# ---- design 1 ----
### src/rtl/reset_sequencer.sv
`default_nettype none
// ----------------------------------------------------------------------------
// reset_sequencer: holds all reset channels, then releases them one by one.
// Rev 1.0
// ----------------------------------------------------------------------------
module reset_sequencer #(
  parameter int NUM_CH      = 4,
  parameter int HOLD_CYCLES = 16,
  parameter int STAGGER     = 4,
  parameter int DEBOUNCE    = 1024
) (
  input  logic              clk,
  input  logic              rst,
  input  logic              ext_rst_req,
  input  logic              sw_rst_req,
  output logic [NUM_CH-1:0] rst_n_out,
  output logic              ready,
  output logic [1:0]        rst_cause
);

  localparam int HOLD_W = $clog2(HOLD_CYCLES + 1);
  localparam int STG_W  = $clog2(STAGGER + 1);
  localparam int DEB_W  = $clog2(DEBOUNCE + 1);

  localparam logic [HOLD_W-1:0] HOLD_LAST = HOLD_W'(HOLD_CYCLES - 1);
  localparam logic [HOLD_W-1:0] HOLD_MAX  = HOLD_W'(HOLD_CYCLES);
  localparam logic [STG_W-1:0]  STG_LAST  = STG_W'(STAGGER - 1);
  localparam logic [DEB_W-1:0]  DEB_LAST  = DEB_W'(DEBOUNCE - 1);
  localparam logic [DEB_W-1:0]  DEB_MAX   = DEB_W'(DEBOUNCE);

  localparam logic [1:0] ST_HOLD    = 2'd0;
  localparam logic [1:0] ST_RELEASE = 2'd1;
  localparam logic [1:0] ST_RUN     = 2'd2;

  logic [1:0]        state     = ST_HOLD;
  logic [1:0]        state_nxt;
  logic              sync_meta = 1'b0;
  logic              sync_out  = 1'b0;
  logic [DEB_W-1:0]  deb_cnt   = '0;
  logic [HOLD_W-1:0] hold_cnt  = '0;
  logic [STG_W-1:0]  stg_cnt   = '0;
  logic [NUM_CH-1:0] rel_mask  = '0;
  logic              ready_reg = 1'b0;
  logic [1:0]        cause_reg = 2'b00;

  logic [HOLD_W-1:0] hold_nxt;
  logic [STG_W-1:0]  stg_nxt;
  logic [NUM_CH-1:0] mask_nxt;
  logic              ready_nxt;
  logic [1:0]        cause_nxt;
  logic [NUM_CH-1:0] rel_shift;
  logic              ext_pulse;
  logic              req;

  // Counter saturates at DEBOUNCE, so the match below fires once per high phase.
  assign ext_pulse = sync_out && (deb_cnt == DEB_LAST);
  assign req       = ext_pulse | sw_rst_req;
  assign rel_shift = (rel_mask << 1) | NUM_CH'(1);

  assign rst_n_out = rel_mask;
  assign ready     = ready_reg;
  assign rst_cause = cause_reg;

  always_ff @(posedge clk) begin
    if (rst) begin
      sync_meta <= 1'b0;
      sync_out  <= 1'b0;
      deb_cnt   <= '0;
    end else begin
      sync_meta <= ext_rst_req;
      sync_out  <= sync_meta;
      if (!sync_out)
        deb_cnt <= '0;
      else if (deb_cnt != DEB_MAX)
        deb_cnt <= deb_cnt + 1'b1;
    end
  end

  always_ff @(posedge clk) begin
    if (rst) begin
      state     <= ST_HOLD;
      hold_cnt  <= '0;
      stg_cnt   <= '0;
      rel_mask  <= '0;
      ready_reg <= 1'b0;
      cause_reg <= 2'b00;
    end else begin
      state     <= state_nxt;
      hold_cnt  <= hold_nxt;
      stg_cnt   <= stg_nxt;
      rel_mask  <= mask_nxt;
      ready_reg <= ready_nxt;
      cause_reg <= cause_nxt;
    end
  end

  always_comb begin
    state_nxt = state;
    case (state)
      ST_HOLD:
        if (hold_cnt == HOLD_LAST)
          state_nxt = rel_shift[NUM_CH-1] ? ST_RUN : ST_RELEASE;
      ST_RELEASE:
        if ((stg_cnt == STG_LAST) && rel_shift[NUM_CH-1])
          state_nxt = ST_RUN;
      ST_RUN:
        state_nxt = ST_RUN;
      default:
        state_nxt = ST_HOLD;
    endcase
    if (req)
      state_nxt = ST_HOLD;
  end

  always_comb begin
    hold_nxt  = hold_cnt;
    stg_nxt   = stg_cnt;
    mask_nxt  = rel_mask;
    ready_nxt = ready_reg;
    cause_nxt = cause_reg;
    case (state)
      ST_HOLD: begin
        mask_nxt  = '0;
        ready_nxt = 1'b0;
        if (hold_cnt == HOLD_LAST) begin
          hold_nxt  = HOLD_MAX;
          stg_nxt   = '0;
          mask_nxt  = rel_shift;
          ready_nxt = rel_shift[NUM_CH-1];
        end else if (hold_cnt != HOLD_MAX) begin
          hold_nxt = hold_cnt + 1'b1;
        end
      end
      ST_RELEASE: begin
        if (stg_cnt == STG_LAST) begin
          stg_nxt   = '0;
          mask_nxt  = rel_shift;
          ready_nxt = rel_shift[NUM_CH-1];
        end else begin
          stg_nxt = stg_cnt + 1'b1;
        end
      end
      default: ;
    endcase
    // Any request aborts whatever release is in progress.
    if (req) begin
      hold_nxt  = '0;
      stg_nxt   = '0;
      mask_nxt  = '0;
      ready_nxt = 1'b0;
      cause_nxt = {sw_rst_req, ext_pulse};
    end
  end

endmodule
`default_nettype wire

### config.mk
export PLATFORM = sky130hd
export DESIGN_NAME = reset_sequencer
export DESIGN_NICKNAME = d
export VERILOG_FILES = /design/src/rtl/reset_sequencer.sv
export SDC_FILE = /design/constraint.sdc
export NUM_CORES = 1
export LEC_CHECK = 0
export CAP_MARGIN = 20
export CORE_MARGIN = 5
export CORE_UTILIZATION = 51
export CTS_BUF_LIST = sky130_fd_sc_hd__clkbuf_4 sky130_fd_sc_hd__clkbuf_8 sky130_fd_sc_hd__clkbuf_16
export DETAILED_ROUTE_END_ITERATION = 7
export PLACE_DENSITY = 0.74
export SLEW_MARGIN = 15
export SYNTH_ARGS = -nofsm -noshare
export SYNTH_HDL_FRONTEND = slang
export SYNTH_SLANG_ARGS = --single-unit
### constraint.sdc
create_clock -name clk -period 1.5 [get_ports clk]
set_clock_uncertainty 0.05 [all_clocks]
set_input_delay 0.15 -clock clk [delete_from_list [all_inputs] [get_ports clk]]
set_output_delay 0.15 -clock clk [all_outputs]
set_load 0.03 [all_outputs]
# ---- design 2 ----
## config.mk

```make
export PLATFORM = sky130hd
export DESIGN_NAME = memshare_ib_remap_loader
export DESIGN_NICKNAME = d
export VERILOG_FILES = /design/src/rtl/memshare_ib_remap_loader.sv
export SDC_FILE = /design/constraint.sdc
export NUM_CORES = 1
export LEC_CHECK = 0
export ABC_AREA = 1
export CAP_MARGIN = 25
export CELL_PAD_IN_SITES_DETAIL_PLACEMENT = 1
export CELL_PAD_IN_SITES_GLOBAL_PLACEMENT = 2
export CORE_AREA = 2 2 75 95
export CTS_CLUSTER_SIZE = 24
export DETAILED_ROUTE_END_ITERATION = 10
export DIE_AREA = 0 0 77 97
export GPL_TIMING_DRIVEN = 0
export PLACE_DENSITY_LB_ADDON = 0.1
export REMOVE_ABC_BUFFERS = 1
export SLEW_MARGIN = 0
export SYNTH_ARGS = -nofsm -noshare
export SYNTH_HDL_FRONTEND = slang
export SYNTH_SLANG_ARGS = --single-unit
```

## constraint.sdc

```tcl
create_clock -name sys_clk -period 1.7 [get_ports sys_clk]
set_input_delay 0.255 -clock sys_clk [delete_from_list [all_inputs] [get_ports sys_clk]]
set_output_delay 0.255 -clock sys_clk [all_outputs]
set_load 0.005 [all_outputs]
```

## src/rtl/memshare_ib_remap_loader.sv

```systemverilog
`default_nettype none
// ---------------------------------------------------------------------------
// memshare_ib_remap_loader : streams a full IB-LUT image into the share-group
// IB-RAM rank remap port, one rank-wide word per address, then pulses done.
// Revision: 1.0
// ---------------------------------------------------------------------------
module memshare_ib_remap_loader #(
  parameter int MSG_WIDTH     = 4,
  parameter int GROUP_SIZE    = 4,
  parameter int COL_SEL_WIDTH = 1,
  parameter int ADDR_WIDTH    = COL_SEL_WIDTH + MSG_WIDTH,
  parameter int ENTRY_NUM     = 2 ** ADDR_WIDTH
) (
  input  logic                                sys_clk,
  input  logic                                rstn,
  input  logic                                load_req_i,
  input  logic                                load_abort_i,
  input  logic                                entry_valid_i,
  input  logic [MSG_WIDTH*GROUP_SIZE-1:0]     entry_data_i,
  output logic                                entry_ready_o,
  output logic [COL_SEL_WIDTH*GROUP_SIZE-1:0] remap_colSel_vec_o,
  output logic [MSG_WIDTH*GROUP_SIZE-1:0]     remap_c2v_vec_o,
  output logic [MSG_WIDTH*GROUP_SIZE-1:0]     remap_dataIn_vec_o,
  output logic                                nRemap_en_o,
  output logic                                busy_o,
  output logic                                done_o,
  output logic                                aborted_o
);

  typedef enum logic [1:0] {
    IDLE   = 2'd0,
    LOAD   = 2'd1,
    FINISH = 2'd2
  } state_t;

  state_t                            state, state_nxt;
  logic [ADDR_WIDTH-1:0]             addr_cnt, addr_nxt;
  logic                              nremap, nremap_nxt;
  logic                              ready, ready_nxt;
  logic                              busy, busy_nxt;
  logic                              done, done_nxt;
  logic                              aborted, aborted_nxt;
  logic [COL_SEL_WIDTH*GROUP_SIZE-1:0] colsel, colsel_nxt;
  logic [MSG_WIDTH*GROUP_SIZE-1:0]   c2v, c2v_nxt;
  logic [MSG_WIDTH*GROUP_SIZE-1:0]   data, data_nxt;

  logic accept;
  logic last_addr;

  assign accept    = entry_valid_i & ready;
  assign last_addr = (addr_cnt == ADDR_WIDTH'(ENTRY_NUM - 1));

  always_ff @(posedge sys_clk or negedge rstn) begin
    if (!rstn) begin
      state    <= IDLE;
      addr_cnt <= '0;
      nremap   <= 1'b1;
      ready    <= 1'b0;
      busy     <= 1'b0;
      done     <= 1'b0;
      aborted  <= 1'b0;
      colsel   <= '0;
      c2v      <= '0;
      data     <= '0;
    end else begin
      state    <= state_nxt;
      addr_cnt <= addr_nxt;
      nremap   <= nremap_nxt;
      ready    <= ready_nxt;
      busy     <= busy_nxt;
      done     <= done_nxt;
      aborted  <= aborted_nxt;
      colsel   <= colsel_nxt;
      c2v      <= c2v_nxt;
      data     <= data_nxt;
    end
  end

  // The write enable defaults high each cycle so only an accept produces a write.
  always_comb begin
    state_nxt   = state;
    addr_nxt    = addr_cnt;
    nremap_nxt  = 1'b1;
    ready_nxt   = ready;
    busy_nxt    = busy;
    done_nxt    = 1'b0;
    aborted_nxt = 1'b0;
    colsel_nxt  = colsel;
    c2v_nxt     = c2v;
    data_nxt    = data;

    case (state)
      IDLE: begin
        if (load_req_i) begin
          state_nxt = LOAD;
          addr_nxt  = '0;
          busy_nxt  = 1'b1;
          ready_nxt = 1'b1;
        end
      end

      LOAD: begin
        if (load_abort_i) begin
          state_nxt   = IDLE;
          addr_nxt    = '0;
          ready_nxt   = 1'b0;
          busy_nxt    = 1'b0;
          aborted_nxt = 1'b1;
        end else if (accept) begin
          nremap_nxt = 1'b0;
          colsel_nxt = {GROUP_SIZE{addr_cnt[ADDR_WIDTH-1:MSG_WIDTH]}};
          c2v_nxt    = {GROUP_SIZE{addr_cnt[MSG_WIDTH-1:0]}};
          data_nxt   = entry_data_i;
          addr_nxt   = addr_cnt + 1'b1;
          if (last_addr) begin
            state_nxt = FINISH;
            ready_nxt = 1'b0;
            addr_nxt  = '0;
          end
        end
      end

      FINISH: begin
        state_nxt = IDLE;
        ready_nxt = 1'b0;
        busy_nxt  = 1'b0;
        addr_nxt  = '0;
        if (load_abort_i) begin
          aborted_nxt = 1'b1;
        end else begin
          done_nxt = 1'b1;
        end
      end

      default: begin
        state_nxt = IDLE;
        addr_nxt  = '0;
        ready_nxt = 1'b0;
        busy_nxt  = 1'b0;
      end
    endcase
  end

  assign entry_ready_o      = ready;
  assign remap_colSel_vec_o = colsel;
  assign remap_c2v_vec_o    = c2v;
  assign remap_dataIn_vec_o = data;
  assign nRemap_en_o        = nremap;
  assign busy_o             = busy;
  assign done_o             = done;
  assign aborted_o          = aborted;

endmodule
`default_nettype wire

```

# ---- design 3 ----
--- src/rtl/vga_bounce_gen_pkg.sv ---
// Shared types, colours and widths for the bouncing-block pixel generator.
package vga_pkg;

    localparam int POS_W  = 11;   // position arithmetic width, wide enough that nothing wraps
    localparam int ADDR_W = 10;   // pixel address width from the VGA controller
    localparam int STEP_W = 4;    // per-move step width
    localparam int CNT_W  = 16;   // bounce counter width

    typedef logic [23:0]       rgb_t;
    typedef logic [POS_W-1:0]  pos_t;

    // Direction along one axis: increasing (right/down) or decreasing (left/up).
    typedef enum logic {
        DIR_INC = 1'b0,
        DIR_DEC = 1'b1
    } dir_t;

    localparam rgb_t BORDER_RGB = 24'h0000FF;
    localparam rgb_t BG_RGB     = 24'hFFFFFF;
    localparam rgb_t PALETTE [4] = '{24'h000000, 24'hFF0000, 24'h00FF00, 24'hFFFF00};

    // Block colour for a given palette index.
    function automatic rgb_t palette_rgb(input logic [1:0] idx);
        return PALETTE[idx];
    endfunction

endpackage

--- src/rtl/vga_bounce_gen_if.sv ---
// Pixel-request / pixel-data bundle between the VGA controller and the generator.
interface vga_bounce_gen_if;
    import vga_pkg::*;

    logic [ADDR_W-1:0] h_addr;
    logic [ADDR_W-1:0] v_addr;
    logic              frame_start;
    logic              mode;
    logic              pause;
    logic [STEP_W-1:0] step_x;
    logic [STEP_W-1:0] step_y;
    rgb_t              vga_data;
    logic [CNT_W-1:0]  bounce_cnt;

    // Controller side: drives addresses and control, receives pixels.
    modport master (
        output h_addr, v_addr, frame_start, mode, pause, step_x, step_y,
        input  vga_data, bounce_cnt
    );

    // Generator side.
    modport slave (
        input  h_addr, v_addr, frame_start, mode, pause, step_x, step_y,
        output vga_data, bounce_cnt
    );

endinterface

--- src/rtl/vga_bounce_gen_axis.sv ---
// One axis of block motion: position, direction and wall-hit detection.
// A move clamps onto the wall it would reach or cross and reverses direction.
module bounce_axis
    import vga_pkg::*;
#(
    parameter int MIN  = 40,
    parameter int MAX  = 560,
    parameter int INIT = 100
) (
    input  logic              clk,
    input  logic              rst,
    input  logic              move_en,
    input  logic [STEP_W-1:0] step,
    output pos_t              pos,
    output logic              hit
);

    localparam pos_t MIN_P  = pos_t'(MIN);
    localparam pos_t MAX_P  = pos_t'(MAX);
    localparam pos_t INIT_P = pos_t'(INIT);

    pos_t pos_reg;
    pos_t pos_next;
    dir_t dir_reg;
    dir_t dir_next;
    pos_t step_ext;
    pos_t fwd_pos;
    pos_t low_lim;

    // Next position/direction; a zero step leaves the axis completely idle.
    always_comb begin
        step_ext = pos_t'(step);
        fwd_pos  = pos_reg + step_ext;
        low_lim  = MIN_P + step_ext;
        pos_next = pos_reg;
        dir_next = dir_reg;
        hit      = 1'b0;
        if (move_en && (step != '0)) begin
            if (dir_reg == DIR_INC) begin
                if (fwd_pos >= MAX_P) begin
                    pos_next = MAX_P;
                    dir_next = DIR_DEC;
                    hit      = 1'b1;
                end else begin
                    pos_next = fwd_pos;
                end
            end else begin
                if (pos_reg <= low_lim) begin
                    pos_next = MIN_P;
                    dir_next = DIR_INC;
                    hit      = 1'b1;
                end else begin
                    pos_next = pos_reg - step_ext;
                end
            end
        end
    end

    // Position and direction registers.
    always_ff @(posedge clk or negedge rst) begin
        if (!rst) begin
            pos_reg <= INIT_P;
            dir_reg <= DIR_INC;
        end else begin
            pos_reg <= pos_next;
            dir_reg <= dir_next;
        end
    end

    assign pos = pos_reg;

endmodule

--- src/rtl/vga_bounce_gen.sv ---
// Bouncing-block pixel generator: border frame, moving block, background.
// Moves are timed either by a clock divider or by frame_start; every bounce
// bumps a saturating counter and advances the block colour.
module vga_bounce_gen
    import vga_pkg::*;
#(
    parameter int H_DISP   = 640,
    parameter int V_DISP   = 480,
    parameter int W_SIDE   = 40,
    parameter int BLK_W    = 40,
    parameter int BLK_H    = 40,
    parameter int X_INIT   = 100,
    parameter int Y_INIT   = 100,
    parameter int TICK_DIV = 500000
) (
    input  logic              clk,
    input  logic              rst,
    vga_bounce_gen_if.slave   bus
);

    // Travel limits for the block's top-left corner.
    localparam int X_MIN = W_SIDE;
    localparam int X_MAX = H_DISP - W_SIDE - BLK_W;
    localparam int Y_MIN = W_SIDE;
    localparam int Y_MAX = V_DISP - W_SIDE - BLK_H;

    // Pixel-map constants in position width.
    localparam pos_t H_DISP_P  = pos_t'(H_DISP);
    localparam pos_t V_DISP_P  = pos_t'(V_DISP);
    localparam pos_t W_SIDE_P  = pos_t'(W_SIDE);
    localparam pos_t H_EDGE_P  = pos_t'(H_DISP - W_SIDE);
    localparam pos_t V_EDGE_P  = pos_t'(V_DISP - W_SIDE);
    localparam pos_t BLK_W_P   = pos_t'(BLK_W);
    localparam pos_t BLK_H_P   = pos_t'(BLK_H);

    localparam int                TICK_W    = $clog2(TICK_DIV);
    localparam logic [TICK_W-1:0] TICK_LAST = TICK_W'(TICK_DIV - 1);

    logic [TICK_W-1:0] tick_reg;
    logic [TICK_W-1:0] tick_next;
    logic              move_en;

    pos_t              x_pos;
    pos_t              y_pos;
    logic              hit_h;
    logic              hit_v;
    logic              bounce_evt;

    logic [CNT_W-1:0]  cnt_reg;
    logic [CNT_W-1:0]  cnt_next;
    logic [1:0]        col_reg;
    logic [1:0]        col_next;

    pos_t              h_pos;
    pos_t              v_pos;
    pos_t              x_end;
    pos_t              y_end;
    logic              in_active;
    logic              in_border;
    logic              in_block;
    rgb_t              pix_next;
    rgb_t              vga_data_reg;

    // Move timing: divider in mode 0, frame pulse in mode 1; pause freezes both.
    // Mode 1 parks the divider at zero so a later switch back starts a full period.
    always_comb begin
        tick_next = tick_reg;
        move_en   = 1'b0;
        if (bus.mode) begin
            tick_next = '0;
            move_en   = bus.frame_start & ~bus.pause;
        end else if (!bus.pause) begin
            if (tick_reg == TICK_LAST) begin
                tick_next = '0;
                move_en   = 1'b1;
            end else begin
                tick_next = tick_reg + TICK_W'(1);
            end
        end
    end

    // Divider register.
    always_ff @(posedge clk or negedge rst) begin
        if (!rst) begin
            tick_reg <= '0;
        end else begin
            tick_reg <= tick_next;
        end
    end

    bounce_axis #(
        .MIN  (X_MIN),
        .MAX  (X_MAX),
        .INIT (X_INIT)
    ) u_axis_x (
        .clk     (clk),
        .rst     (rst),
        .move_en (move_en),
        .step    (bus.step_x),
        .pos     (x_pos),
        .hit     (hit_h)
    );

    bounce_axis #(
        .MIN  (Y_MIN),
        .MAX  (Y_MAX),
        .INIT (Y_INIT)
    ) u_axis_y (
        .clk     (clk),
        .rst     (rst),
        .move_en (move_en),
        .step    (bus.step_y),
        .pos     (y_pos),
        .hit     (hit_v)
    );

    // A corner hit on both axes in the same move is a single bounce.
    assign bounce_evt = hit_h | hit_v;

    // Bounce bookkeeping: saturating count and wrapping palette index.
    always_comb begin
        cnt_next = cnt_reg;
        col_next = col_reg;
        if (bounce_evt) begin
            if (cnt_reg != {CNT_W{1'b1}}) begin
                cnt_next = cnt_reg + CNT_W'(1);
            end
            col_next = col_reg + 2'd1;
        end
    end

    // Bounce counter and colour index registers.
    always_ff @(posedge clk or negedge rst) begin
        if (!rst) begin
            cnt_reg <= '0;
            col_reg <= '0;
        end else begin
            cnt_reg <= cnt_next;
            col_reg <= col_next;
        end
    end

    assign h_pos = pos_t'(bus.h_addr);
    assign v_pos = pos_t'(bus.v_addr);
    assign x_end = x_pos + BLK_W_P;
    assign y_end = y_pos + BLK_H_P;

    // Pixel classification in priority order: blanking, border, block, background.
    always_comb begin
        in_active = (h_pos < H_DISP_P) && (v_pos < V_DISP_P);
        in_border = (h_pos < W_SIDE_P) || (h_pos >= H_EDGE_P) ||
                    (v_pos < W_SIDE_P) || (v_pos >= V_EDGE_P);
        in_block  = (h_pos >= x_pos) && (h_pos < x_end) &&
                    (v_pos >= y_pos) && (v_pos < y_end);
        pix_next  = BG_RGB;
        if (!in_active) begin
            pix_next = '0;
        end else if (in_border) begin
            pix_next = BORDER_RGB;
        end else if (in_block) begin
            pix_next = palette_rgb(col_reg);
        end
    end

    // Output pixel register; uses the block position held before this edge.
    always_ff @(posedge clk or negedge rst) begin
        if (!rst) begin
            vga_data_reg <= '0;
        end else begin
            vga_data_reg <= pix_next;
        end
    end

    assign bus.vga_data   = vga_data_reg;
    assign bus.bounce_cnt = cnt_reg;

endmodule

--- src/flat_wrapper.sv ---
// flat-port wrapper written by rule: the top's interface ports become plain ports
module vga_bounce_gen_flat import vga_pkg::*;
#(
    parameter int H_DISP   = 640,
    parameter int V_DISP   = 480,
    parameter int W_SIDE   = 40,
    parameter int BLK_W    = 40,
    parameter int BLK_H    = 40,
    parameter int X_INIT   = 100,
    parameter int Y_INIT   = 100,
    parameter int TICK_DIV = 500000
)
  (clk, rst, bus_h_addr, bus_v_addr, bus_frame_start, bus_mode, bus_pause, bus_step_x, bus_step_y, bus_vga_data, bus_bounce_cnt);
  vga_bounce_gen_if bus_i ();
  input  logic clk;
  input  logic rst;
  input wire logic [$bits(bus_i.h_addr)-1:0] bus_h_addr;
  input wire logic [$bits(bus_i.v_addr)-1:0] bus_v_addr;
  input wire logic [$bits(bus_i.frame_start)-1:0] bus_frame_start;
  input wire logic [$bits(bus_i.mode)-1:0] bus_mode;
  input wire logic [$bits(bus_i.pause)-1:0] bus_pause;
  input wire logic [$bits(bus_i.step_x)-1:0] bus_step_x;
  input wire logic [$bits(bus_i.step_y)-1:0] bus_step_y;
  output wire logic [$bits(bus_i.vga_data)-1:0] bus_vga_data;
  output wire logic [$bits(bus_i.bounce_cnt)-1:0] bus_bounce_cnt;
  assign bus_i.h_addr = bus_h_addr;
  assign bus_i.v_addr = bus_v_addr;
  assign bus_i.frame_start = bus_frame_start;
  assign bus_i.mode = bus_mode;
  assign bus_i.pause = bus_pause;
  assign bus_i.step_x = bus_step_x;
  assign bus_i.step_y = bus_step_y;
  assign bus_vga_data = bus_i.vga_data;
  assign bus_bounce_cnt = bus_i.bounce_cnt;
  vga_bounce_gen #(.H_DISP(H_DISP), .V_DISP(V_DISP), .W_SIDE(W_SIDE), .BLK_W(BLK_W), .BLK_H(BLK_H), .X_INIT(X_INIT), .Y_INIT(Y_INIT), .TICK_DIV(TICK_DIV)) u_core (.clk(clk), .rst(rst), .bus(bus_i));
endmodule
--- config.mk ---
export PLATFORM = sky130hd
export DESIGN_NAME = vga_bounce_gen_flat
export DESIGN_NICKNAME = d
export VERILOG_FILES = /design/src/rtl/vga_bounce_gen_pkg.sv /design/src/rtl/vga_bounce_gen_if.sv /design/src/rtl/vga_bounce_gen_axis.sv /design/src/rtl/vga_bounce_gen.sv /design/src/flat_wrapper.sv
export SDC_FILE = /design/constraint.sdc
export NUM_CORES = 1
export LEC_CHECK = 0
export ABC_AREA = 0
export CAP_MARGIN = 20
export CORE_ASPECT_RATIO = 0.9
export CORE_UTILIZATION = 57
export CTS_BUF_LIST = sky130_fd_sc_hd__clkbuf_16
export DETAILED_ROUTE_END_ITERATION = 7
export GPL_ROUTABILITY_DRIVEN = 0
export PLACE_DENSITY_LB_ADDON = 0.1
export REMOVE_ABC_BUFFERS = 1
export SLEW_MARGIN = 20
export SYNTH_ARGS = -nofsm -noshare
export SYNTH_HDL_FRONTEND = slang
export SYNTH_SLANG_ARGS = --single-unit
--- constraint.sdc ---
create_clock -name clk -period 3.9 [get_ports clk]
set_clock_uncertainty 0.1 [all_clocks]
set_input_delay 0.585 -clock clk [delete_from_list [all_inputs] [get_ports clk]]
set_output_delay 0.585 -clock clk [all_outputs]
set_load 0.02 [all_outputs]
Design 2, power grid:
Bar = 20 um. Pins as bars on the die edge.
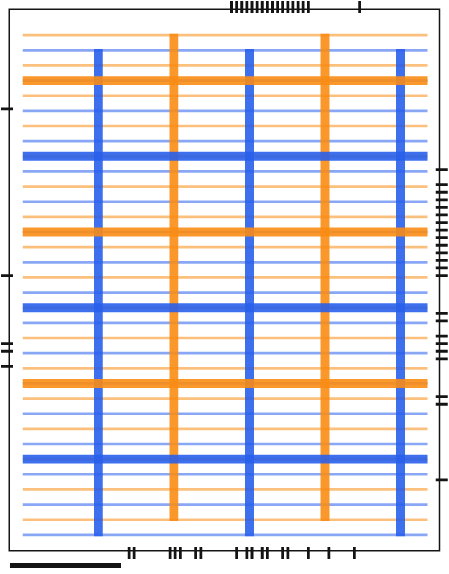
Key: VSS = blue; VDD = orange
34 met1 rails follow the rows. 6 straps on met5. 5 straps on met4.

==> changes_impl.md, design 2 <==
### Changed

- Top-area cell share: between 40 and 50%
- Hold_buf cts: 0
- Worst setup margin: 0.1587 ns
- Clock Skew: 0.005290 ns
- Worst-Margin Slew: 0.7572 ns
- GRT Util Overall: 11.50%
- Commonest Layout Cell: clkdlybuf4s50_1
- Status: finished clean
- Pre-CTS WS: about 0.054 ns
- Clock group power: 0.607 mW
- Setup TNS Final: 0 ns
- Synth-to-Final Area Change: 40.22%
- N_diodes: 0
- Reg2reg setup slack: 0.16 ns
- Max cap viols: 0
- Clock slew seen by the registers of the worst setup and hold paths: 0.07 ns
- Final Wtd Congestion: ~0.7
- P_leak: 1.056 nW
design 2: cell families (layout without fill, tap and decap cells):
group | after synthesis | after routing | share of synthesized area (%)
flops | 33 | 33 | 51.12
simple gates | 86 | 86 | 24.83
compound gates | 12 | 12 | 5.181
fa+ha+maj | 6 | 6 | 4.640
buf+inv | 38 | 88 | 14.23
design 2: layer usage:
metal  routed length [um]  global-route usage (%)  up-vias
li1                     -                       -      625
met1                 1646                   11.58      633
met2                 2276                   21.86       37
met3                  198                   3.451        8
met4                   69                   4.258        0
met5                    0                       0        -
design 2: critical path, cell delays in order, from the launching register on:
cell     delay, ns
dfrtp_1       0.40
inv_1         0.14
ha_1          0.23
nand2_2       0.10
inv_4         0.20
nand2_8       0.18
nand2_1       0.10
o21ai_0       0.07
design 2: flip-flops by register name (all words and copies together), names as in the netlist:
signal,flops
aborted_o,1
addr_cnt,5
busy_o,1
done_o,1
entry_ready_o,1
nRemap_en_o,1
remap_c2v_vec_o,4
remap_colSel_vec_o,1
remap_dataIn_vec_o,16
state,2
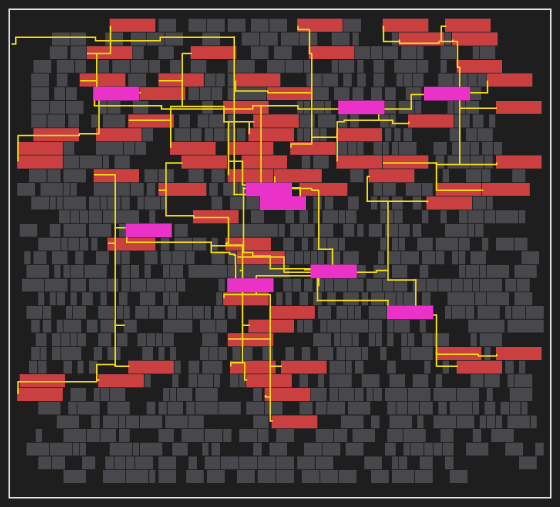
Design 3: routed clock nets over the placement
Key: clock wires = yellow [length 972 um]; cells driving clock nets = magenta [count 9]; flip-flops = red [count 64]
There are 10 routed clock nets.
clock group power: 0.789 mW
Latency at later pin: 0.33 ns
Clk network pwr share: 18.7%

==> changes_impl.md, design 3 <==
### Changed

- Status: finished clean
- Comb area: approximately 3700 um2
- CP max stage delay: roughly 0.42 ns
- Top Ports: around 73
- Fp util: 58.78%
- Post-CTS Setup Bufs: 0
- Worst setup EP type: flip-flop
- Crit Path Class: in2reg
- Die X: 107.4 um
- Slew HR: 49.34%
- Register area: 1609 um2
- Clock Path Buffers: 2
- Share of cells above drive strength 1: 9.906%
- Main synth FF type: dfrtp_1
- Most frequent cells in the layout: clkdlybuf4s50_1, dfrtp_1, ha_1
- Clock slew seen by the registers of the worst setup and hold paths: 0.06 ns
- Fraction of area in registers: approximately a quarter
- Logic share of the area: 53.68%
- Synthesis area per yosys: 5702 um2
- Detailed Route WL: 14960 um
- Largest net degree at the start of global routing: 34
- Detailed-route DRC error count: 0
- Clock Root Buffer: clkbuf_16
- First-pass GRT wire length: 25670 um
- Worst hold slack: 0.2197 ns
- Mapped Area: approximately 5700 um2
- Fill cells: around 800
- Drt pass-1 iters: 7
- Cts bufs inserted: 9
- R2R Path Start: u_core.u_axis_x.pos[0]$_DFFE_PN0P_
- HPWL after DPL: around 11000 um
- # nets final: 835
- Initial antenna violation count: 0
- Finished Core Util: 70.37%
- Commonest Layout Cell: clkdlybuf4s50_1
- Die area: 10410 um2
- Max frequency: 0.2703 GHz
- Crit path DAT: 3.81 ns
- Hold Crit Class: in2async
- Via count: 5385
- Xor+xnor area frac: 7.220%
==> design 3: where the power goes <==
part / leakage, nW / total, mW / internal, mW / switching, mW
combinational: 1.96 / 2.33 / 1.01 / 1.32
sequential: 0.826 / 1.10 / 0.826 / 0.278
clock: 0.142 / 0.789 / 0.488 / 0.301
total: 2.93 / 4.22 / 2.33 / 1.90
==> design 3: metal layers <==
layer	share of wire (%)	global-route usage (%)	vias up	wire [um]
li1	-	-	2559	-
met3	6.0	6.267	39	904
met1	44	40.22	2597	6513
met5	0	0	-	0
met4	2.3	10.12	0	349
met2	48	50.72	190	7191
==> design 3: path summary, 6_finish.rpt <==
check / endpoint / slack [ns] / cells past startpoint
hold / removal: u_core.u_axis_x.pos[1]$_DFFE_PN0P_ / 0.22 / 1
setup reg to reg: u_core.bus.bounce_cnt[4]$_DFFE_PN0P_ / 0.46 / 12
max in group asynchronous: u_core.u_axis_x.pos[5]$_DFFE_PN1P_ / 2.55 / 2
setup / recovery: u_core.bus.bounce_cnt[4]$_DFFE_PN0P_ / 0.20 / 13
hold reg to reg: u_core.col_reg[1]$_DFFE_PN0P_ / 0.38 / 1
min in group clk: u_core.col_reg[1]$_DFFE_PN0P_ / 0.38 / 1
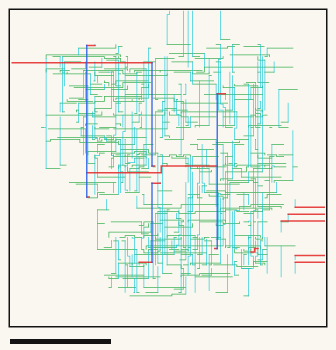
Design 1: signal wires by layer
Bar = 20 um.
Key: met3 = red [wire length 97.7 um]; met2 = cyan [wire length 1380 um]; met1 = green [wire length 1260 um]; met4 = blue [wire length 96.6 um]
Detailed Route WL: 2828 um
via count: 1151
DR WL/cell: 13.03 um

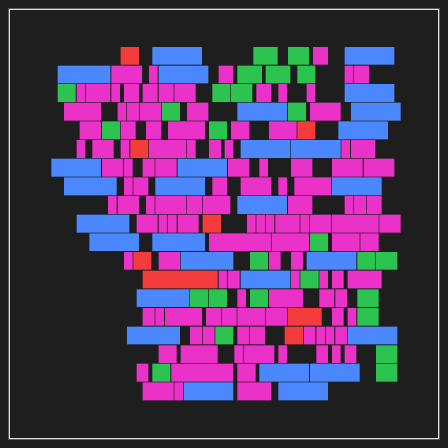
Design 1: placement by cell class
Key: flops = blue [cells 29]; other buffers and delay cells = green [cells 26]; clock drivers and dummy loads = red [cells 8]; all other logic = magenta [cells 123]
Finished Core Util: 68.61%
fraction of area in registers: 31.98%
finished layout cell area: 1843 um2
Core Area: 2686 um2
Placement Rows: 19

==> changes_impl.md, design 1 <==
### Changed

- Worst Path Required: 1.73 ns
- First-pass GRT wire length: just under 5000 um
- Invs w/o clock: 8
- Status: finished clean
- Pre-CTS WS: -0.03344 ns
- Tcrit/Tclk final: 99.46%
- Synthesized Nets: 169
- Main synth FF type: dfxtp_1
- Xor+xnor area frac: 5.620%
- N_diodes: 0
- Starting DRT DRC Count: 45
- Simple-Gate Fraction of Synth Area: 27.83%
- Cell Type Count: 39
- Synth top cell by count: dfxtp_1
- Clock slew seen by the registers of the worst setup and hold paths: 0.09 ns
- Clk network pwr share: 45.1%
- Slew HR: 79.89%
- # Cells Yosys: 156
- Crit path launch type: flip-flop
- I/O Buffers: 10
- Commonest Layout Cell: dfxtp_1
- Data buffer area share: about 11%
- Detailed-route DRC error count: 0
- Synth-to-Final Area Change: 31.40%
- Initial antenna violation count: 0
- Total grt overflow: 0
- Cts bufs inserted: 5
- CP bufs+invs: 0
- Clock Path Buffers: 2
- Mi-comb count: 115
- Number of H-tree levels: 2
- Share of cells above drive strength 1: a little under a third
- Mapped Area: 1403 um2
- Flip-flops: 29
==> design 1: sequential cells by signal (all words and copies together), names as in the netlist <==
signal / cells
rst_n_out: 4
deb_cnt: 11
rst_cause: 2
sync_meta: 1
state: 2
stg_cnt: 3
sync_out: 1
hold_cnt: 5
==> design 1: through the flow <==
| step | util (%) | power, mW | hold WS, ns |
|---|---|---|---|
| after global routing | 68.61 | 1.606 | 0.3350 |
| after floorplan | - | 0.8270 | 0.1716 |
| after detailed placement | 61.02 | 0.8519 | 0.3835 |
| after global placement | 61.02 | 0.8503 | 0.3762 |
| final | 68.61 | 1.539 | 0.3173 |
| after CTS | 65.86 | 1.538 | 0.3110 |
==> design 1: path summary, 6_finish.rpt <==
path	slack, ns	end	cells past startpoint	from
max reg2reg	0.008	stg_cnt[0]$_SDFFE_PP0P_	7	hold_cnt[0]$_SDFFE_PP0P_
min reg2reg	0.40	sync_out$_SDFF_PP0_	1	sync_meta$_SDFF_PP0_
max	0.008	stg_cnt[0]$_SDFFE_PP0P_	7	hold_cnt[0]$_SDFFE_PP0P_
min	0.32	sync_meta$_SDFF_PP0_	2	ext_rst_req

# ---- design 4 ----
`src/rtl/coffee_pkg.sv`:
```
// Shared types and helpers for the multi-product coffee vendor.
// Credit and prices are counted in quarter units throughout.
package coffee_pkg;

    typedef enum logic [1:0] {
        IDLE     = 2'd0,
        CREDIT   = 2'd1,
        DISPENSE = 2'd2,
        CHANGE   = 2'd3
    } state_e;

    localparam int Q025 = 1;
    localparam int Q05  = 2;
    localparam int Q1   = 4;

    // Widest packed price table the helper accepts (16 products x 32 bits).
    localparam int PRICES_MAX_W = 512;

    function automatic logic [31:0] price_of(input logic [PRICES_MAX_W-1:0] prices,
                                             input int idx, input int w);
        logic [31:0] mask;
        mask = (32'd1 << w) - 32'd1;
        return 32'(prices >> (idx * w)) & mask;
    endfunction

endpackage

```
`src/rtl/coffee_change_dispenser.sv`:
```
// Greedy coin-return generator: load a credit, then pay it out one coin per
// cycle using the largest coin that fits. Shared by refunds and change.
module coffee_change_dispenser
    import coffee_pkg::*;
#(
    parameter int PRICE_W = 6
) (
    input  logic               clock,
    input  logic               reset,
    input  logic               load,
    input  logic [PRICE_W-1:0] load_credit,
    output logic [PRICE_W-1:0] remaining,
    output logic               change_1,
    output logic               change_05,
    output logic               change_025
);

    logic [PRICE_W-1:0] rem_q, rem_d;
    logic               change_1_q, change_1_d;
    logic               change_05_q, change_05_d;
    logic               change_025_q, change_025_d;

    always_comb begin
        rem_d        = rem_q;
        change_1_d   = 1'b0;
        change_05_d  = 1'b0;
        change_025_d = 1'b0;
        if (load) begin
            rem_d = load_credit;
        end else if (int'(rem_q) >= Q1) begin
            change_1_d = 1'b1;
            rem_d      = rem_q - PRICE_W'(Q1);
        end else if (int'(rem_q) >= Q05) begin
            change_05_d = 1'b1;
            rem_d       = rem_q - PRICE_W'(Q05);
        end else if (rem_q != '0) begin
            change_025_d = 1'b1;
            rem_d        = rem_q - PRICE_W'(Q025);
        end
    end

    always_ff @(posedge clock or negedge reset) begin
        if (!reset) begin
            rem_q        <= '0;
            change_1_q   <= 1'b0;
            change_05_q  <= 1'b0;
            change_025_q <= 1'b0;
        end else begin
            rem_q        <= rem_d;
            change_1_q   <= change_1_d;
            change_05_q  <= change_05_d;
            change_025_q <= change_025_d;
        end
    end

    assign remaining  = rem_q;
    assign change_1   = change_1_q;
    assign change_05  = change_05_q;
    assign change_025 = change_025_q;

endmodule

```
`src/rtl/coffee_vendor_multi.sv`:
```
// Multi-product coffee vendor: coin credit, per-product prices, refunds and
// change via the greedy dispenser, saturating vend counter.
module coffee_vendor_multi
    import coffee_pkg::*;
#(
    parameter int                            N_PRODUCTS = 4,
    parameter int                            PRICE_W    = 6,
    parameter logic [N_PRODUCTS*PRICE_W-1:0] PRICES     = {6'd8, 6'd6, 6'd5, 6'd4},
    parameter int                            COUNT_W    = 10,
    parameter bit                            AUTO_VEND  = 1'b0,
    localparam int                           SEL_W      = (N_PRODUCTS > 1) ? $clog2(N_PRODUCTS) : 1
) (
    input  logic               clock,
    input  logic               reset,
    input  logic               money_in025,
    input  logic               money_in05,
    input  logic               money_in1,
    input  logic               select_valid,
    input  logic [SEL_W-1:0]   product_sel,
    input  logic               cancel,
    output logic               sai_cafe,
    output logic [SEL_W-1:0]   product_out,
    output logic               change_025,
    output logic               change_05,
    output logic               change_1,
    output logic               coin_reject,
    output logic               sel_error,
    output logic [PRICE_W-1:0] credit,
    output logic               busy,
    output logic [COUNT_W-1:0] coffee_counter
);

    localparam int                        SUM_W      = PRICE_W + 3;
    localparam int                        CREDIT_MAX = (1 << PRICE_W) - 1;
    localparam logic [PRICES_MAX_W-1:0]   PRICES_EXT = PRICES_MAX_W'(PRICES);

    state_e             state_q, state_d;
    logic [PRICE_W-1:0] credit_q, credit_d;
    logic [COUNT_W-1:0] counter_q, counter_d;
    logic               sai_cafe_q, sai_cafe_d;
    logic [SEL_W-1:0]   product_out_q, product_out_d;
    logic               coin_reject_q, coin_reject_d;
    logic               sel_error_q, sel_error_d;
    logic               busy_q, busy_d;

    logic [2:0]         coin_sum;
    logic               any_coin, coins_fit, in_entry;
    logic [SUM_W-1:0]   credit_sum;
    logic [PRICE_W-1:0] sel_price, price0;
    logic               cancel_go, vend_go, sel_reject, auto_go;
    logic               disp_load;
    logic [PRICE_W-1:0] disp_load_credit, disp_remaining;

    assign coin_sum   = (money_in1   ? 3'(Q1)   : 3'd0)
                      + (money_in05  ? 3'(Q05)  : 3'd0)
                      + (money_in025 ? 3'(Q025) : 3'd0);
    assign any_coin   = money_in1 | money_in05 | money_in025;
    assign credit_sum = SUM_W'(credit_q) + SUM_W'(coin_sum);
    assign coins_fit  = credit_sum <= SUM_W'(CREDIT_MAX);
    assign sel_price  = PRICE_W'(price_of(PRICES_EXT, int'(product_sel), PRICE_W));
    assign price0     = PRICE_W'(price_of(PRICES_EXT, 0, PRICE_W));
    assign in_entry   = (state_q == IDLE) || (state_q == CREDIT);

    // Priority in IDLE/CREDIT: cancel, then select, then coins.
    assign cancel_go  = in_entry && cancel && (credit_q != '0);
    assign vend_go    = in_entry && !AUTO_VEND && !cancel_go && select_valid
                        && (int'(product_sel) < N_PRODUCTS) && (credit_q >= sel_price);
    assign sel_reject = in_entry && !AUTO_VEND && !cancel_go && select_valid && !vend_go;
    assign auto_go    = in_entry && AUTO_VEND && !cancel_go && any_coin && coins_fit
                        && (credit_sum >= SUM_W'(price0));

    always_comb begin
        state_d = state_q;
        unique case (state_q)
            IDLE, CREDIT: begin
                if (cancel_go)
                    state_d = CHANGE;
                else if (vend_go || auto_go)
                    state_d = DISPENSE;
                else if ((coins_fit && credit_sum != '0) || credit_q != '0)
                    state_d = CREDIT;
                else
                    state_d = IDLE;
            end
            DISPENSE: state_d = (disp_remaining != '0) ? CHANGE : IDLE;
            CHANGE:   state_d = (disp_remaining == '0) ? IDLE : CHANGE;
            default:  state_d = IDLE;
        endcase
    end

    always_comb begin
        credit_d         = credit_q;
        counter_d        = counter_q;
        sai_cafe_d       = 1'b0;
        product_out_d    = product_out_q;
        coin_reject_d    = any_coin;
        sel_error_d      = 1'b0;
        disp_load        = 1'b0;
        disp_load_credit = '0;
        busy_d           = (state_d == DISPENSE) || (state_d == CHANGE);
        unique case (state_q)
            IDLE, CREDIT: begin
                if (cancel_go) begin
                    disp_load        = 1'b1;
                    disp_load_credit = credit_q;
                    credit_d         = '0;
                end else if (vend_go) begin
                    sai_cafe_d       = 1'b1;
                    product_out_d    = product_sel;
                    disp_load        = 1'b1;
                    disp_load_credit = credit_q - sel_price;
                end else begin
                    sel_error_d   = sel_reject;
                    coin_reject_d = any_coin && !coins_fit;
                    if (coins_fit)
                        credit_d = credit_sum[PRICE_W-1:0];
                    if (auto_go) begin
                        sai_cafe_d       = 1'b1;
                        product_out_d    = '0;
                        disp_load        = 1'b1;
                        disp_load_credit = credit_sum[PRICE_W-1:0] - price0;
                    end
                end
            end
            DISPENSE: begin
                // Leftover credit already sits in the dispenser from the accept edge.
                credit_d  = '0;
                counter_d = (counter_q == '1) ? counter_q : counter_q + 1'b1;
            end
            default: ;
        endcase
    end

    always_ff @(posedge clock or negedge reset) begin
        if (!reset) begin
            state_q       <= IDLE;
            credit_q      <= '0;
            counter_q     <= '0;
            sai_cafe_q    <= 1'b0;
            product_out_q <= '0;
            coin_reject_q <= 1'b0;
            sel_error_q   <= 1'b0;
            busy_q        <= 1'b0;
        end else begin
            state_q       <= state_d;
            credit_q      <= credit_d;
            counter_q     <= counter_d;
            sai_cafe_q    <= sai_cafe_d;
            product_out_q <= product_out_d;
            coin_reject_q <= coin_reject_d;
            sel_error_q   <= sel_error_d;
            busy_q        <= busy_d;
        end
    end

    coffee_change_dispenser #(
        .PRICE_W (PRICE_W)
    ) u_dispenser (
        .clock       (clock),
        .reset       (reset),
        .load        (disp_load),
        .load_credit (disp_load_credit),
        .remaining   (disp_remaining),
        .change_1    (change_1),
        .change_05   (change_05),
        .change_025  (change_025)
    );

    assign sai_cafe       = sai_cafe_q;
    assign product_out    = product_out_q;
    assign coin_reject    = coin_reject_q;
    assign sel_error      = sel_error_q;
    assign busy           = busy_q;
    assign coffee_counter = counter_q;
    assign credit         = (state_q == CHANGE) ? disp_remaining : credit_q;

endmodule

```
`config.mk`:
```
export PLATFORM = sky130hd
export DESIGN_NAME = coffee_vendor_multi
export DESIGN_NICKNAME = d
export VERILOG_FILES = /design/src/rtl/coffee_pkg.sv /design/src/rtl/coffee_change_dispenser.sv /design/src/rtl/coffee_vendor_multi.sv
export SDC_FILE = /design/constraint.sdc
export NUM_CORES = 1
export LEC_CHECK = 0
export ABC_AREA = 0
export CORE_ASPECT_RATIO = 2
export CORE_MARGIN = 3
export CORE_UTILIZATION = 49
export CTS_BUF_LIST = sky130_fd_sc_hd__clkbuf_8 sky130_fd_sc_hd__clkbuf_16
export CTS_CLUSTER_SIZE = 40
export DETAILED_ROUTE_END_ITERATION = 16
export PLACE_DENSITY = 0.73
export SYNTH_ARGS = -nofsm -noshare
export SYNTH_HDL_FRONTEND = slang
export SYNTH_SLANG_ARGS = --single-unit
export TNS_END_PERCENT = 10
```
`constraint.sdc`:
```
create_clock -name clock -period 2.4 [get_ports clock]
set_clock_uncertainty 0.2 [all_clocks]
set_input_delay 0.72 -clock clock [delete_from_list [all_inputs] [get_ports clock]]
set_output_delay 0.72 -clock clock [all_outputs]
set_load 0.02 [all_outputs]
```
# ---- design 5 ----
<file path="src/rtl/program_sequencer.sv">
// program_sequencer: two-pass program sequencer for the 8-bit single-cycle core.
// The label pass records every stl address into a label table. The execute pass then
// walks the program and resolves blt targets from that table.
// Optional feature: define SEQ_CYCLE_COUNT_EN to build the saturating EXEC-cycle counter.
// When it is undefined, cycleCount is tied to zero.
module program_sequencer #(
    parameter int unsigned PC_W  = 8,
    parameter int unsigned LBL_N = 16
) (
    input  logic            clk,
    input  logic            resetN,
    input  logic            start,
    input  logic [7:0]      instruction,
    input  logic            stall,
    input  logic            branchTaken,
    output logic [PC_W-1:0] pc,
    output logic            labelPassFlag,
    output logic            execValid,
    output logic            haltFlag,
    output logic            errorFlag,
    output logic [15:0]     cycleCount
);

    localparam int unsigned LBL_W = $clog2(LBL_N);
    localparam logic [3:0] OpStl = 4'b0111;
    localparam logic [3:0] OpBlt = 4'b1001;
    localparam logic [3:0] OpHlt = 4'b1110;

    typedef enum logic [1:0] {StIdle, StLabel, StExec, StHalted} state_e;

    state_e            state_q, state_d;
    logic [PC_W-1:0]   pc_q, pc_d;
    logic              err_q, err_d;
    logic [LBL_N-1:0]  valid_q, valid_d;
    logic [PC_W-1:0]   lbl_table_q [LBL_N];

    logic [3:0]        opcode;
    logic [LBL_W-1:0]  lbl_idx;
    logic              pc_last;
    logic              run_start;
    logic              lbl_we;

    assign opcode    = instruction[7:4];
    assign lbl_idx   = instruction[LBL_W-1:0];
    assign pc_last   = (pc_q == {PC_W{1'b1}});
    // start is honoured only when no pass is running; stall does not gate it
    assign run_start = start && ((state_q == StIdle) || (state_q == StHalted));
    assign lbl_we    = (state_q == StLabel) && !stall && (opcode == OpStl);

    // Next-state, PC and fault logic for the two passes
    always_comb begin
        state_d = state_q;
        pc_d    = pc_q;
        err_d   = err_q;
        valid_d = valid_q;
        unique case (state_q)
            StIdle: begin
                pc_d = '0;
                if (run_start) begin
                    state_d = StLabel;
                    valid_d = '0;
                    err_d   = 1'b0;
                end
            end
            StLabel: begin
                if (!stall) begin
                    if (opcode == OpStl) begin
                        valid_d[lbl_idx] = 1'b1;
                    end
                    if (opcode == OpHlt) begin
                        pc_d    = '0;
                        state_d = StExec;
                    end else if (pc_last) begin
                        // Ran off the end of program space without a hlt
                        err_d   = 1'b1;
                        state_d = StHalted;
                    end else begin
                        pc_d = pc_q + PC_W'(1);
                    end
                end
            end
            StExec: begin
                if (!stall) begin
                    if ((opcode == OpBlt) && branchTaken) begin
                        if (valid_q[lbl_idx]) begin
                            pc_d = lbl_table_q[lbl_idx];
                        end else begin
                            err_d   = 1'b1;
                            state_d = StHalted;
                        end
                    end else if (opcode == OpHlt) begin
                        state_d = StHalted;
                    end else begin
                        pc_d = pc_q + PC_W'(1);
                    end
                end
            end
            StHalted: begin
                if (run_start) begin
                    state_d = StLabel;
                    pc_d    = '0;
                    valid_d = '0;
                    err_d   = 1'b0;
                end
            end
            default: begin
                state_d = StIdle;
                pc_d    = '0;
            end
        endcase
    end

    // State, PC, sticky error and label-valid registers
    always_ff @(posedge clk or negedge resetN) begin
        if (!resetN) begin
            state_q <= StIdle;
            pc_q    <= '0;
            err_q   <= 1'b0;
            valid_q <= '0;
        end else begin
            state_q <= state_d;
            pc_q    <= pc_d;
            err_q   <= err_d;
            valid_q <= valid_d;
        end
    end

    // Label table data; only the valid bits need a reset
    always_ff @(posedge clk) begin
        if (lbl_we) begin
            lbl_table_q[lbl_idx] <= pc_q;
        end
    end

    assign pc            = pc_q;
    assign errorFlag     = err_q;
    assign labelPassFlag = (state_q == StLabel);
    assign execValid     = (state_q == StExec) && !stall;
    assign haltFlag      = (state_q == StHalted);

`ifdef SEQ_CYCLE_COUNT_EN
    logic [15:0] cnt_q;

    // Saturating count of executed cycles, cleared on each accepted start
    always_ff @(posedge clk or negedge resetN) begin
        if (!resetN) begin
            cnt_q <= '0;
        end else if (run_start) begin
            cnt_q <= '0;
        end else if (execValid && (cnt_q != 16'hFFFF)) begin
            cnt_q <= cnt_q + 16'd1;
        end
    end

    assign cycleCount = cnt_q;
`else
    assign cycleCount = '0;
`endif

endmodule

</file>
<file path="config.mk">
export PLATFORM = sky130hd
export DESIGN_NAME = program_sequencer
export DESIGN_NICKNAME = d
export VERILOG_FILES = /design/src/rtl/program_sequencer.sv
export SDC_FILE = /design/constraint.sdc
export NUM_CORES = 1
export LEC_CHECK = 0
export ABC_AREA = 1
export CAP_MARGIN = 20
export CELL_PAD_IN_SITES_DETAIL_PLACEMENT = 0
export CELL_PAD_IN_SITES_GLOBAL_PLACEMENT = 1
export CORE_ASPECT_RATIO = 0.8
export CORE_MARGIN = 3
export CORE_UTILIZATION = 47
export DETAILED_ROUTE_END_ITERATION = 10
export PLACE_DENSITY = 0.87
export SLEW_MARGIN = 10
export SYNTH_ARGS = -nofsm -noshare
export SYNTH_HDL_FRONTEND = slang
export SYNTH_SLANG_ARGS = --single-unit
</file>
<file path="constraint.sdc">
create_clock -name clk -period 2.5 [get_ports clk]
set_clock_uncertainty 0.15 [all_clocks]
set_input_delay 0.25 -clock clk [delete_from_list [all_inputs] [get_ports clk]]
set_output_delay 0.25 -clock clk [all_outputs]
set_load 0.01 [all_outputs]
</file>
Design 4, routed clock nets over the placement:
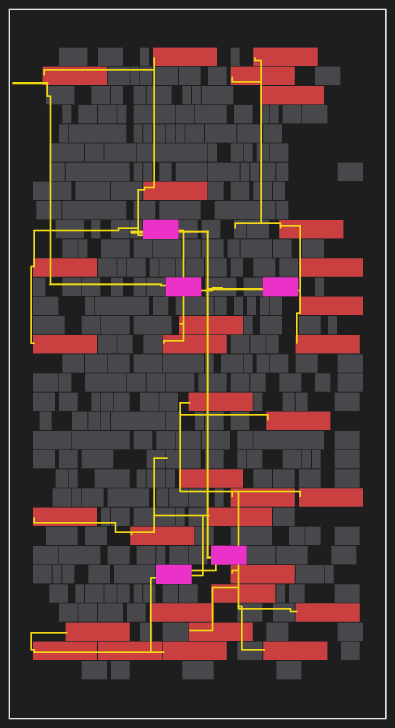
Key: clock wires = yellow [length 483 um]; cells driving clock nets = magenta [count 5]; flip-flops = red [count 32]
There are 6 routed clock nets. Position of the flops: all over the die.

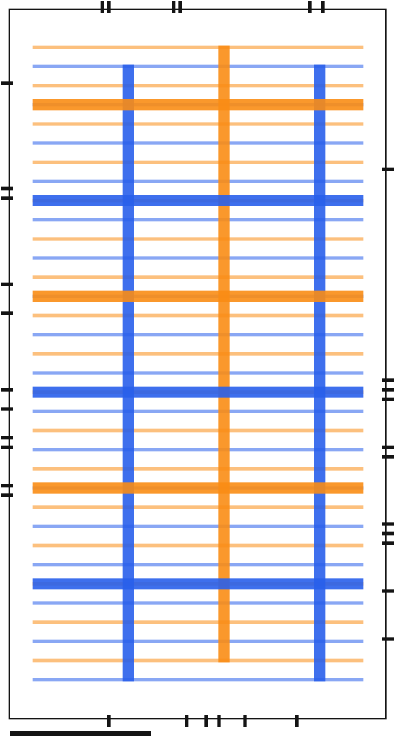
Design 4: power grid
Bar = 20 um. Pins as bars on the die edge.
Key: VDD = orange; VSS = blue
6 straps on met5. 34 met1 rails follow the rows. 3 straps on met4. The core has 33 rows.

==> changes_impl.md, design 4 <==
### Changed

- Clock Path Buffers: 2
- CTS tree: yes
- Latency at later pin: 0.29 ns
- Slowest-stage cell, CP: fa_2
- Worst setup startpoint: product_sel[0]
- Slew HR: a little under three quarters
- Dominant kind of combinational cell: simple AND/OR/NAND/NOR gates
- Pre-CTS WS: -0.8161 ns
- Finished Core Util: between 70% and 80%
- Synthesized instance count: 224
- Synthesized Nets: 250
- Mean Syn Cell Area: 9.764 um2
- Status: complete, but fails checks
- Drt pass-1 iters: 5
- Worst setup margin: -0.2008 ns
- Detailed Route WL: ~6600 um
- Reg2reg setup slack: -0.10 ns
- Number of H-tree levels: 2
- Pint: 2.272 mW
- Share of cells above drive strength 1: 33.75%
- Synthesis area per yosys: about 2200 um2
- Min Tclk post-route: 2.601 ns
- Largest net degree at the start of global routing: 33
- Logic share of the area: a little under half
- Top cells by area: dfrtp_1, ha_1, nand2_1
- Core Area: 4212 um2
- Resized Gates After CTS: 37
- Max cap viols: 0
- EDFF count, synth: 0
- Finish-stage setup viols: 18
- Vias per cell: 5.753
- CP max stage delay: 0.33 ns
- Synth Seq Share: between 30% and 40%
- Failing checks: negative setup slack
-- design 4: worst register-to-register path, cell delays in order, from the launching register on --
cell,delay (ns)
dfrtp_1,0.43
inv_1,0.11
ha_4,0.17
fa_2,0.33
nand2b_4,0.16
a21oi_4,0.22
buf_6,0.14
o21ai_4,0.06
a21oi_4,0.21
nor2_1,0.06
o32a_1,0.29
-- design 4: flip-flops by register name, summed over array words and instances (netlist names) --
register                count
coffee_counter             10
coin_reject                 1
busy                        1
credit_q                    6
sai_cafe                    1
state_q                     1
u_dispenser.change_05       1
u_dispenser.change_1        1
u_dispenser.change_025      1
product_out                 2
u_dispenser.remaining       6
sel_error                   1
-- design 4: routing by layer --
| layer | wire [um] | global-route usage, % |
|---|---|---|
| met5 | 0 | 0 |
| met4 | 345 | 15.75 |
| met3 | 219 | 4.000 |
| met2 | 3742 | 43.80 |
| met1 | 2272 | 24.74 |
-- design 4: stage by stage --
stage                     cell area, um2  instances
final                               3227        369
after global routing                3227        369
after CTS                           3154        367
after detailed placement            2957        354
after global placement              2957        354
after floorplan                     2217        224
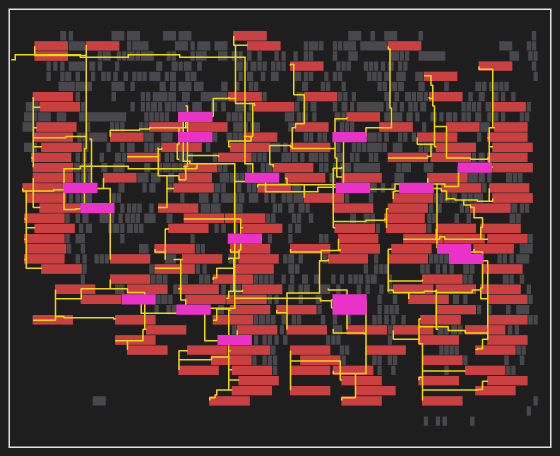
Design 5: routed clock nets over the placement
Key: clock wires = yellow [length 1770 um]; cells driving clock nets = magenta [count 17]; flip-flops = red [count 155]
There are 18 routed clock nets.
Latency at later pin: 0.42 ns
Clk network pwr share: 35.5%
clock group power: 2.44 mW

==> changes_impl.md, design 5 <==
### Changed

- Mapped Area: 7247 um2
- Seq. pwr: 3.01 mW
- Via count: 5383
- Highest routed layer: met4
- Crit path DAT: 1.96 ns
- Status: finished clean
- Simple-Gate Fraction of Synth Area: 23.29%
- Drt pass-1 iters: 5
- Mux frac, synth: 0%
- Max cap viols: 0
- Critical-path maximum fanout: 7
- Worst setup EP type: output pin
- Comb pwr share: 20.7%
- P_leak: 3.527 nW
- Placement Rows: 39
- Fraction of area in registers: 53.98%
- # Cells Yosys: about 760
- Clk tree area frac: 6.696%
- Total grt overflow: 0
- Hold Crit Class: in2async
- Top Ports: roughly 41
- Aoi share: between 6 and 7%
- Met3 usage: 5.158%
- Placed insts: 1003
- Mi-comb count: 534
- Crit path launch type: flip-flop
- Detailed-route DRC error count: 0
- Logic share of the area: 27.32%
- Most flops, register: lbl_table_q
design 5: placed cells by master (no fill, tap or decap), types with 5 or more instances in the layout:
master             n
ha_1               5
edfxtp_1         128
a21oi_1           38
o21ai_1            7
inv_2              6
dfrtp_1           27
nand3_1           19
nand2_1          361
clkdlybuf4s50_1   23
buf_4             38
clkinvlp_4         5
o21ai_0           37
clkbuf_16         17
inv_1             37
nor2_1            29
conb_1            16
design 5: kinds of logic after synthesis:
family	Yosys count
AND/OR/NAND/NOR	423
flip-flops	155
buffers and inverters	89
AND-OR/OR-AND	86
adder cells (fa/ha/maj)	5
XOR/XNOR	4
other	1
design 5: path summary, 6_finish.rpt:
kind	from	to	slack, ns	cells past startpoint
setup / recovery	state_q[0]$_DFFE_PN0P_	execValid	0.14	5
min in group clk	errorFlag$_DFFE_PN0P_	errorFlag$_DFFE_PN0P_	0.37	2
hold reg to reg	errorFlag$_DFFE_PN0P_	errorFlag$_DFFE_PN0P_	0.37	2
setup reg to reg	state_q[0]$_DFFE_PN0P_	valid_q[11]$_DFFE_PN0P_	0.31	7
hold / removal	resetN	valid_q[2]$_DFFE_PN0P_	0.06	2
max in group asynchronous	resetN	pc[3]$_DFFE_PN0P_	1.84	2

# ---- design 6 ----
Design 6, power grid:
Bar = 50 um. Pins as bars on the die edge.
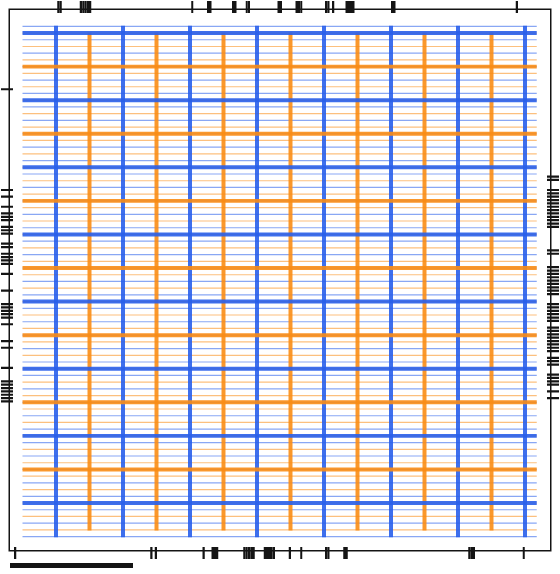

$ cat src/rtl/insn_parcel_buffer_pkg.sv
// Shared types and helpers for the instruction parcel buffer between fetch and decode.
package insn_parcel_buffer_pkg;

  localparam int unsigned INSN_BUFFER_ENTRY_COUNT = 8;
  localparam int unsigned INSN_FETCH_PARCELS      = 2;
  localparam int unsigned INSN_PC_WIDTH           = 32;

  typedef logic [15:0] parcel_t;

  typedef logic [$clog2(INSN_BUFFER_ENTRY_COUNT)-1:0] insn_buffer_ptr_t;
  typedef logic [$clog2(INSN_BUFFER_ENTRY_COUNT):0]   insn_buffer_entry_count_t;

  typedef struct packed {
    logic [INSN_PC_WIDTH-1:0] pc;
    logic                     fault;
    parcel_t                  insn;
  } insn_buffer_entry_t;

  // Anything other than 2'b11 in the low bits marks a 16-bit instruction.
  function automatic logic is_compressed(parcel_t parcel);
    return parcel[1:0] != 2'b11;
  endfunction

  function automatic logic is_pow2(int unsigned value);
    return (value != 0) && ((value & (value - 1)) == 0);
  endfunction

endpackage

$ cat src/rtl/insn_parcel_buffer.sv
// Circular FIFO of 16-bit parcels; fetch pushes whole lines, decode pops one
// compressed or 32-bit instruction per cycle straight from the head entries.
module insn_parcel_buffer
  import insn_parcel_buffer_pkg::*;
#(
  parameter int unsigned ENTRY_COUNT   = INSN_BUFFER_ENTRY_COUNT,
  parameter int unsigned FETCH_PARCELS = INSN_FETCH_PARCELS,
  parameter int unsigned PC_WIDTH      = INSN_PC_WIDTH
) (
  input  logic                        clk,
  input  logic                        rstN,
  input  logic                        flush,
  input  logic                        writeValid,
  output logic                        writeReady,
  input  logic [PC_WIDTH-1:0]         writePc,
  input  logic [FETCH_PARCELS*16-1:0] writeData,
  input  logic                        writeFault,
  output logic                        readValid,
  input  logic                        readReady,
  output logic [PC_WIDTH-1:0]         readPc,
  output logic [31:0]                 readInsn,
  output logic                        readCompressed,
  output logic                        readFault
);

  localparam int unsigned PtrW = $clog2(ENTRY_COUNT);
  localparam int unsigned OffW = $clog2(FETCH_PARCELS);

  typedef logic [PtrW-1:0] ptr_t;
  typedef logic [PtrW:0]   cnt_t;

  typedef struct packed {
    logic [PC_WIDTH-1:0] pc;
    logic                fault;
    parcel_t             insn;
  } entry_t;

  if (!is_pow2(ENTRY_COUNT) || !is_pow2(FETCH_PARCELS) || (FETCH_PARCELS < 2) ||
      (ENTRY_COUNT < 2 * FETCH_PARCELS)) begin : g_bad_params
    $error("insn_parcel_buffer: invalid ENTRY_COUNT/FETCH_PARCELS");
  end

  entry_t mem_q [ENTRY_COUNT];
  ptr_t   head_q, head_d, tail_q, tail_d;
  cnt_t   count_q, count_d;

  logic [OffW-1:0]     start;
  logic [PC_WIDTH-1:0] line_base;
  logic                push, pop;
  cnt_t                push_n, pop_n;
  entry_t              head_entry;
  ptr_t                head_next;
  logic                unused_pc_lsb;

  assign unused_pc_lsb = writePc[0];
  assign start         = writePc[OffW:1];
  assign line_base     = {writePc[PC_WIDTH-1:OffW+1], {(OffW + 1){1'b0}}};
  assign push_n        = cnt_t'(FETCH_PARCELS) - cnt_t'(start);

  // Ready looks only at the registered count, so a same-cycle pop never
  // lets a line in that would not otherwise fit.
  assign writeReady = count_q <= cnt_t'(ENTRY_COUNT - FETCH_PARCELS);
  assign push       = writeValid && writeReady && !flush;
  assign pop        = readValid && readReady && !flush;

  assign head_entry = mem_q[head_q];
  assign head_next  = head_q + ptr_t'(1);

  always_comb begin
    readValid      = 1'b0;
    readPc         = '0;
    readInsn       = '0;
    readCompressed = 1'b0;
    readFault      = 1'b0;
    pop_n          = '0;
    if (count_q != '0) begin
      // A faulted head goes out alone so decode never waits on a parcel
      // that fetch will not deliver.
      if (head_entry.fault || is_compressed(head_entry.insn)) begin
        readValid = 1'b1;
        readInsn  = {16'h0000, head_entry.insn};
        readFault = head_entry.fault;
        pop_n     = cnt_t'(1);
      end else if (count_q >= cnt_t'(2)) begin
        readValid = 1'b1;
        readInsn  = {mem_q[head_next].insn, head_entry.insn};
        readFault = mem_q[head_next].fault;
        pop_n     = cnt_t'(2);
      end
      if (readValid) begin
        readPc         = head_entry.pc;
        readCompressed = is_compressed(head_entry.insn);
      end
    end
  end

  always_comb begin
    head_d  = head_q;
    tail_d  = tail_q;
    count_d = count_q;
    if (flush) begin
      head_d  = '0;
      tail_d  = '0;
      count_d = '0;
    end else begin
      if (push) tail_d = tail_q + ptr_t'(push_n);
      if (pop)  head_d = head_q + ptr_t'(pop_n);
      count_d = count_q + (push ? push_n : cnt_t'(0)) - (pop ? pop_n : cnt_t'(0));
    end
  end

  always_ff @(posedge clk or negedge rstN) begin
    if (!rstN) begin
      head_q  <= '0;
      tail_q  <= '0;
      count_q <= '0;
    end else begin
      head_q  <= head_d;
      tail_q  <= tail_d;
      count_q <= count_d;
    end
  end

  // Parcels below the start offset belong to the previous path and are skipped.
  always_ff @(posedge clk) begin
    if (push) begin
      for (int i = 0; i < FETCH_PARCELS; i++) begin
        if (i >= int'(start)) begin
          mem_q[tail_q + ptr_t'(i) - ptr_t'(start)] <= entry_t'{
            pc:    line_base + PC_WIDTH'(2 * i),
            fault: writeFault,
            insn:  writeData[16*i +: 16]
          };
        end
      end
    end
  end

  a_count_bound: assert property (@(posedge clk) disable iff (!rstN)
    count_q <= cnt_t'(ENTRY_COUNT));

endmodule

$ cat config.mk
export PLATFORM = sky130hd
export DESIGN_NAME = insn_parcel_buffer
export DESIGN_NICKNAME = d
export VERILOG_FILES = /design/src/rtl/insn_parcel_buffer_pkg.sv /design/src/rtl/insn_parcel_buffer.sv
export SDC_FILE = /design/constraint.sdc
export NUM_CORES = 1
export LEC_CHECK = 0
export CAP_MARGIN = 30
export CORE_MARGIN = 5
export CORE_UTILIZATION = 45
export DETAILED_ROUTE_END_ITERATION = 16
export GPL_TIMING_DRIVEN = 0
export PLACE_DENSITY = 0.74
export SLEW_MARGIN = 20
export SYNTH_ARGS = -nofsm -noshare
export SYNTH_HDL_FRONTEND = slang
export SYNTH_SLANG_ARGS = --single-unit
$ cat constraint.sdc
create_clock -name clk -period 4.8 [get_ports clk]
set_clock_uncertainty 0.2 [all_clocks]
set_input_delay 1.44 -clock clk [delete_from_list [all_inputs] [get_ports clk]]
set_output_delay 1.44 -clock clk [all_outputs]
set_load 0.01 [all_outputs]
# ---- design 7 ----
==> config.mk <==
export PLATFORM = sky130hd
export DESIGN_NAME = immediate_decode_unit
export DESIGN_NICKNAME = d
export VERILOG_FILES = /design/src/rtl/immediate_decode_unit_pkg.sv /design/src/rtl/immediate_decode_unit_decode.sv /design/src/rtl/immediate_decode_unit.sv
export SDC_FILE = /design/constraint.sdc
export NUM_CORES = 1
export LEC_CHECK = 0
export CAP_MARGIN = 20
export CORE_ASPECT_RATIO = 0.8
export CORE_MARGIN = 2
export CORE_UTILIZATION = 47
export DETAILED_ROUTE_END_ITERATION = 8
export PLACE_DENSITY_LB_ADDON = 0.05
export REMOVE_ABC_BUFFERS = 1
export SYNTH_ARGS = -nofsm -noshare
export SYNTH_HDL_FRONTEND = slang
export SYNTH_SLANG_ARGS = --single-unit
==> constraint.sdc <==
create_clock -name clock -period 1.8 [get_ports clock]
set_input_delay 0.36 -clock clock [delete_from_list [all_inputs] [get_ports clock]]
set_output_delay 0.36 -clock clock [all_outputs]
set_load 0.005 [all_outputs]
==> src/rtl/immediate_decode_unit_pkg.sv <==
// Shared format codes and RISC-V major opcodes for the immediate decode unit.
package immediate_decode_unit_pkg;

    typedef enum logic [2:0] {
        FmtR       = 3'd0,
        FmtI       = 3'd1,
        FmtS       = 3'd2,
        FmtB       = 3'd3,
        FmtU       = 3'd4,
        FmtJ       = 3'd5,
        FmtIllegal = 3'd7
    } fmt_e;

    localparam logic [6:0] OpLoad   = 7'b0000011;
    localparam logic [6:0] OpImm    = 7'b0010011;
    localparam logic [6:0] OpJalr   = 7'b1100111;
    localparam logic [6:0] OpImm32  = 7'b0011011;
    localparam logic [6:0] OpStore  = 7'b0100011;
    localparam logic [6:0] OpBranch = 7'b1100011;
    localparam logic [6:0] OpLui    = 7'b0110111;
    localparam logic [6:0] OpAuipc  = 7'b0010111;
    localparam logic [6:0] OpJal    = 7'b1101111;
    localparam logic [6:0] OpReg    = 7'b0110011;

endpackage

==> src/rtl/immediate_decode_unit_decode.sv <==
// Purely combinational immediate extraction and format classification of one
// RISC-V instruction word.
module imm_format_decode
    import immediate_decode_unit_pkg::*;
#(
    parameter int unsigned XLEN = 32
) (
    input  logic [31:0]     instr_i,
    output logic [XLEN-1:0] imm_o,
    output fmt_e            fmt_o,
    output logic            illegal_o
);

    logic [6:0]  opcode;
    logic [2:0]  funct3;
    logic        is_shift;
    logic [31:0] imm32;
    logic [31:0] imm_i;

    assign opcode   = instr_i[6:0];
    assign funct3   = instr_i[14:12];
    assign is_shift = (funct3 == 3'b001) || (funct3 == 3'b101);
    assign imm_i    = {{20{instr_i[31]}}, instr_i[31:20]};

    always_comb begin
        imm32     = '0;
        fmt_o     = FmtIllegal;
        illegal_o = 1'b1;
        case (opcode)
            OpLoad, OpJalr: begin
                fmt_o     = FmtI;
                illegal_o = 1'b0;
                imm32     = imm_i;
            end
            OpImm: begin
                fmt_o     = FmtI;
                illegal_o = 1'b0;
                imm32     = imm_i;
                // Shift amounts are unsigned; RV64 widens shamt by one bit.
                if (is_shift) begin
                    if (XLEN == 64) imm32 = {26'd0, instr_i[25:20]};
                    else            imm32 = {27'd0, instr_i[24:20]};
                end
            end
            OpImm32: begin
                if (XLEN == 64) begin
                    fmt_o     = FmtI;
                    illegal_o = 1'b0;
                    imm32     = imm_i;
                end
            end
            OpStore: begin
                fmt_o     = FmtS;
                illegal_o = 1'b0;
                imm32     = {{20{instr_i[31]}}, instr_i[31:25], instr_i[11:7]};
            end
            OpBranch: begin
                fmt_o     = FmtB;
                illegal_o = 1'b0;
                imm32     = {{19{instr_i[31]}}, instr_i[31], instr_i[7], instr_i[30:25],
                             instr_i[11:8], 1'b0};
            end
            OpLui, OpAuipc: begin
                fmt_o     = FmtU;
                illegal_o = 1'b0;
                imm32     = {instr_i[31:12], 12'd0};
            end
            OpJal: begin
                fmt_o     = FmtJ;
                illegal_o = 1'b0;
                imm32     = {{11{instr_i[31]}}, instr_i[31], instr_i[19:12], instr_i[20],
                             instr_i[30:21], 1'b0};
            end
            OpReg: begin
                fmt_o     = FmtR;
                illegal_o = 1'b0;
            end
            default: ;
        endcase
    end

    assign imm_o = XLEN'($signed(imm32));

endmodule

==> src/rtl/immediate_decode_unit.sv <==
// Immediate decode unit: decodes each accepted instruction into a two-entry
// (output + skid) ready/valid pipeline and counts illegal opcodes.
module immediate_decode_unit
    import immediate_decode_unit_pkg::*;
#(
    parameter int unsigned XLEN      = 32,
    parameter int unsigned CNT_WIDTH = 16
) (
    input  logic                 clock,
    input  logic                 resetN,
    input  logic                 inValid,
    output logic                 inReady,
    input  logic [31:0]          instruction,
    output logic                 outValid,
    input  logic                 outReady,
    output logic [XLEN-1:0]      outImmediate,
    output logic [2:0]           outFormat,
    output logic                 outIllegal,
    input  logic                 clearCount,
    output logic [CNT_WIDTH-1:0] illegalCount
);

    typedef struct packed {
        logic [XLEN-1:0] imm;
        fmt_e            fmt;
        logic            illegal;
    } entry_t;

    localparam entry_t EntryReset = '{imm: '0, fmt: FmtR, illegal: 1'b0};

    logic [XLEN-1:0]      dec_imm;
    fmt_e                 dec_fmt;
    logic                 dec_illegal;
    entry_t               dec;
    entry_t               out_q, out_d, skid_q, skid_d;
    logic                 out_valid_q, out_valid_d, skid_valid_q, skid_valid_d;
    logic                 live_q;
    logic                 accept, deliver;
    logic [CNT_WIDTH-1:0] count_q, count_d;

    imm_format_decode #(
        .XLEN(XLEN)
    ) u_decode (
        .instr_i  (instruction),
        .imm_o    (dec_imm),
        .fmt_o    (dec_fmt),
        .illegal_o(dec_illegal)
    );

    assign dec = '{imm: dec_imm, fmt: dec_fmt, illegal: dec_illegal};

    // live_q holds inReady low until the first edge after reset release.
    assign inReady = live_q & ~skid_valid_q;
    assign accept  = inValid & inReady;
    assign deliver = out_valid_q & outReady;

    always_comb begin
        out_d        = out_q;
        out_valid_d  = out_valid_q;
        skid_d       = skid_q;
        skid_valid_d = skid_valid_q;
        if (deliver || !out_valid_q) begin
            if (skid_valid_q) begin
                out_d        = skid_q;
                out_valid_d  = 1'b1;
                skid_valid_d = 1'b0;
            end else if (accept) begin
                out_d       = dec;
                out_valid_d = 1'b1;
            end else begin
                out_valid_d = 1'b0;
            end
        end else if (accept) begin
            skid_d       = dec;
            skid_valid_d = 1'b1;
        end
    end

    always_comb begin
        count_d = count_q;
        if (clearCount) begin
            count_d = '0;
        end else if (accept && dec_illegal && (count_q != '1)) begin
            count_d = count_q + CNT_WIDTH'(1);
        end
    end

    always_ff @(posedge clock or negedge resetN) begin
        if (!resetN) begin
            out_q        <= EntryReset;
            skid_q       <= EntryReset;
            out_valid_q  <= 1'b0;
            skid_valid_q <= 1'b0;
            live_q       <= 1'b0;
            count_q      <= '0;
        end else begin
            out_q        <= out_d;
            skid_q       <= skid_d;
            out_valid_q  <= out_valid_d;
            skid_valid_q <= skid_valid_d;
            live_q       <= 1'b1;
            count_q      <= count_d;
        end
    end

    assign outValid     = out_valid_q;
    assign outImmediate = out_q.imm;
    assign outFormat    = out_q.fmt;
    assign outIllegal   = out_q.illegal;
    assign illegalCount = count_q;

endmodule

Design 7, signal wires by layer:
Bar = 20 um.
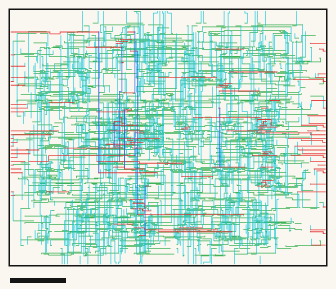
Key: met3 = red [wire length 904 um]; met1 = green [wire length 6250 um]; met4 = blue [wire length 248 um]; met2 = cyan [wire length 6510 um]

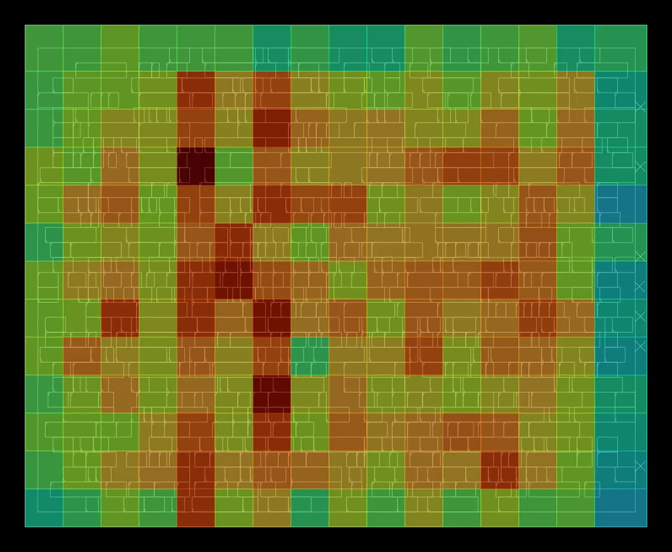
Design 7: routing congestion map
global route hottest layer: met2
DR WL/cell: 18.29 um

==> changes_impl.md, design 7 <==
### Changed

- Status: complete, but fails checks
- Failing checks: design-rule violations, negative setup slack
- Setup TNS Final: -0.2363 ns
- Via count: 4445
- Repair and plain buffers: 193
- Mi-comb count: 343
- Fp util: 48.78%
- Main synth FF type: dfrtp_1
- Largest net degree at the start of global routing: 42
- Worst hold slack: 0.3905 ns
- HPWL after DPL: 9300 um
- Top class by area: sequential cells
- Die X: 113.0 um
- Final Wtd Congestion: 0.8403
- Synth Seq Share: 50.99%
- Drt pass-1 iters: 7
- Met3 routed wirelength: 903 um
- Detailed-route DRC error count: 7
- Worst Path Required: 2.02 ns
- Flip-flops: 91
- Pre-CTS WS: -0.5251 ns
- Vias per cell: 5.841
- Worst setup startpoint: skid_valid_q$_DFFE_PN0P_
- N_diodes: 0
- Invs w/o clock: 3
- Aoi share: 21.35%
- First-pass GRT wire length: 22600 um
- Min Tclk post-route: 1.866 ns
- Finish-stage setup viols: 6
- Worst setup margin: -0.06566 ns
- Fraction of area in registers: 33.33%
- Hold_buf cts: 1
- Clock slew seen by the registers of the worst setup and hold paths: approximately 0.07 ns
- Placed insts: between 700 and 800
- CP bufs+invs: 2
- Die Y: just over 90 um
- CTS tree: yes
design 7: cells in the mapped netlist, types with 4 or more instances:
| master | count | area, um2 |
|---|---|---|
| dfrtp_1 | 91 | 2277 |
| nand2_1 | 47 | 176.4 |
| a21oi_1 | 46 | 230.2 |
| nor2_1 | 41 | 153.9 |
| o21ai_0 | 37 | 185.2 |
| clkbuf_1 | 17 | 63.81 |
| nor3_1 | 17 | 85.08 |
| and3_1 | 13 | 81.33 |
| o22ai_1 | 12 | 75.07 |
| a31oi_1 | 11 | 68.82 |
| a22oi_1 | 10 | 75.07 |
| nor2b_1 | 10 | 62.56 |
| buf_2 | 7 | 35.03 |
| o31ai_1 | 7 | 52.55 |
| or4_1 | 7 | 52.55 |
| a221o_1 | 6 | 60.06 |
| a22o_1 | 6 | 52.55 |
| mux2_2 | 6 | 67.56 |
| nand3_1 | 6 | 30.03 |
| nand4_1 | 5 | 31.28 |
| o21bai_1 | 5 | 37.54 |
| or3_1 | 5 | 31.28 |
| mux2i_1 | 4 | 40.04 |
| nand2b_1 | 4 | 25.02 |
| or2_2 | 4 | 25.02 |
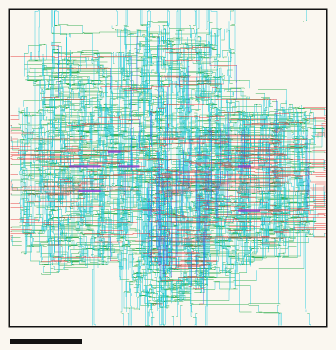
Design 6: signal wires by layer
Bar = 50 um.
Key: met2 = cyan [wire length 27.4 mm]; met4 = blue [wire length 1910 um]; met5 = purple [wire length 75.4 um]; met3 = red [wire length 5880 um]; met1 = green [wire length 20.2 mm]
Detailed Route WL: 55470 um
via count: 12690
GRT Util Overall: 22.92%
DR WL/cell: 26.25 um

About 'power grid' of design 6:
Key: VDD = orange; VSS = blue
77 met1 rails follow the rows. 15 straps on met5.
Die X: 218.8 um
Core Area: 43080 um2
Peak VDD IR: 0.0003193 V

==> changes_impl.md, design 6 <==
### Changed

- Synthesized instance count: 1302
- RSZ-0062 raised after global routing: true
- Initial antenna violation count: 8
- Finish-stage setup viols: 6
- Worst reg-to-reg path cell count: 13
- Fill cells: 3456
- Fp util: 45.53%
- Comb area: around 7700 um2
- CTS sink cnt: 394
- Synthesis area per yosys: 19610 um2
- Antenna-violating nets left: 0
- N_diodes: 4
- Final Power: 11.13 mW
- Status: complete, but fails checks
- Worst setup margin: -0.04151 ns
- CP max stage delay: 0.57 ns
- Failing checks: negative setup slack
- Top class by area: sequential cells
- Final Hold Violating Endpoints: 0
- P_leak: 8.164 nW
- R2R Path Start: head_q[1]$_DFFE_PN0P_
- Ys Warns: 0
- Max frequency: slightly above 0.2 GHz
- Logic share of the area: 32.49%
- Tcrit/Tclk final: 100.9%
-- design 6: per-stage QoR --
step                util, %  hold WS (ns)
floorplan                 -        0.2360
global placement      49.64        0.2461
detailed placement    50.28        0.2532
CTS                   54.51        0.2649
global route          55.04        0.2893
finish                55.05        0.2692
-- design 6: logic make-up after synthesis --
group / Yosys count / share of synthesized area, %
DFF: 394 / 59.66
and+or+nand+nor: 387 / 11.37
muxes: 179 / 17.43
AOI/OAI and AO/OA: 169 / 6.934
buffers and inverters: 147 / 2.985
adders and majority gates: 17 / 1.238
xor gates and xnor gates: 8 / 0.3572
other: 1 / 0.01912
-- design 6: layer usage --
layer | up-vias | GRT usage [%] | share of wire, %
met5 | - | 0 | 0.14
li1 | 5380 | - | -
met4 | 12 | 8.080 | 3.4
met3 | 166 | 6.001 | 11
met2 | 735 | 38.24 | 49
met1 | 6400 | 29.31 | 36
-- design 6: state kept, by name (all words and copies together) (netlist names) --
signal   cells
head_q       3
mem_q      384
tail_q       3
count_q      4
-- design 6: power breakdown --
group,switching [mW],total (mW),internal [mW]
Combinational,2.03,3.81,1.78
Clock,1.37,3.30,1.93
Sequential,0.0749,4.02,3.95
Total,3.47,11.1,7.66

# ---- design 8 ----
Design 8, power grid:
Bar = 20 um. Pins as bars on the die edge.
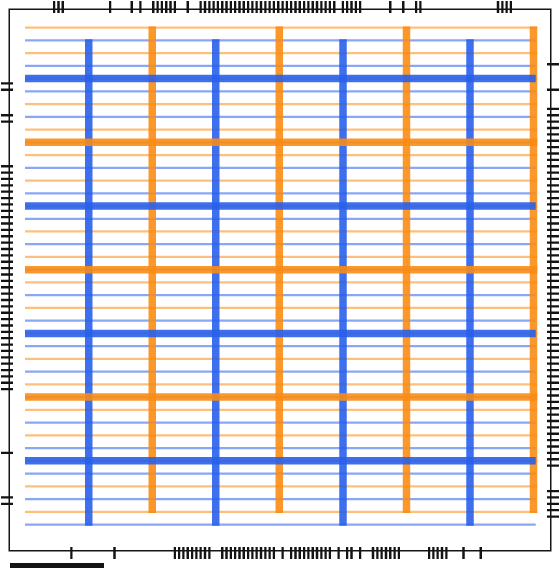

$ cat config.mk
export PLATFORM = sky130hd
export DESIGN_NAME = exception_ctrl_flat
export DESIGN_NICKNAME = d
export VERILOG_FILES = /design/src/rtl/exception_ctrl_if.sv /design/src/rtl/exception_ctrl.sv /design/src/flat_wrapper.sv
export SDC_FILE = /design/constraint.sdc
export NUM_CORES = 1
export LEC_CHECK = 0
export CAP_MARGIN = 20
export CORE_MARGIN = 3
export CORE_UTILIZATION = 30
export CTS_CLUSTER_DIAMETER = 30
export CTS_CLUSTER_SIZE = 25
export DETAILED_ROUTE_END_ITERATION = 8
export PLACE_DENSITY = 0.69
export SLEW_MARGIN = 30
export SYNTH_ARGS = -nofsm -noshare
export SYNTH_HDL_FRONTEND = slang
export SYNTH_SLANG_ARGS = --single-unit
$ cat constraint.sdc
create_clock -name clk -period 2.1 [get_ports clk]
set_input_delay 0.315 -clock clk [delete_from_list [all_inputs] [get_ports clk]]
set_output_delay 0.315 -clock clk [all_outputs]
set_load 0.005 [all_outputs]
$ cat src/rtl/exception_ctrl_if.sv
// Core-side bundle for the exception sequencer: decoder status, PC, redirects and MRS state.
interface exception_ctrl_if #(
   parameter int unsigned N = 64
);
   logic [3:0]   EStatus;
   logic         ERet;
   logic         ExtIRQ;
   logic [N-1:0] PC;
   logic         Exc;
   logic [N-1:0] ExcVector;
   logic         ERetTaken;
   logic         KillWB;
   logic         ExtIAck;
   logic [N-1:0] ELR;
   logic [3:0]   ESR;
   logic         ExcMode;
   logic         Halt;
   logic [7:0]   ExcCount;

   modport master (
      output EStatus, ERet, ExtIRQ, PC,
      input  Exc, ExcVector, ERetTaken, KillWB, ExtIAck, ELR, ESR, ExcMode, Halt, ExcCount
   );

   modport slave (
      input  EStatus, ERet, ExtIRQ, PC,
      output Exc, ExcVector, ERetTaken, KillWB, ExtIAck, ELR, ESR, ExcMode, Halt, ExcCount
   );
endinterface

$ cat src/rtl/exception_ctrl.sv
// Exception sequencer for the single-cycle LEGv8 core: redirects to the handler vector,
// returns via ELR on ERET, and locks up on a fault taken inside the handler.
module exception_ctrl #(
   parameter int unsigned  N         = 64,
   parameter logic [N-1:0] VECTOR    = N'('hD8),
   parameter logic [3:0]   IRQ_CODE  = 4'b0001,
   parameter logic [3:0]   ERET_CODE = 4'b0100
) (
   input logic                clk,
   input logic                reset,
   exception_ctrl_if.slave    bus
);

   typedef enum logic [1:0] {StRun, StHandler, StLockup} state_e;

   state_e       state_q, state_d;
   logic         shadow_q, shadow_d;
   logic         ack_q, ack_d;
   logic [N-1:0] elr_q, elr_d;
   logic [3:0]   esr_q, esr_d;
   logic [7:0]   cnt_q, cnt_d;
   logic [7:0]   cnt_inc;
   logic         sync_exc, irq_req, status_fault;
   logic         exc, eret_taken, kill_wb;

   assign status_fault = (bus.EStatus != 4'd0);
   assign sync_exc     = status_fault || bus.ERet;
   assign irq_req      = bus.ExtIRQ && !shadow_q;
   assign cnt_inc      = (cnt_q == 8'hFF) ? cnt_q : cnt_q + 8'd1;

   always_comb begin
      state_d    = state_q;
      shadow_d   = shadow_q;
      ack_d      = 1'b0;
      elr_d      = elr_q;
      esr_d      = esr_q;
      cnt_d      = cnt_q;
      exc        = 1'b0;
      eret_taken = 1'b0;
      kill_wb    = 1'b0;
      unique case (state_q)
         StRun: begin
            // Any RUN cycle consumes the post-ERET shadow, whether or not it traps.
            shadow_d = 1'b0;
            if (sync_exc) begin
               exc     = 1'b1;
               kill_wb = 1'b1;
               elr_d   = bus.PC;
               esr_d   = status_fault ? bus.EStatus : ERET_CODE;
               cnt_d   = cnt_inc;
               state_d = StHandler;
            end else if (irq_req) begin
               exc     = 1'b1;
               kill_wb = 1'b1;
               elr_d   = bus.PC;
               esr_d   = IRQ_CODE;
               cnt_d   = cnt_inc;
               ack_d   = 1'b1;
               state_d = StHandler;
            end
         end
         StHandler: begin
            if (status_fault) begin
               kill_wb = 1'b1;
               cnt_d   = cnt_inc;
               state_d = StLockup;
            end else if (bus.ERet) begin
               eret_taken = 1'b1;
               shadow_d   = 1'b1;
               state_d    = StRun;
            end
         end
         StLockup: kill_wb = 1'b1;
         default:  state_d = StRun;
      endcase
      // Redirects are meaningless while the core is being reset.
      if (reset) begin
         exc        = 1'b0;
         eret_taken = 1'b0;
         kill_wb    = 1'b0;
      end
   end

   always_ff @(posedge clk) begin
      if (reset) begin
         state_q  <= StRun;
         shadow_q <= 1'b0;
         ack_q    <= 1'b0;
         elr_q    <= '0;
         esr_q    <= 4'd0;
         cnt_q    <= 8'd0;
      end else begin
         state_q  <= state_d;
         shadow_q <= shadow_d;
         ack_q    <= ack_d;
         elr_q    <= elr_d;
         esr_q    <= esr_d;
         cnt_q    <= cnt_d;
      end
   end

   assign bus.Exc       = exc;
   assign bus.ExcVector = VECTOR;
   assign bus.ERetTaken = eret_taken;
   assign bus.KillWB    = kill_wb;
   assign bus.ExtIAck   = ack_q;
   assign bus.ELR       = elr_q;
   assign bus.ESR       = esr_q;
   assign bus.ExcMode   = (state_q == StHandler);
   assign bus.Halt      = (state_q == StLockup);
   assign bus.ExcCount  = cnt_q;

endmodule

$ cat src/flat_wrapper.sv
// flat-port wrapper written by rule: the top's interface ports become plain ports
module exception_ctrl_flat 
#(
   parameter int unsigned  N         = 64,
   parameter logic [N-1:0] VECTOR    = N'('hD8),
   parameter logic [3:0]   IRQ_CODE  = 4'b0001,
   parameter logic [3:0]   ERET_CODE = 4'b0100
)
  (clk, reset, bus_EStatus, bus_ERet, bus_ExtIRQ, bus_PC, bus_Exc, bus_ExcVector, bus_ERetTaken, bus_KillWB, bus_ExtIAck, bus_ELR, bus_ESR, bus_ExcMode, bus_Halt, bus_ExcCount);
  exception_ctrl_if #(.N(N)) bus_i ();
  input logic clk;
  input logic reset;
  input wire logic [$bits(bus_i.EStatus)-1:0] bus_EStatus;
  input wire logic [$bits(bus_i.ERet)-1:0] bus_ERet;
  input wire logic [$bits(bus_i.ExtIRQ)-1:0] bus_ExtIRQ;
  input wire logic [$bits(bus_i.PC)-1:0] bus_PC;
  output wire logic [$bits(bus_i.Exc)-1:0] bus_Exc;
  output wire logic [$bits(bus_i.ExcVector)-1:0] bus_ExcVector;
  output wire logic [$bits(bus_i.ERetTaken)-1:0] bus_ERetTaken;
  output wire logic [$bits(bus_i.KillWB)-1:0] bus_KillWB;
  output wire logic [$bits(bus_i.ExtIAck)-1:0] bus_ExtIAck;
  output wire logic [$bits(bus_i.ELR)-1:0] bus_ELR;
  output wire logic [$bits(bus_i.ESR)-1:0] bus_ESR;
  output wire logic [$bits(bus_i.ExcMode)-1:0] bus_ExcMode;
  output wire logic [$bits(bus_i.Halt)-1:0] bus_Halt;
  output wire logic [$bits(bus_i.ExcCount)-1:0] bus_ExcCount;
  assign bus_i.EStatus = bus_EStatus;
  assign bus_i.ERet = bus_ERet;
  assign bus_i.ExtIRQ = bus_ExtIRQ;
  assign bus_i.PC = bus_PC;
  assign bus_Exc = bus_i.Exc;
  assign bus_ExcVector = bus_i.ExcVector;
  assign bus_ERetTaken = bus_i.ERetTaken;
  assign bus_KillWB = bus_i.KillWB;
  assign bus_ExtIAck = bus_i.ExtIAck;
  assign bus_ELR = bus_i.ELR;
  assign bus_ESR = bus_i.ESR;
  assign bus_ExcMode = bus_i.ExcMode;
  assign bus_Halt = bus_i.Halt;
  assign bus_ExcCount = bus_i.ExcCount;
  exception_ctrl #(.N(N), .VECTOR(VECTOR), .IRQ_CODE(IRQ_CODE), .ERET_CODE(ERET_CODE)) u_core (.clk(clk), .reset(reset), .bus(bus_i));
endmodule
# ---- design 9 ----
File: config.mk
export PLATFORM = sky130hd
export DESIGN_NAME = ad9467_spi_cfg
export DESIGN_NICKNAME = d
export VERILOG_FILES = /design/src/rtl/ad9467_spi_cfg.sv
export SDC_FILE = /design/constraint.sdc
export NUM_CORES = 1
export LEC_CHECK = 0
export CAP_MARGIN = 20
export CORE_AREA = 2 2 133 83
export CTS_CLUSTER_DIAMETER = 200
export DETAILED_ROUTE_END_ITERATION = 16
export DIE_AREA = 0 0 135 85
export PLACE_DENSITY = 0.69
export RECOVER_POWER = 50
export SYNTH_ARGS = -nofsm -noshare
export SYNTH_HDL_FRONTEND = slang
export SYNTH_SLANG_ARGS = --single-unit
File: constraint.sdc
create_clock -name sclk -period 3.84 [get_ports sclk]
set_input_delay 0.96 -clock sclk [delete_from_list [all_inputs] [get_ports sclk]]
set_output_delay 0.96 -clock sclk [all_outputs]
set_load 0.05 [all_outputs]
File: src/rtl/ad9467_spi_cfg.sv
// ad9467_spi_cfg: configuration sequencer for the AD9467 3-wire SPI port.
//
// On start it writes a fixed four-entry init table (ending with the transfer
// write 0xFF<-0x01) and then raises the sticky cfg_done flag. While idle it
// serves single host register reads/writes through a req/ack handshake.
//
// Ports:
//   sclk, rst               system clock, asynchronous active-high reset
//   start                   pulse: run the init table (ignored while busy)
//   host_req/wr/addr/wdata  host access request, held until host_ack
//   host_ack, host_rdata    completion pulse and read data (held until next read)
//   busy, cfg_done          sequencer activity and init-complete flag
//   spi_csb/clk/sdo/sdo_oe  SPI drive; the tristate for SDIO is built above
//   spi_sdi                 sampled SDIO value

module ad9467_spi_cfg #(
    parameter int unsigned CLK_DIV = 4,  // sclk cycles per SPI half-bit, 2..255
    parameter int unsigned GAP_CYC = 8   // min sclk cycles CSB high between frames, >= 1
) (
    input  logic        sclk,
    input  logic        rst,
    input  logic        start,
    input  logic        host_req,
    input  logic        host_wr,
    input  logic [12:0] host_addr,
    input  logic [7:0]  host_wdata,
    output logic        host_ack,
    output logic [7:0]  host_rdata,
    output logic        busy,
    output logic        cfg_done,
    output logic        spi_csb,
    output logic        spi_clk,
    output logic        spi_sdo,
    output logic        spi_sdo_oe,
    input  logic        spi_sdi
);

    // Sequencer states
    localparam logic [2:0] ST_IDLE      = 3'd0;
    localparam logic [2:0] ST_INIT      = 3'd1;
    localparam logic [2:0] ST_INIT_WAIT = 3'd2;
    localparam logic [2:0] ST_HOST      = 3'd3;
    localparam logic [2:0] ST_HOST_WAIT = 3'd4;
    localparam logic [2:0] ST_ACK       = 3'd5;

    // Frame engine phases
    localparam logic [2:0] FP_IDLE  = 3'd0;
    localparam logic [2:0] FP_SETUP = 3'd1;
    localparam logic [2:0] FP_LOW   = 3'd2;
    localparam logic [2:0] FP_HIGH  = 3'd3;
    localparam logic [2:0] FP_HOLD  = 3'd4;
    localparam logic [2:0] FP_GAP   = 3'd5;

    localparam logic [15:0] DIV_LAST = 16'(CLK_DIV - 1);
    localparam logic [15:0] GAP_LAST = 16'(GAP_CYC - 1);

    function automatic logic [23:0] init_word(input logic [1:0] idx);
        logic [23:0] w;
        case (idx)
            2'd0:    w = {1'b0, 2'b00, 13'h0000, 8'h18};  // SDO config, MSB first
            2'd1:    w = {1'b0, 2'b00, 13'h0014, 8'h01};  // two's complement output
            2'd2:    w = {1'b0, 2'b00, 13'h0016, 8'h00};  // clock phase default
            default: w = {1'b0, 2'b00, 13'h00FF, 8'h01};  // transfer
        endcase
        return w;
    endfunction

    // Sequencer state
    logic [2:0]  st_q, st_d;
    logic [1:0]  idx_q, idx_d;
    logic        wr_q, wr_d;
    logic [12:0] addr_q, addr_d;
    logic [7:0]  wdata_q, wdata_d;
    logic        host_ack_q, host_ack_d;
    logic [7:0]  rdata_q, rdata_d;
    logic        busy_q, busy_d;
    logic        cfg_done_q, cfg_done_d;

    // Frame engine state
    logic [2:0]  fph_q, fph_d;
    logic [15:0] cnt_q, cnt_d;
    logic [4:0]  bit_q, bit_d;
    logic [23:0] shift_q, shift_d;
    logic        rd_frame_q, rd_frame_d;
    logic [7:0]  rsh_q, rsh_d;
    logic        csb_q, csb_d;
    logic        clk_q, clk_d;
    logic        sdo_q, sdo_d;
    logic        oe_q, oe_d;

    logic        frame_go;
    logic [23:0] frame_word;
    logic        frame_done;

    // Sequencer
    always_comb begin
        st_d       = st_q;
        idx_d      = idx_q;
        wr_d       = wr_q;
        addr_d     = addr_q;
        wdata_d    = wdata_q;
        host_ack_d = 1'b0;
        rdata_d    = rdata_q;
        cfg_done_d = cfg_done_q;
        frame_go   = 1'b0;
        frame_word = init_word(idx_q);

        case (st_q)
            ST_IDLE: begin
                // start has priority; a concurrent host_req stays pending
                if (start) begin
                    st_d       = ST_INIT;
                    idx_d      = 2'd0;
                    cfg_done_d = 1'b0;
                end else if (host_req) begin
                    st_d    = ST_HOST;
                    wr_d    = host_wr;
                    addr_d  = host_addr;
                    wdata_d = host_wdata;
                end
            end
            ST_INIT: begin
                frame_go = 1'b1;
                st_d     = ST_INIT_WAIT;
            end
            ST_INIT_WAIT: begin
                if (frame_done) begin
                    if (idx_q == 2'd3) begin
                        cfg_done_d = 1'b1;
                        st_d       = ST_IDLE;
                    end else begin
                        idx_d = idx_q + 2'd1;
                        st_d  = ST_INIT;
                    end
                end
            end
            ST_HOST: begin
                frame_go   = 1'b1;
                frame_word = {~wr_q, 2'b00, addr_q, (wr_q ? wdata_q : 8'h00)};
                st_d       = ST_HOST_WAIT;
            end
            ST_HOST_WAIT: begin
                if (frame_done) begin
                    host_ack_d = 1'b1;
                    if (!wr_q) begin
                        rdata_d = rsh_q;
                    end
                    st_d = ST_ACK;
                end
            end
            // One cycle for the ack so the host can drop req before IDLE looks again
            ST_ACK:  st_d = ST_IDLE;
            default: st_d = ST_IDLE;
        endcase

        busy_d = (st_d != ST_IDLE);
    end

    // Frame engine: SETUP, 24 x (LOW, HIGH), HOLD, then GAP with CSB high
    always_comb begin
        fph_d      = fph_q;
        cnt_d      = cnt_q;
        bit_d      = bit_q;
        shift_d    = shift_q;
        rd_frame_d = rd_frame_q;
        rsh_d      = rsh_q;
        csb_d      = csb_q;
        clk_d      = clk_q;
        sdo_d      = sdo_q;
        oe_d       = oe_q;
        frame_done = 1'b0;

        case (fph_q)
            FP_IDLE: begin
                if (frame_go) begin
                    fph_d      = FP_SETUP;
                    cnt_d      = 16'd0;
                    bit_d      = 5'd0;
                    shift_d    = frame_word;
                    rd_frame_d = frame_word[23];
                    csb_d      = 1'b0;
                    oe_d       = 1'b1;
                end
            end
            FP_SETUP: begin
                if (cnt_q == DIV_LAST) begin
                    fph_d = FP_LOW;
                    cnt_d = 16'd0;
                    sdo_d = shift_q[23];
                end else begin
                    cnt_d = cnt_q + 16'd1;
                end
            end
            FP_LOW: begin
                if (cnt_q == DIV_LAST) begin
                    fph_d = FP_HIGH;
                    cnt_d = 16'd0;
                    clk_d = 1'b1;
                    // Data phase of a read: capture on the rising edge
                    if (rd_frame_q && (bit_q >= 5'd16)) begin
                        rsh_d = {rsh_q[6:0], spi_sdi};
                    end
                end else begin
                    cnt_d = cnt_q + 16'd1;
                end
            end
            FP_HIGH: begin
                if (cnt_q == DIV_LAST) begin
                    cnt_d = 16'd0;
                    clk_d = 1'b0;
                    bit_d = bit_q + 5'd1;
                    if (bit_q == 5'd23) begin
                        fph_d = FP_HOLD;
                    end else begin
                        fph_d   = FP_LOW;
                        shift_d = {shift_q[22:0], 1'b0};
                        sdo_d   = shift_q[22];
                        // Release SDIO on the falling edge that starts bit 17
                        if (rd_frame_q && (bit_q == 5'd15)) begin
                            oe_d = 1'b0;
                        end
                    end
                end else begin
                    cnt_d = cnt_q + 16'd1;
                end
            end
            FP_HOLD: begin
                if (cnt_q == DIV_LAST) begin
                    fph_d = FP_GAP;
                    cnt_d = 16'd0;
                    csb_d = 1'b1;
                    oe_d  = 1'b0;
                    sdo_d = 1'b0;
                end else begin
                    cnt_d = cnt_q + 16'd1;
                end
            end
            FP_GAP: begin
                if (cnt_q == GAP_LAST) begin
                    fph_d      = FP_IDLE;
                    cnt_d      = 16'd0;
                    frame_done = 1'b1;
                end else begin
                    cnt_d = cnt_q + 16'd1;
                end
            end
            default: begin
                fph_d = FP_IDLE;
                csb_d = 1'b1;
                clk_d = 1'b0;
                oe_d  = 1'b0;
            end
        endcase
    end

    // Asynchronous reset drops the frame immediately: CSB high, clk low, oe off
    always_ff @(posedge sclk or posedge rst) begin
        if (rst) begin
            st_q       <= ST_IDLE;
            idx_q      <= 2'd0;
            wr_q       <= 1'b0;
            addr_q     <= 13'd0;
            wdata_q    <= 8'd0;
            host_ack_q <= 1'b0;
            rdata_q    <= 8'd0;
            busy_q     <= 1'b0;
            cfg_done_q <= 1'b0;
            fph_q      <= FP_IDLE;
            cnt_q      <= 16'd0;
            bit_q      <= 5'd0;
            shift_q    <= 24'd0;
            rd_frame_q <= 1'b0;
            rsh_q      <= 8'd0;
            csb_q      <= 1'b1;
            clk_q      <= 1'b0;
            sdo_q      <= 1'b0;
            oe_q       <= 1'b0;
        end else begin
            st_q       <= st_d;
            idx_q      <= idx_d;
            wr_q       <= wr_d;
            addr_q     <= addr_d;
            wdata_q    <= wdata_d;
            host_ack_q <= host_ack_d;
            rdata_q    <= rdata_d;
            busy_q     <= busy_d;
            cfg_done_q <= cfg_done_d;
            fph_q      <= fph_d;
            cnt_q      <= cnt_d;
            bit_q      <= bit_d;
            shift_q    <= shift_d;
            rd_frame_q <= rd_frame_d;
            rsh_q      <= rsh_d;
            csb_q      <= csb_d;
            clk_q      <= clk_d;
            sdo_q      <= sdo_d;
            oe_q       <= oe_d;
        end
    end

    assign host_ack   = host_ack_q;
    assign host_rdata = rdata_q;
    assign busy       = busy_q;
    assign cfg_done   = cfg_done_q;
    assign spi_csb    = csb_q;
    assign spi_clk    = clk_q;
    assign spi_sdo    = sdo_q;
    assign spi_sdo_oe = oe_q;

endmodule
Design 9, routing congestion map:
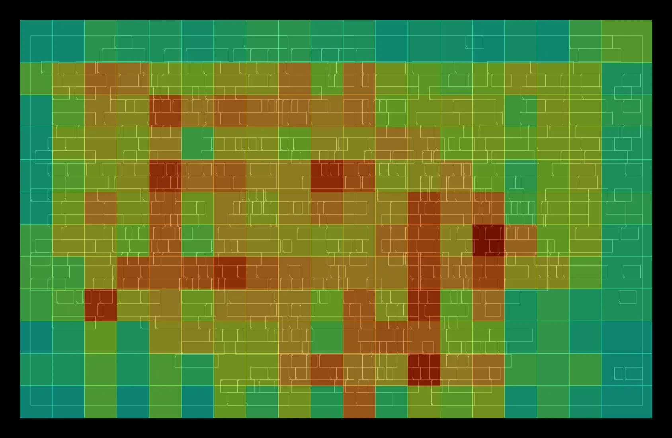
global route hottest layer: met1
DR WL/cell: 16.86 um
met3 usage: 5.496%
GRT Util Overall: 20.61%

==> changes_impl.md, design 9 <==
### Changed

- Status: complete, but fails checks
- Failing checks: max-capacitance violations, max-slew violations
- CLK BUF: 10
- Largest net degree at the start of global routing: 62
- Data buffer area share: 8.086%
- EDFF count, synth: 0
- Critical-path maximum fanout: 10
- Comb pwr share: 2.4%
- Max cap viols: 1
- Top Ports: 42
- Fp util: between 40 and 50%
- Finished Core Util: 56.16%
- Die Y: between 80 and 90 um
- Xor+xnor area frac: 0.1741%
- Pint: 1.581 mW
- P_leak: 2.575 nW
- Worst hold slack: between 0.4 and 0.5 ns
- Slew Limit Fails: 39
- Placed insts: 629
-- design 9: cell usage after synthesis (2+ instances only) --
cell       count
nor3_1        15
a22o_1         5
buf_6          5
nand2_2        2
and4_1         4
o2bb2ai_1      9
nand2_1       55
o21ai_0       27
nand2b_1       6
a21o_1         7
mux2_1         2
clkbuf_1       9
nand3b_1       2
nor4_1         4
dfrtp_1       98
o311ai_0       2
buf_4          2
nor2_1        20
a31oi_1        8
o21a_1         3
a2bb2oi_1      2
a21oi_1       30
nor4_4         2
o31a_1         2
inv_1         10
a22oi_1        2
o221a_2        5
nor3_4         2
o21ai_1        2
ha_1           8
o2111ai_1      2
and3_1         3
buf_2         10
nand3_1       18
a21oi_4        2
nand4_1        4
or3_1          3
mux2_2        42
and3b_1        3
-- design 9: per-layer routing --
metal	part of all wire, %	GRT usage (%)	vias to the layer above
met1	51	31.63	1865
met4	1.1	4.640	0
met2	41	29.21	133
met3	6.9	5.496	10
li1	-	-	1784
met5	0	0	-
-- design 9: critical path, cell delays in order, from the launching register on --
cell and delay (ns):
dfrtp_1 0.41, ha_1 0.23, nor4b_1 0.45, nand4_1 0.59, nor3_4 0.62, nand2_2 0.19, o221a_2 0.28
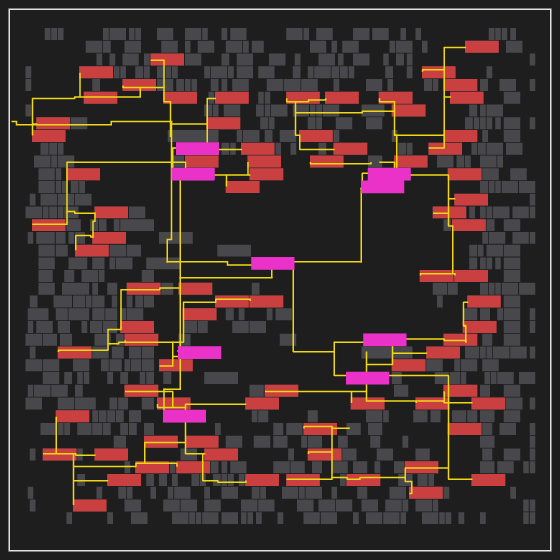
Design 8: routed clock nets over the placement
Key: cells driving clock nets = magenta [count 9]; flip-flops = red [count 80]; clock wires = yellow [length 1060 um]
There are 10 routed clock nets.
Clock Skew: 0.006557 ns
Clk network pwr share: 37.2%
Latency at later pin: 0.32 ns
clock group power: 1.69 mW

## Picture notes: 'power grid' of design 8
Key: VDD = orange; VSS = blue
40 met1 rails follow the rows. The core has 39 rows.
Peak VDD IR: 0.0003722 V
Die Y: 115.3 um
Die X: 115.3 um
Core Area: 11560 um2

==> changes_impl.md, design 8 <==
### Changed

- Main synth FF type: dfxtp_1
- Vias in the first global route: 3025
- Finished Core Util: approximately 47%
- Clock Path Buffers: 2
- M2 GR Usage: 23.77%
- DR WL/cell: 13.13 um
- Highest routed layer: met4
- HPWL after DPL: 7065 um
- Switch share: 26.58%
- # nets final: 659
- Clock slew seen by the registers of the worst setup and hold paths: 0.06 ns
- CTS sink cnt: 80
- Mapped Area: around 3600 um2
- Post-CTS Setup Bufs: 0
- CP max stage delay: 0.57 ns
- Vias per cell: 4.358
- Initial antenna violation count: 0
- Resized Gates After CTS: 11
- Leading area contributor after synthesis: dfxtp_1
- Synth Seq Share: approximately 45%
- Routed met1 length: between 4000 and 5000 um
- Status: finished clean
- Tcrit/Tclk final: 98.41%
- Post-Layout Cell Count: 734
- Aoi share: 13.93%
- Pre-CTS WS: -0.5088 ns
- Max cap viols: 0
- Pint: approximately 3.3 mW
- N_diodes: 0
- Top cells by area: dfxtp_1, buf_4, nand2_1
- Mux frac, synth: 0.2793%
- Die area: 13290 um2
==> design 8: flip-flops by register name, indices dropped and copies added (netlist names) <==
name and count:
u_core.bus.ELR 64, u_core.shadow_q 1, u_core.state_q 2, u_core.bus.ExcCount 8, u_core.bus.ExtIAck 1, u_core.bus.ESR 4
==> design 8: worst paths after layout <==
check,startpoint,endpoint,cells after the start
max,u_core.state_q[0]$_SDFFE_PP0P_,bus_ExcMode,2
min,reset,u_core.bus.ExcCount[6]$_SDFFE_PP0P_,2
max reg2reg,u_core.shadow_q$_SDFFE_PP0P_,u_core.bus.ELR[41]$_SDFFE_PP0N_,9
min reg2reg,u_core.bus.ELR[45]$_SDFFE_PP0N_,u_core.bus.ELR[45]$_SDFFE_PP0N_,2
==> design 8: critical path, delay by kind of cell (launching register included) <==
family / cells / cell delay (ns)
AND/OR/NAND/NOR: 1 / 0.37
flip-flops: 1 / 0.49
buffers and inverters: 1 / 0.57
==> design 8: area by class of cell <==
type | count | area [um2]
Fill cell | 1150 | 6141
Inverter | 1 | 3.754
Clock inverter | 6 | 92.59
Tap cell | 143 | 178.9
Timing Repair Buffer | 170 | 1719
Clock buffer | 10 | 239.0
Sequential cell | 80 | 1602
Multi-Input combinational cell | 324 | 1589

# ---- design 10 ----
### src/rtl/rbm_stochastic_neuron_if.sv
// Operand/result bundle for the stochastic RBM neuron.
// Master drives operands; slave returns the registered neuron outputs.
interface rbm_stochastic_neuron_if #(
    parameter int bitlength         = 12,
    parameter int sigmoid_bitlength = 8,
    parameter int input_dim         = 15
);
    logic                                data_valid;
    logic [input_dim-1:0]                input_bits;
    logic [input_dim*bitlength-1:0]      weights;
    logic signed [bitlength-1:0]         bias;
    logic signed [bitlength-1:0]         sum;
    logic [sigmoid_bitlength-1:0]        prob;
    logic [sigmoid_bitlength-1:0]        rnd;
    logic                                spike;
    logic                                out_valid;

    modport master (
        output data_valid, input_bits, weights, bias,
        input  sum, prob, rnd, spike, out_valid
    );

    modport slave (
        input  data_valid, input_bits, weights, bias,
        output sum, prob, rnd, spike, out_valid
    );
endinterface

### src/rtl/rbm_stochastic_neuron.sv
// Two-stage stochastic RBM neuron: gated weight sum with per-step
// saturation, piecewise-linear sigmoid, LFSR-driven Bernoulli spike.
module rbm_stochastic_neuron #(
    parameter int                   bitlength         = 12,
    parameter int                   sigmoid_bitlength = 8,
    parameter int                   input_dim         = 15,
    parameter logic [bitlength-1:0] Inf               = 12'h7FF,
    parameter logic [7:0]           SEED              = 8'h07
) (
    input logic                   clock,
    input logic                   reset,
    rbm_stochastic_neuron_if.slave nif
);
    typedef logic signed [bitlength-1:0] word_t;
    typedef logic signed [bitlength:0]   wide_t;
    typedef logic [bitlength+1:0]        p_t;
    typedef logic [sigmoid_bitlength-1:0] pr_t;

    localparam logic [7:0] SEED_EFF = (SEED == 8'h00) ? 8'h01 : SEED;
    localparam wide_t      INF_X    = {1'b0, Inf};
    localparam wide_t      NINF_X   = -INF_X;
    localparam pr_t        PMAX     = {sigmoid_bitlength{1'b1}};

    word_t                              bias_q, bias_d;
    logic [input_dim-1:0][bitlength-1:0] g_q, g_d;
    logic                               vs1_q, vs1_d;
    word_t                              sum_q, sum_d;
    pr_t                                prob_q, prob_d;
    logic                               spike_q, spike_d;
    logic                               vout_q, vout_d;
    logic [7:0]                         r_q, r_d;

    word_t                              result;
    logic [bitlength-1:0]               mag;
    p_t                                 p;
    p_t                                 q;
    pr_t                                prob_c;

    function automatic word_t sat_add(input word_t a, input word_t b);
        wide_t s;
        s = wide_t'(a) + wide_t'(b);
        if (s > INF_X)
            return word_t'(INF_X);
        else if (s < NINF_X)
            return word_t'(NINF_X);
        else
            return word_t'(s);
    endfunction

    always_comb begin
        bias_d = bias_q;
        g_d    = g_q;
        vs1_d  = nif.data_valid;
        if (nif.data_valid) begin
            bias_d = nif.bias;
            for (int j = 0; j < input_dim; j++) begin
                g_d[j] = nif.input_bits[j] ?
                         nif.weights[j*bitlength +: bitlength] : '0;
            end
        end
    end

    // Saturate after every addition so the result depends on input order.
    always_comb begin
        result = bias_q;
        for (int j = 0; j < input_dim; j++) begin
            result = sat_add(result, word_t'(g_q[j]));
        end
    end

    always_comb begin
        mag = result[bitlength-1] ? -result : result;
        p   = p_t'(256);
        unique case (1'b1)
            (mag < 16):              p = p_t'({mag, 2'b00}) + p_t'(128);
            (mag >= 16 && mag < 38): p = p_t'({mag, 1'b0}) + p_t'(160);
            (mag >= 38 && mag < 80): p = p_t'(mag >> 1) + p_t'(216);
            (mag >= 80):             p = p_t'(256);
        endcase
        q      = p_t'(256) - p;
        prob_c = '0;
        if (!result[bitlength-1])
            prob_c = (p > p_t'(PMAX)) ? PMAX : pr_t'(p);
        else
            prob_c = (q > p_t'(PMAX)) ? PMAX : pr_t'(q);
    end

    always_comb begin
        sum_d   = sum_q;
        prob_d  = prob_q;
        spike_d = spike_q;
        vout_d  = vs1_q;
        r_d     = {r_q[6:0], r_q[7] ^ r_q[5] ^ r_q[4] ^ r_q[3]};
        if (vs1_q) begin
            sum_d   = result;
            prob_d  = prob_c;
            spike_d = (prob_c > pr_t'(r_q));
        end
    end

    always_ff @(posedge clock or negedge reset) begin
        if (!reset) begin
            bias_q  <= '0;
            g_q     <= '0;
            vs1_q   <= 1'b0;
            sum_q   <= '0;
            prob_q  <= '0;
            spike_q <= 1'b0;
            vout_q  <= 1'b0;
            r_q     <= SEED_EFF;
        end else begin
            bias_q  <= bias_d;
            g_q     <= g_d;
            vs1_q   <= vs1_d;
            sum_q   <= sum_d;
            prob_q  <= prob_d;
            spike_q <= spike_d;
            vout_q  <= vout_d;
            r_q     <= r_d;
        end
    end

    assign nif.sum       = sum_q;
    assign nif.prob      = prob_q;
    assign nif.spike     = spike_q;
    assign nif.out_valid = vout_q;
    assign nif.rnd       = pr_t'(r_q);
endmodule

### src/flat_wrapper.sv
// flat-port wrapper written by rule: the top's interface ports become plain ports
module rbm_stochastic_neuron_flat 
#(
    parameter int                   bitlength         = 12,
    parameter int                   sigmoid_bitlength = 8,
    parameter int                   input_dim         = 15,
    parameter logic [bitlength-1:0] Inf               = 12'h7FF,
    parameter logic [7:0]           SEED              = 8'h07
)
  (clock, reset, nif_data_valid, nif_input_bits, nif_weights, nif_bias, nif_sum, nif_prob, nif_rnd, nif_spike, nif_out_valid);
  rbm_stochastic_neuron_if #(.bitlength(bitlength), .sigmoid_bitlength(sigmoid_bitlength), .input_dim(input_dim)) nif_i ();
  input logic clock;
  input logic reset;
  input wire logic [$bits(nif_i.data_valid)-1:0] nif_data_valid;
  input wire logic [$bits(nif_i.input_bits)-1:0] nif_input_bits;
  input wire logic [$bits(nif_i.weights)-1:0] nif_weights;
  input wire logic [$bits(nif_i.bias)-1:0] nif_bias;
  output wire logic [$bits(nif_i.sum)-1:0] nif_sum;
  output wire logic [$bits(nif_i.prob)-1:0] nif_prob;
  output wire logic [$bits(nif_i.rnd)-1:0] nif_rnd;
  output wire logic [$bits(nif_i.spike)-1:0] nif_spike;
  output wire logic [$bits(nif_i.out_valid)-1:0] nif_out_valid;
  assign nif_i.data_valid = nif_data_valid;
  assign nif_i.input_bits = nif_input_bits;
  assign nif_i.weights = nif_weights;
  assign nif_i.bias = nif_bias;
  assign nif_sum = nif_i.sum;
  assign nif_prob = nif_i.prob;
  assign nif_rnd = nif_i.rnd;
  assign nif_spike = nif_i.spike;
  assign nif_out_valid = nif_i.out_valid;
  rbm_stochastic_neuron #(.bitlength(bitlength), .sigmoid_bitlength(sigmoid_bitlength), .input_dim(input_dim), .Inf(Inf), .SEED(SEED)) u_core (.clock(clock), .reset(reset), .nif(nif_i));
endmodule
### config.mk
export PLATFORM = sky130hd
export DESIGN_NAME = rbm_stochastic_neuron_flat
export DESIGN_NICKNAME = d
export VERILOG_FILES = /design/src/rtl/rbm_stochastic_neuron_if.sv /design/src/rtl/rbm_stochastic_neuron.sv /design/src/flat_wrapper.sv
export SDC_FILE = /design/constraint.sdc
export NUM_CORES = 1
export LEC_CHECK = 0
export CAP_MARGIN = 20
export CORE_MARGIN = 3
export CORE_UTILIZATION = 49
export CTS_CLUSTER_DIAMETER = 80
export DETAILED_ROUTE_END_ITERATION = 6
export PLACE_DENSITY = 0.85
export SLEW_MARGIN = 20
export SYNTH_ARGS = -nofsm -noshare
export SYNTH_HDL_FRONTEND = slang
export SYNTH_SLANG_ARGS = --single-unit
### constraint.sdc
create_clock -name clock -period 44.6 [get_ports clock]
set_clock_uncertainty 0.2 [all_clocks]
set_input_delay 13.38 -clock clock [delete_from_list [all_inputs] [get_ports clock]]
set_output_delay 13.38 -clock clock [all_outputs]
set_load 0.01 [all_outputs]
# ---- design 11 ----
**src/rtl/rv_mem_arb.sv**
```systemverilog
// rtl/rv_mem_arb.sv - fetch/data arbiter and fixed-latency sequencer for one shared single-port memory
// Optional macro ARB_RR_EN: round-robin arbitration instead of fixed data-over-fetch priority.

module rv_mem_arb #(
    parameter int DPWIDTH = 32,
    parameter int MEM_LAT = 2
) (
    input  logic               clk,
    input  logic               rst,
    input  logic               if_req,
    input  logic [DPWIDTH-1:0] if_addr,
    output logic               if_gnt,
    output logic               if_rvalid,
    output logic [DPWIDTH-1:0] if_rdata,
    input  logic               d_req,
    input  logic               d_we,
    input  logic [DPWIDTH-1:0] d_addr,
    input  logic [DPWIDTH-1:0] d_wdata,
    output logic               d_gnt,
    output logic               d_rvalid,
    output logic [DPWIDTH-1:0] d_rdata,
    output logic               mem_en,
    output logic               mem_we,
    output logic [DPWIDTH-1:0] mem_addr,
    output logic [DPWIDTH-1:0] mem_wdata,
    input  logic [DPWIDTH-1:0] mem_rdata,
    output logic               busy
);

    typedef enum logic [1:0] {
        S_IDLE,
        S_ACCESS,
        S_WAIT,
        S_RESP
    } state_t;

    localparam logic [3:0] CNT_LOAD = 4'(MEM_LAT - 1);

    state_t             state_q;
    logic               owner_data_q;
    logic               we_q;
    logic               mem_en_q;
    logic               mem_we_q;
    logic               if_rvalid_q;
    logic               d_rvalid_q;
    logic               busy_q;
    logic [3:0]         cnt_q;
    logic [DPWIDTH-1:0] addr_q;
    logic [DPWIDTH-1:0] wdata_q;
    logic [DPWIDTH-1:0] if_rdata_q;
    logic [DPWIDTH-1:0] d_rdata_q;

    logic               grant;
    logic               sel_data;

`ifdef ARB_RR_EN
    logic last_fetch_q;

    // On a tie the requester that was not served last wins.
    assign sel_data = d_req && (!if_req || last_fetch_q);

    always_ff @(posedge clk) begin
        if (rst) begin
            last_fetch_q <= 1'b1;
        end else if (grant) begin
            last_fetch_q <= !sel_data;
        end
    end
`else
    assign sel_data = d_req;
`endif

    // Grants are combinational so the requester sees acceptance in its request cycle.
    assign grant  = (state_q == S_IDLE) && (if_req || d_req) && !rst;
    assign d_gnt  = grant && sel_data;
    assign if_gnt = grant && !sel_data;

    always_ff @(posedge clk) begin
        if (rst) begin
            state_q      <= S_IDLE;
            owner_data_q <= 1'b0;
            we_q         <= 1'b0;
            mem_en_q     <= 1'b0;
            mem_we_q     <= 1'b0;
            if_rvalid_q  <= 1'b0;
            d_rvalid_q   <= 1'b0;
            busy_q       <= 1'b0;
            cnt_q        <= 4'd0;
            addr_q       <= '0;
            wdata_q      <= '0;
            if_rdata_q   <= '0;
            d_rdata_q    <= '0;
        end else begin
            if_rvalid_q <= 1'b0;
            d_rvalid_q  <= 1'b0;
            case (state_q)
                S_IDLE: begin
                    if (grant) begin
                        owner_data_q <= sel_data;
                        we_q         <= sel_data && d_we;
                        addr_q       <= sel_data ? d_addr : if_addr;
                        if (sel_data) begin
                            wdata_q <= d_wdata;
                        end
                        mem_en_q     <= 1'b1;
                        mem_we_q     <= sel_data && d_we;
                        busy_q       <= 1'b1;
                        state_q      <= S_ACCESS;
                    end
                end
                S_ACCESS: begin
                    mem_en_q <= 1'b0;
                    mem_we_q <= 1'b0;
                    cnt_q    <= CNT_LOAD;
                    state_q  <= S_WAIT;
                end
                S_WAIT: begin
                    // Count 0 marks the cycle the memory presents its read data.
                    if (cnt_q == 4'd0) begin
                        if (owner_data_q) begin
                            d_rdata_q  <= we_q ? '0 : mem_rdata;
                            d_rvalid_q <= 1'b1;
                        end else begin
                            if_rdata_q  <= mem_rdata;
                            if_rvalid_q <= 1'b1;
                        end
                        state_q <= S_RESP;
                    end else begin
                        cnt_q <= cnt_q - 4'd1;
                    end
                end
                S_RESP: begin
                    busy_q  <= 1'b0;
                    state_q <= S_IDLE;
                end
                default: begin
                    state_q <= S_IDLE;
                end
            endcase
        end
    end

    assign mem_en    = mem_en_q;
    assign mem_we    = mem_we_q;
    assign mem_addr  = addr_q;
    assign mem_wdata = wdata_q;
    assign if_rvalid = if_rvalid_q;
    assign if_rdata  = if_rdata_q;
    assign d_rvalid  = d_rvalid_q;
    assign d_rdata   = d_rdata_q;
    assign busy      = busy_q;

endmodule

```
**config.mk**
```make
export PLATFORM = sky130hd
export DESIGN_NAME = rv_mem_arb
export DESIGN_NICKNAME = d
export VERILOG_FILES = /design/src/rtl/rv_mem_arb.sv
export SDC_FILE = /design/constraint.sdc
export NUM_CORES = 1
export LEC_CHECK = 0
export CAP_MARGIN = 20
export CORE_ASPECT_RATIO = 1.1
export CORE_MARGIN = 2
export CORE_UTILIZATION = 42
export DETAILED_ROUTE_END_ITERATION = 12
export PLACE_DENSITY_LB_ADDON = 0.12
export SYNTH_ARGS = -nofsm -noshare
export SYNTH_HDL_FRONTEND = slang
export SYNTH_SLANG_ARGS = --single-unit
```
**constraint.sdc**
```tcl
create_clock -name clk -period 1.9 [get_ports clk]
set_input_delay 0.38 -clock clk [delete_from_list [all_inputs] [get_ports clk]]
set_output_delay 0.38 -clock clk [all_outputs]
set_load 0.005 [all_outputs]
```

==> gallery <==
Power grid.
image #1
Bar = 50 um. Pins as bars on the die edge.
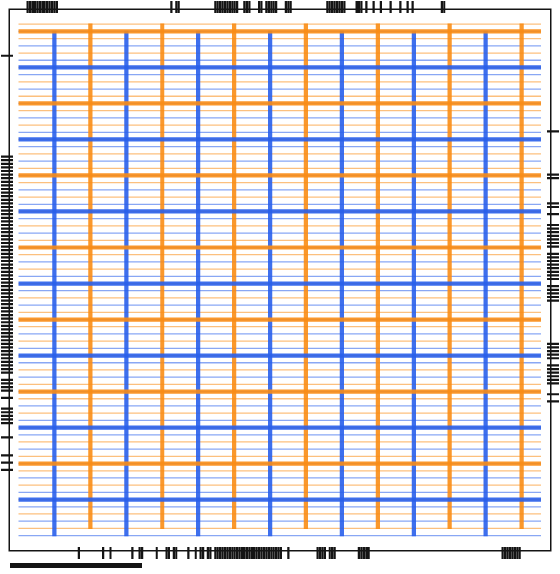
image #2
Bar = 20 um. Pins as bars on the die edge.
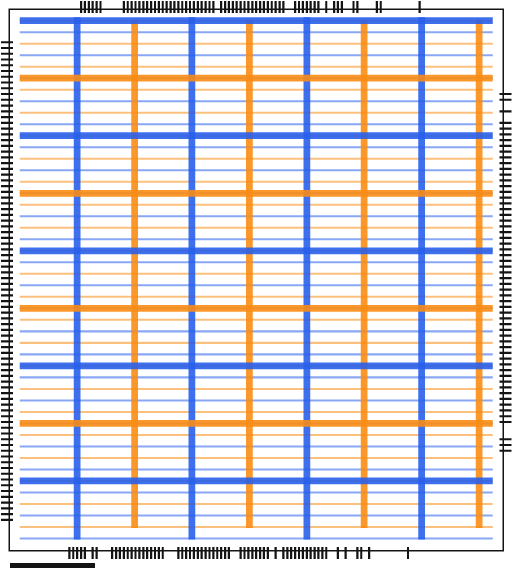
design 11 -> image #2
design 10 -> image #1
Of these, largest die: image #1

Design 11, routing congestion map:
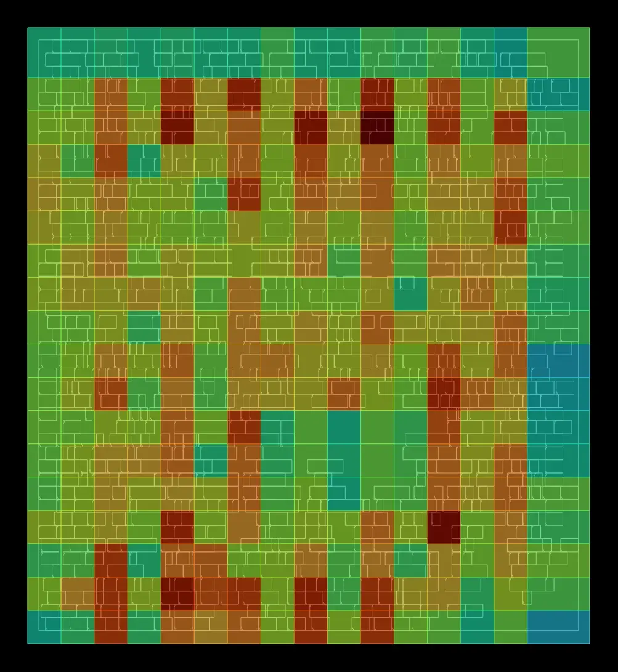
DR WL/cell: 16.31 um
Finished Core Util: 67.77%
met3 usage: 7.495%
global route hottest layer: met2
M2 GR Usage: 39.26%

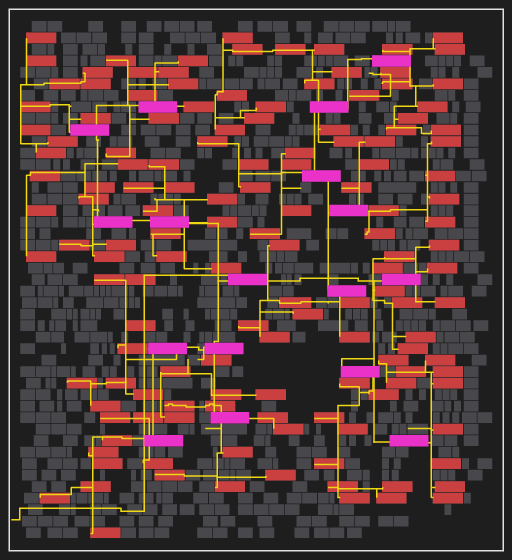
Design 11: routed clock nets over the placement
Key: flip-flops = red [count 141]; cells driving clock nets = magenta [count 17]; clock wires = yellow [length 1650 um]
Position of the flops: all over the die. There are 18 routed clock nets.

==> changes_impl.md, design 11 <==
### Changed

- Status: finished clean
- # nets final: between 1000 and 1500
- I/O Buffers: 267
- CP bufs+invs: 2
- Slowest-stage cell, CP: dfxtp_1
- Crit path launch type: flip-flop
- Flops after synth: approximately 140
- Clock Skew: 0.007957 ns
- Tcrit/Tclk final: 94.97%
- Area after DPL: slightly below 9000 um2
- Cell Type Count: 40
- Met3 routed wirelength: 1441 um
- Clock Path Buffers: 2
- First-pass GRT wire length: 27300 um
- Global routing usage on met1: 26.62%
- Placed insts: 1049
==> design 11: what timing repair did <==
| item | 4_1_cts | 5_1_grt |
|---|---|---|
| setup buffers | 0 | 0 |
| cloned | 0 | 1 |
| setup endpoints to repair | 2 | 17 |
| resized | 6 | 4 |
==> design 11: worst max path at each step <==
stage / start / to
floorplan: state_q[0]$_SDFFE_PP0P_ / d_gnt
global placement: if_req / if_gnt
detailed placement: if_req / if_gnt
CTS: state_q[0]$_SDFFE_PP0P_ / d_gnt
global route: state_q[0]$_SDFFE_PP0P_ / if_gnt
finish: state_q[0]$_SDFFE_PP0P_ / if_gnt
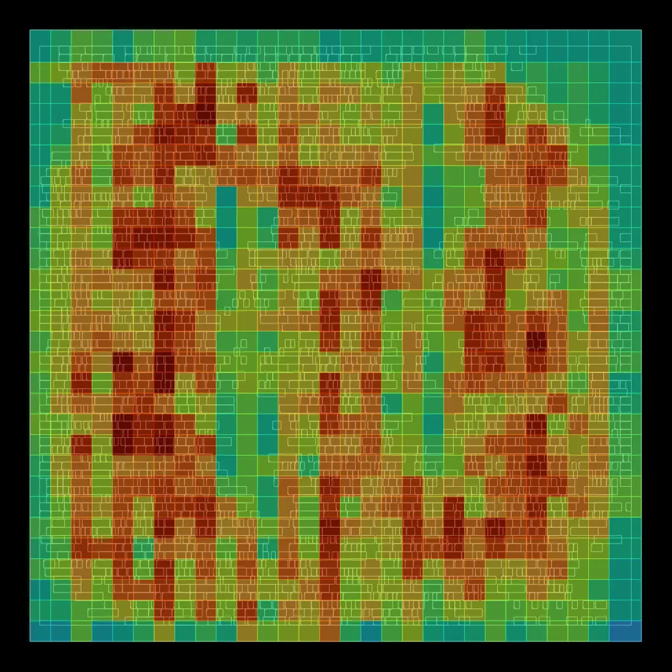
Design 10: routing congestion map
met3 usage: 3.106%
M2 GR Usage: 43.57%

==> changes_impl.md, design 10 <==
### Changed

- Status: finished clean
- First-pass GRT wire length: between 80000 and 90000 um
- Highest routed layer: met5
- Die X: 203.9 um
- Max cap viols: 0
- Worst setup margin: 0.03327 ns
- Global routing usage on met1: 30.94%
- Slew HR: 33.74%
- Crit Path Class: reg2reg
- Met3 routed wirelength: 3021 um
- Hold Crit Class: reg2reg
- Xor+xnor area frac: 7.156%
- Share of cells above drive strength 1: 20.17%
- # Cells Yosys: 2276
- CTS sink cnt: 223
- Drt pass-1 iters: 7
- N_diodes: 1
- Flops after synth: around 220
- Simple-Gate Fraction of Synth Area: 13.77%
- Clk tree area frac: under 10%
- Finished Core Util: about two thirds
- Antenna-violating nets left: 0
- Crit path DAT: 44.80 ns
- Die area: approximately 42000 um2
- Comb area: 13360 um2
- Total grt overflow: 0
- Slew Limit Fails: 0
- Fp util: roughly 50%
==> design 10: flip-flops by register name, indices dropped and copies added, names as in the netlist <==
signal and count:
u_core.nif.spike 1, u_core.nif.rnd 8, u_core.nif.sum 12, u_core.nif.prob 8, u_core.vout_d 1, u_core.nif.out_valid 1
u_core.g_q 180, u_core.bias_q 12
==> design 10: final timing paths <==
| path | start | slack (ns) | cells after the start | to |
|---|---|---|---|---|
| max in group asynchronous | reset | 30.22 | 2 | u_core.g_q[148]$_DFFE_PN0P_ |
| max reg2reg | u_core.g_q[0]$_DFFE_PN0P_ | 0.03 | 236 | u_core.nif.spike$_DFFE_PN0P_ |
| min | u_core.nif.rnd[1]$_DFF_PN1_ | 0.19 | 0 | u_core.nif.rnd[2]$_DFF_PN1_ |
| max | u_core.g_q[0]$_DFFE_PN0P_ | 0.03 | 236 | u_core.nif.spike$_DFFE_PN0P_ |
| min reg2reg | u_core.nif.rnd[1]$_DFF_PN1_ | 0.19 | 0 | u_core.nif.rnd[2]$_DFF_PN1_ |
| min in group asynchronous | reset | 12.70 | 1 | u_core.nif.rnd[4]$_DFF_PN0_ |


==> gallery <==
Routed clock nets over the placement.
picture 1
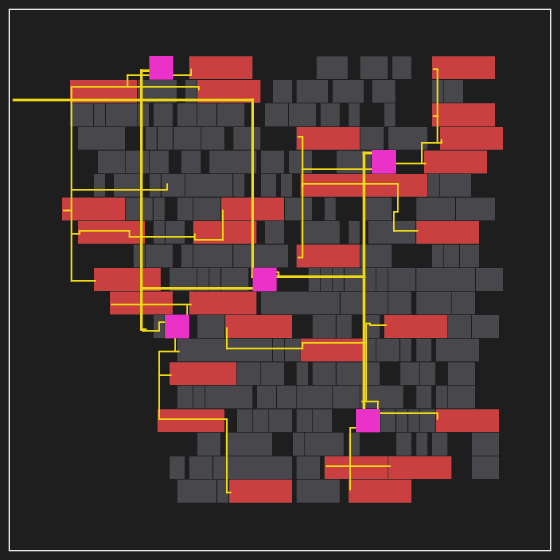
picture 2
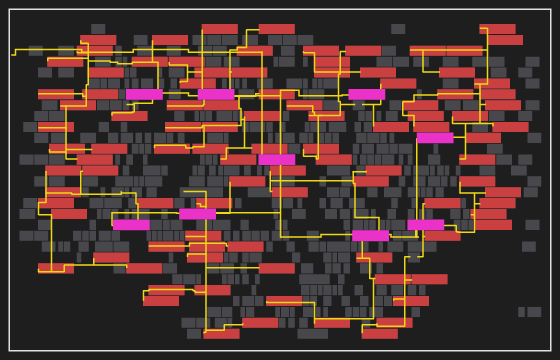
picture 3
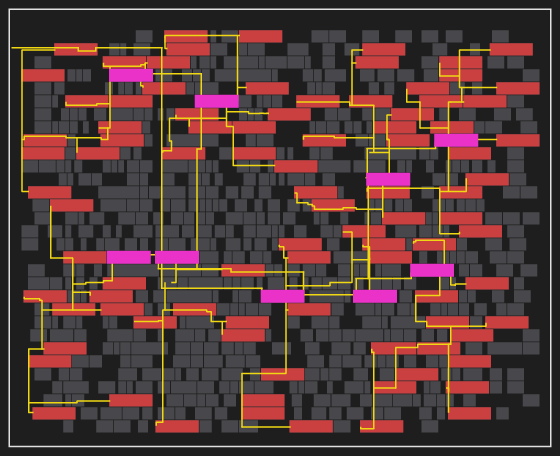
picture 4
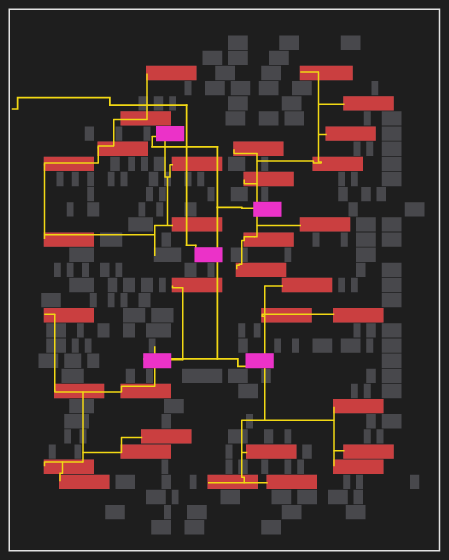
picture 5
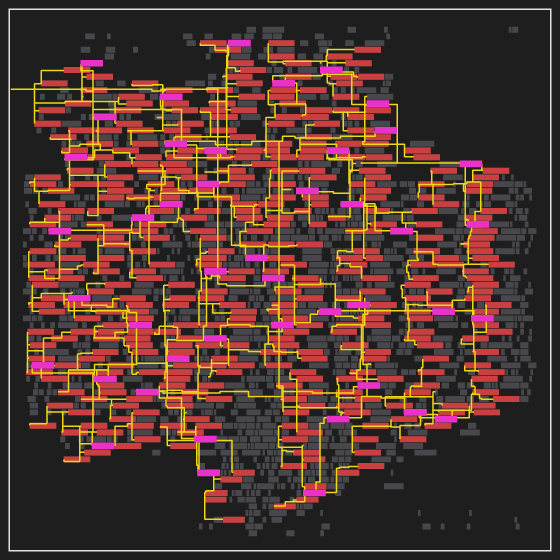
picture 6
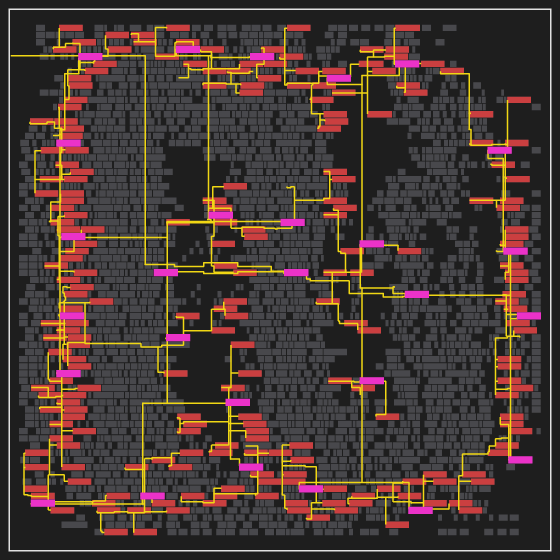
- picture 6 = design 10
- picture 2 = design 9
- picture 3 = design 7
- picture 5 = design 6
- picture 1 = design 1
- picture 4 = design 2
Of these, most sequential cells: picture 5

Key to picture 5:
Key: flip-flops = red [count 394]; cells driving clock nets = magenta [count 44]; clock wires = yellow [length 4920 um]
There are 45 routed clock nets.


==> layout pictures side by side <==
Signal wires by layer.
shot_01.png
Bar = 50 um.
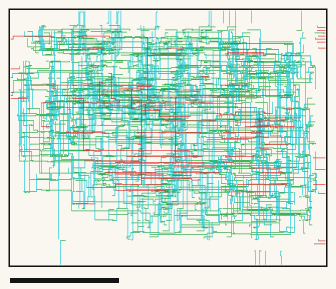
shot_02.png
Bar = 20 um.
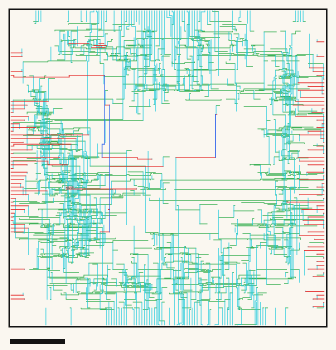
shot_03.png
Bar = 20 um.
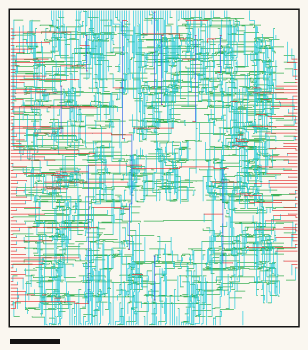
shot_04.png
Bar = 20 um.
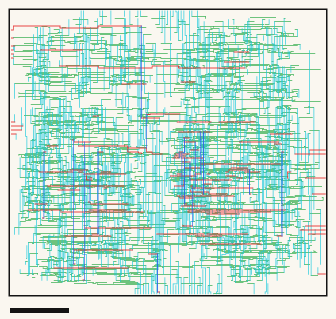
shot_05.png
Bar = 20 um.
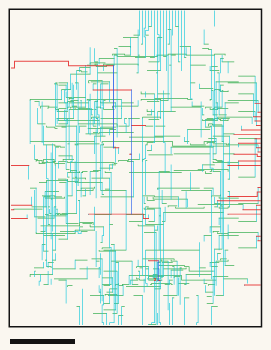
shot_06.png
Bar = 50 um.
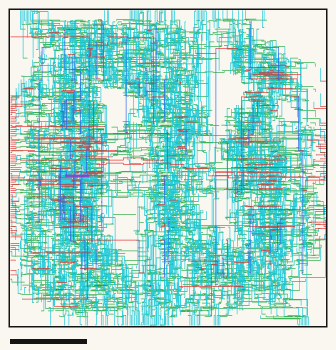
The one with the least wire is shot_05.png.
The one with the most wire is shot_06.png.
shot_05.png is design 2.
shot_04.png is design 3.
shot_06.png is design 10.
shot_01.png is design 5.
shot_02.png is design 8.
shot_03.png is design 11.

Power figures rest on the tool's default switching activity, not on a simulated workload.
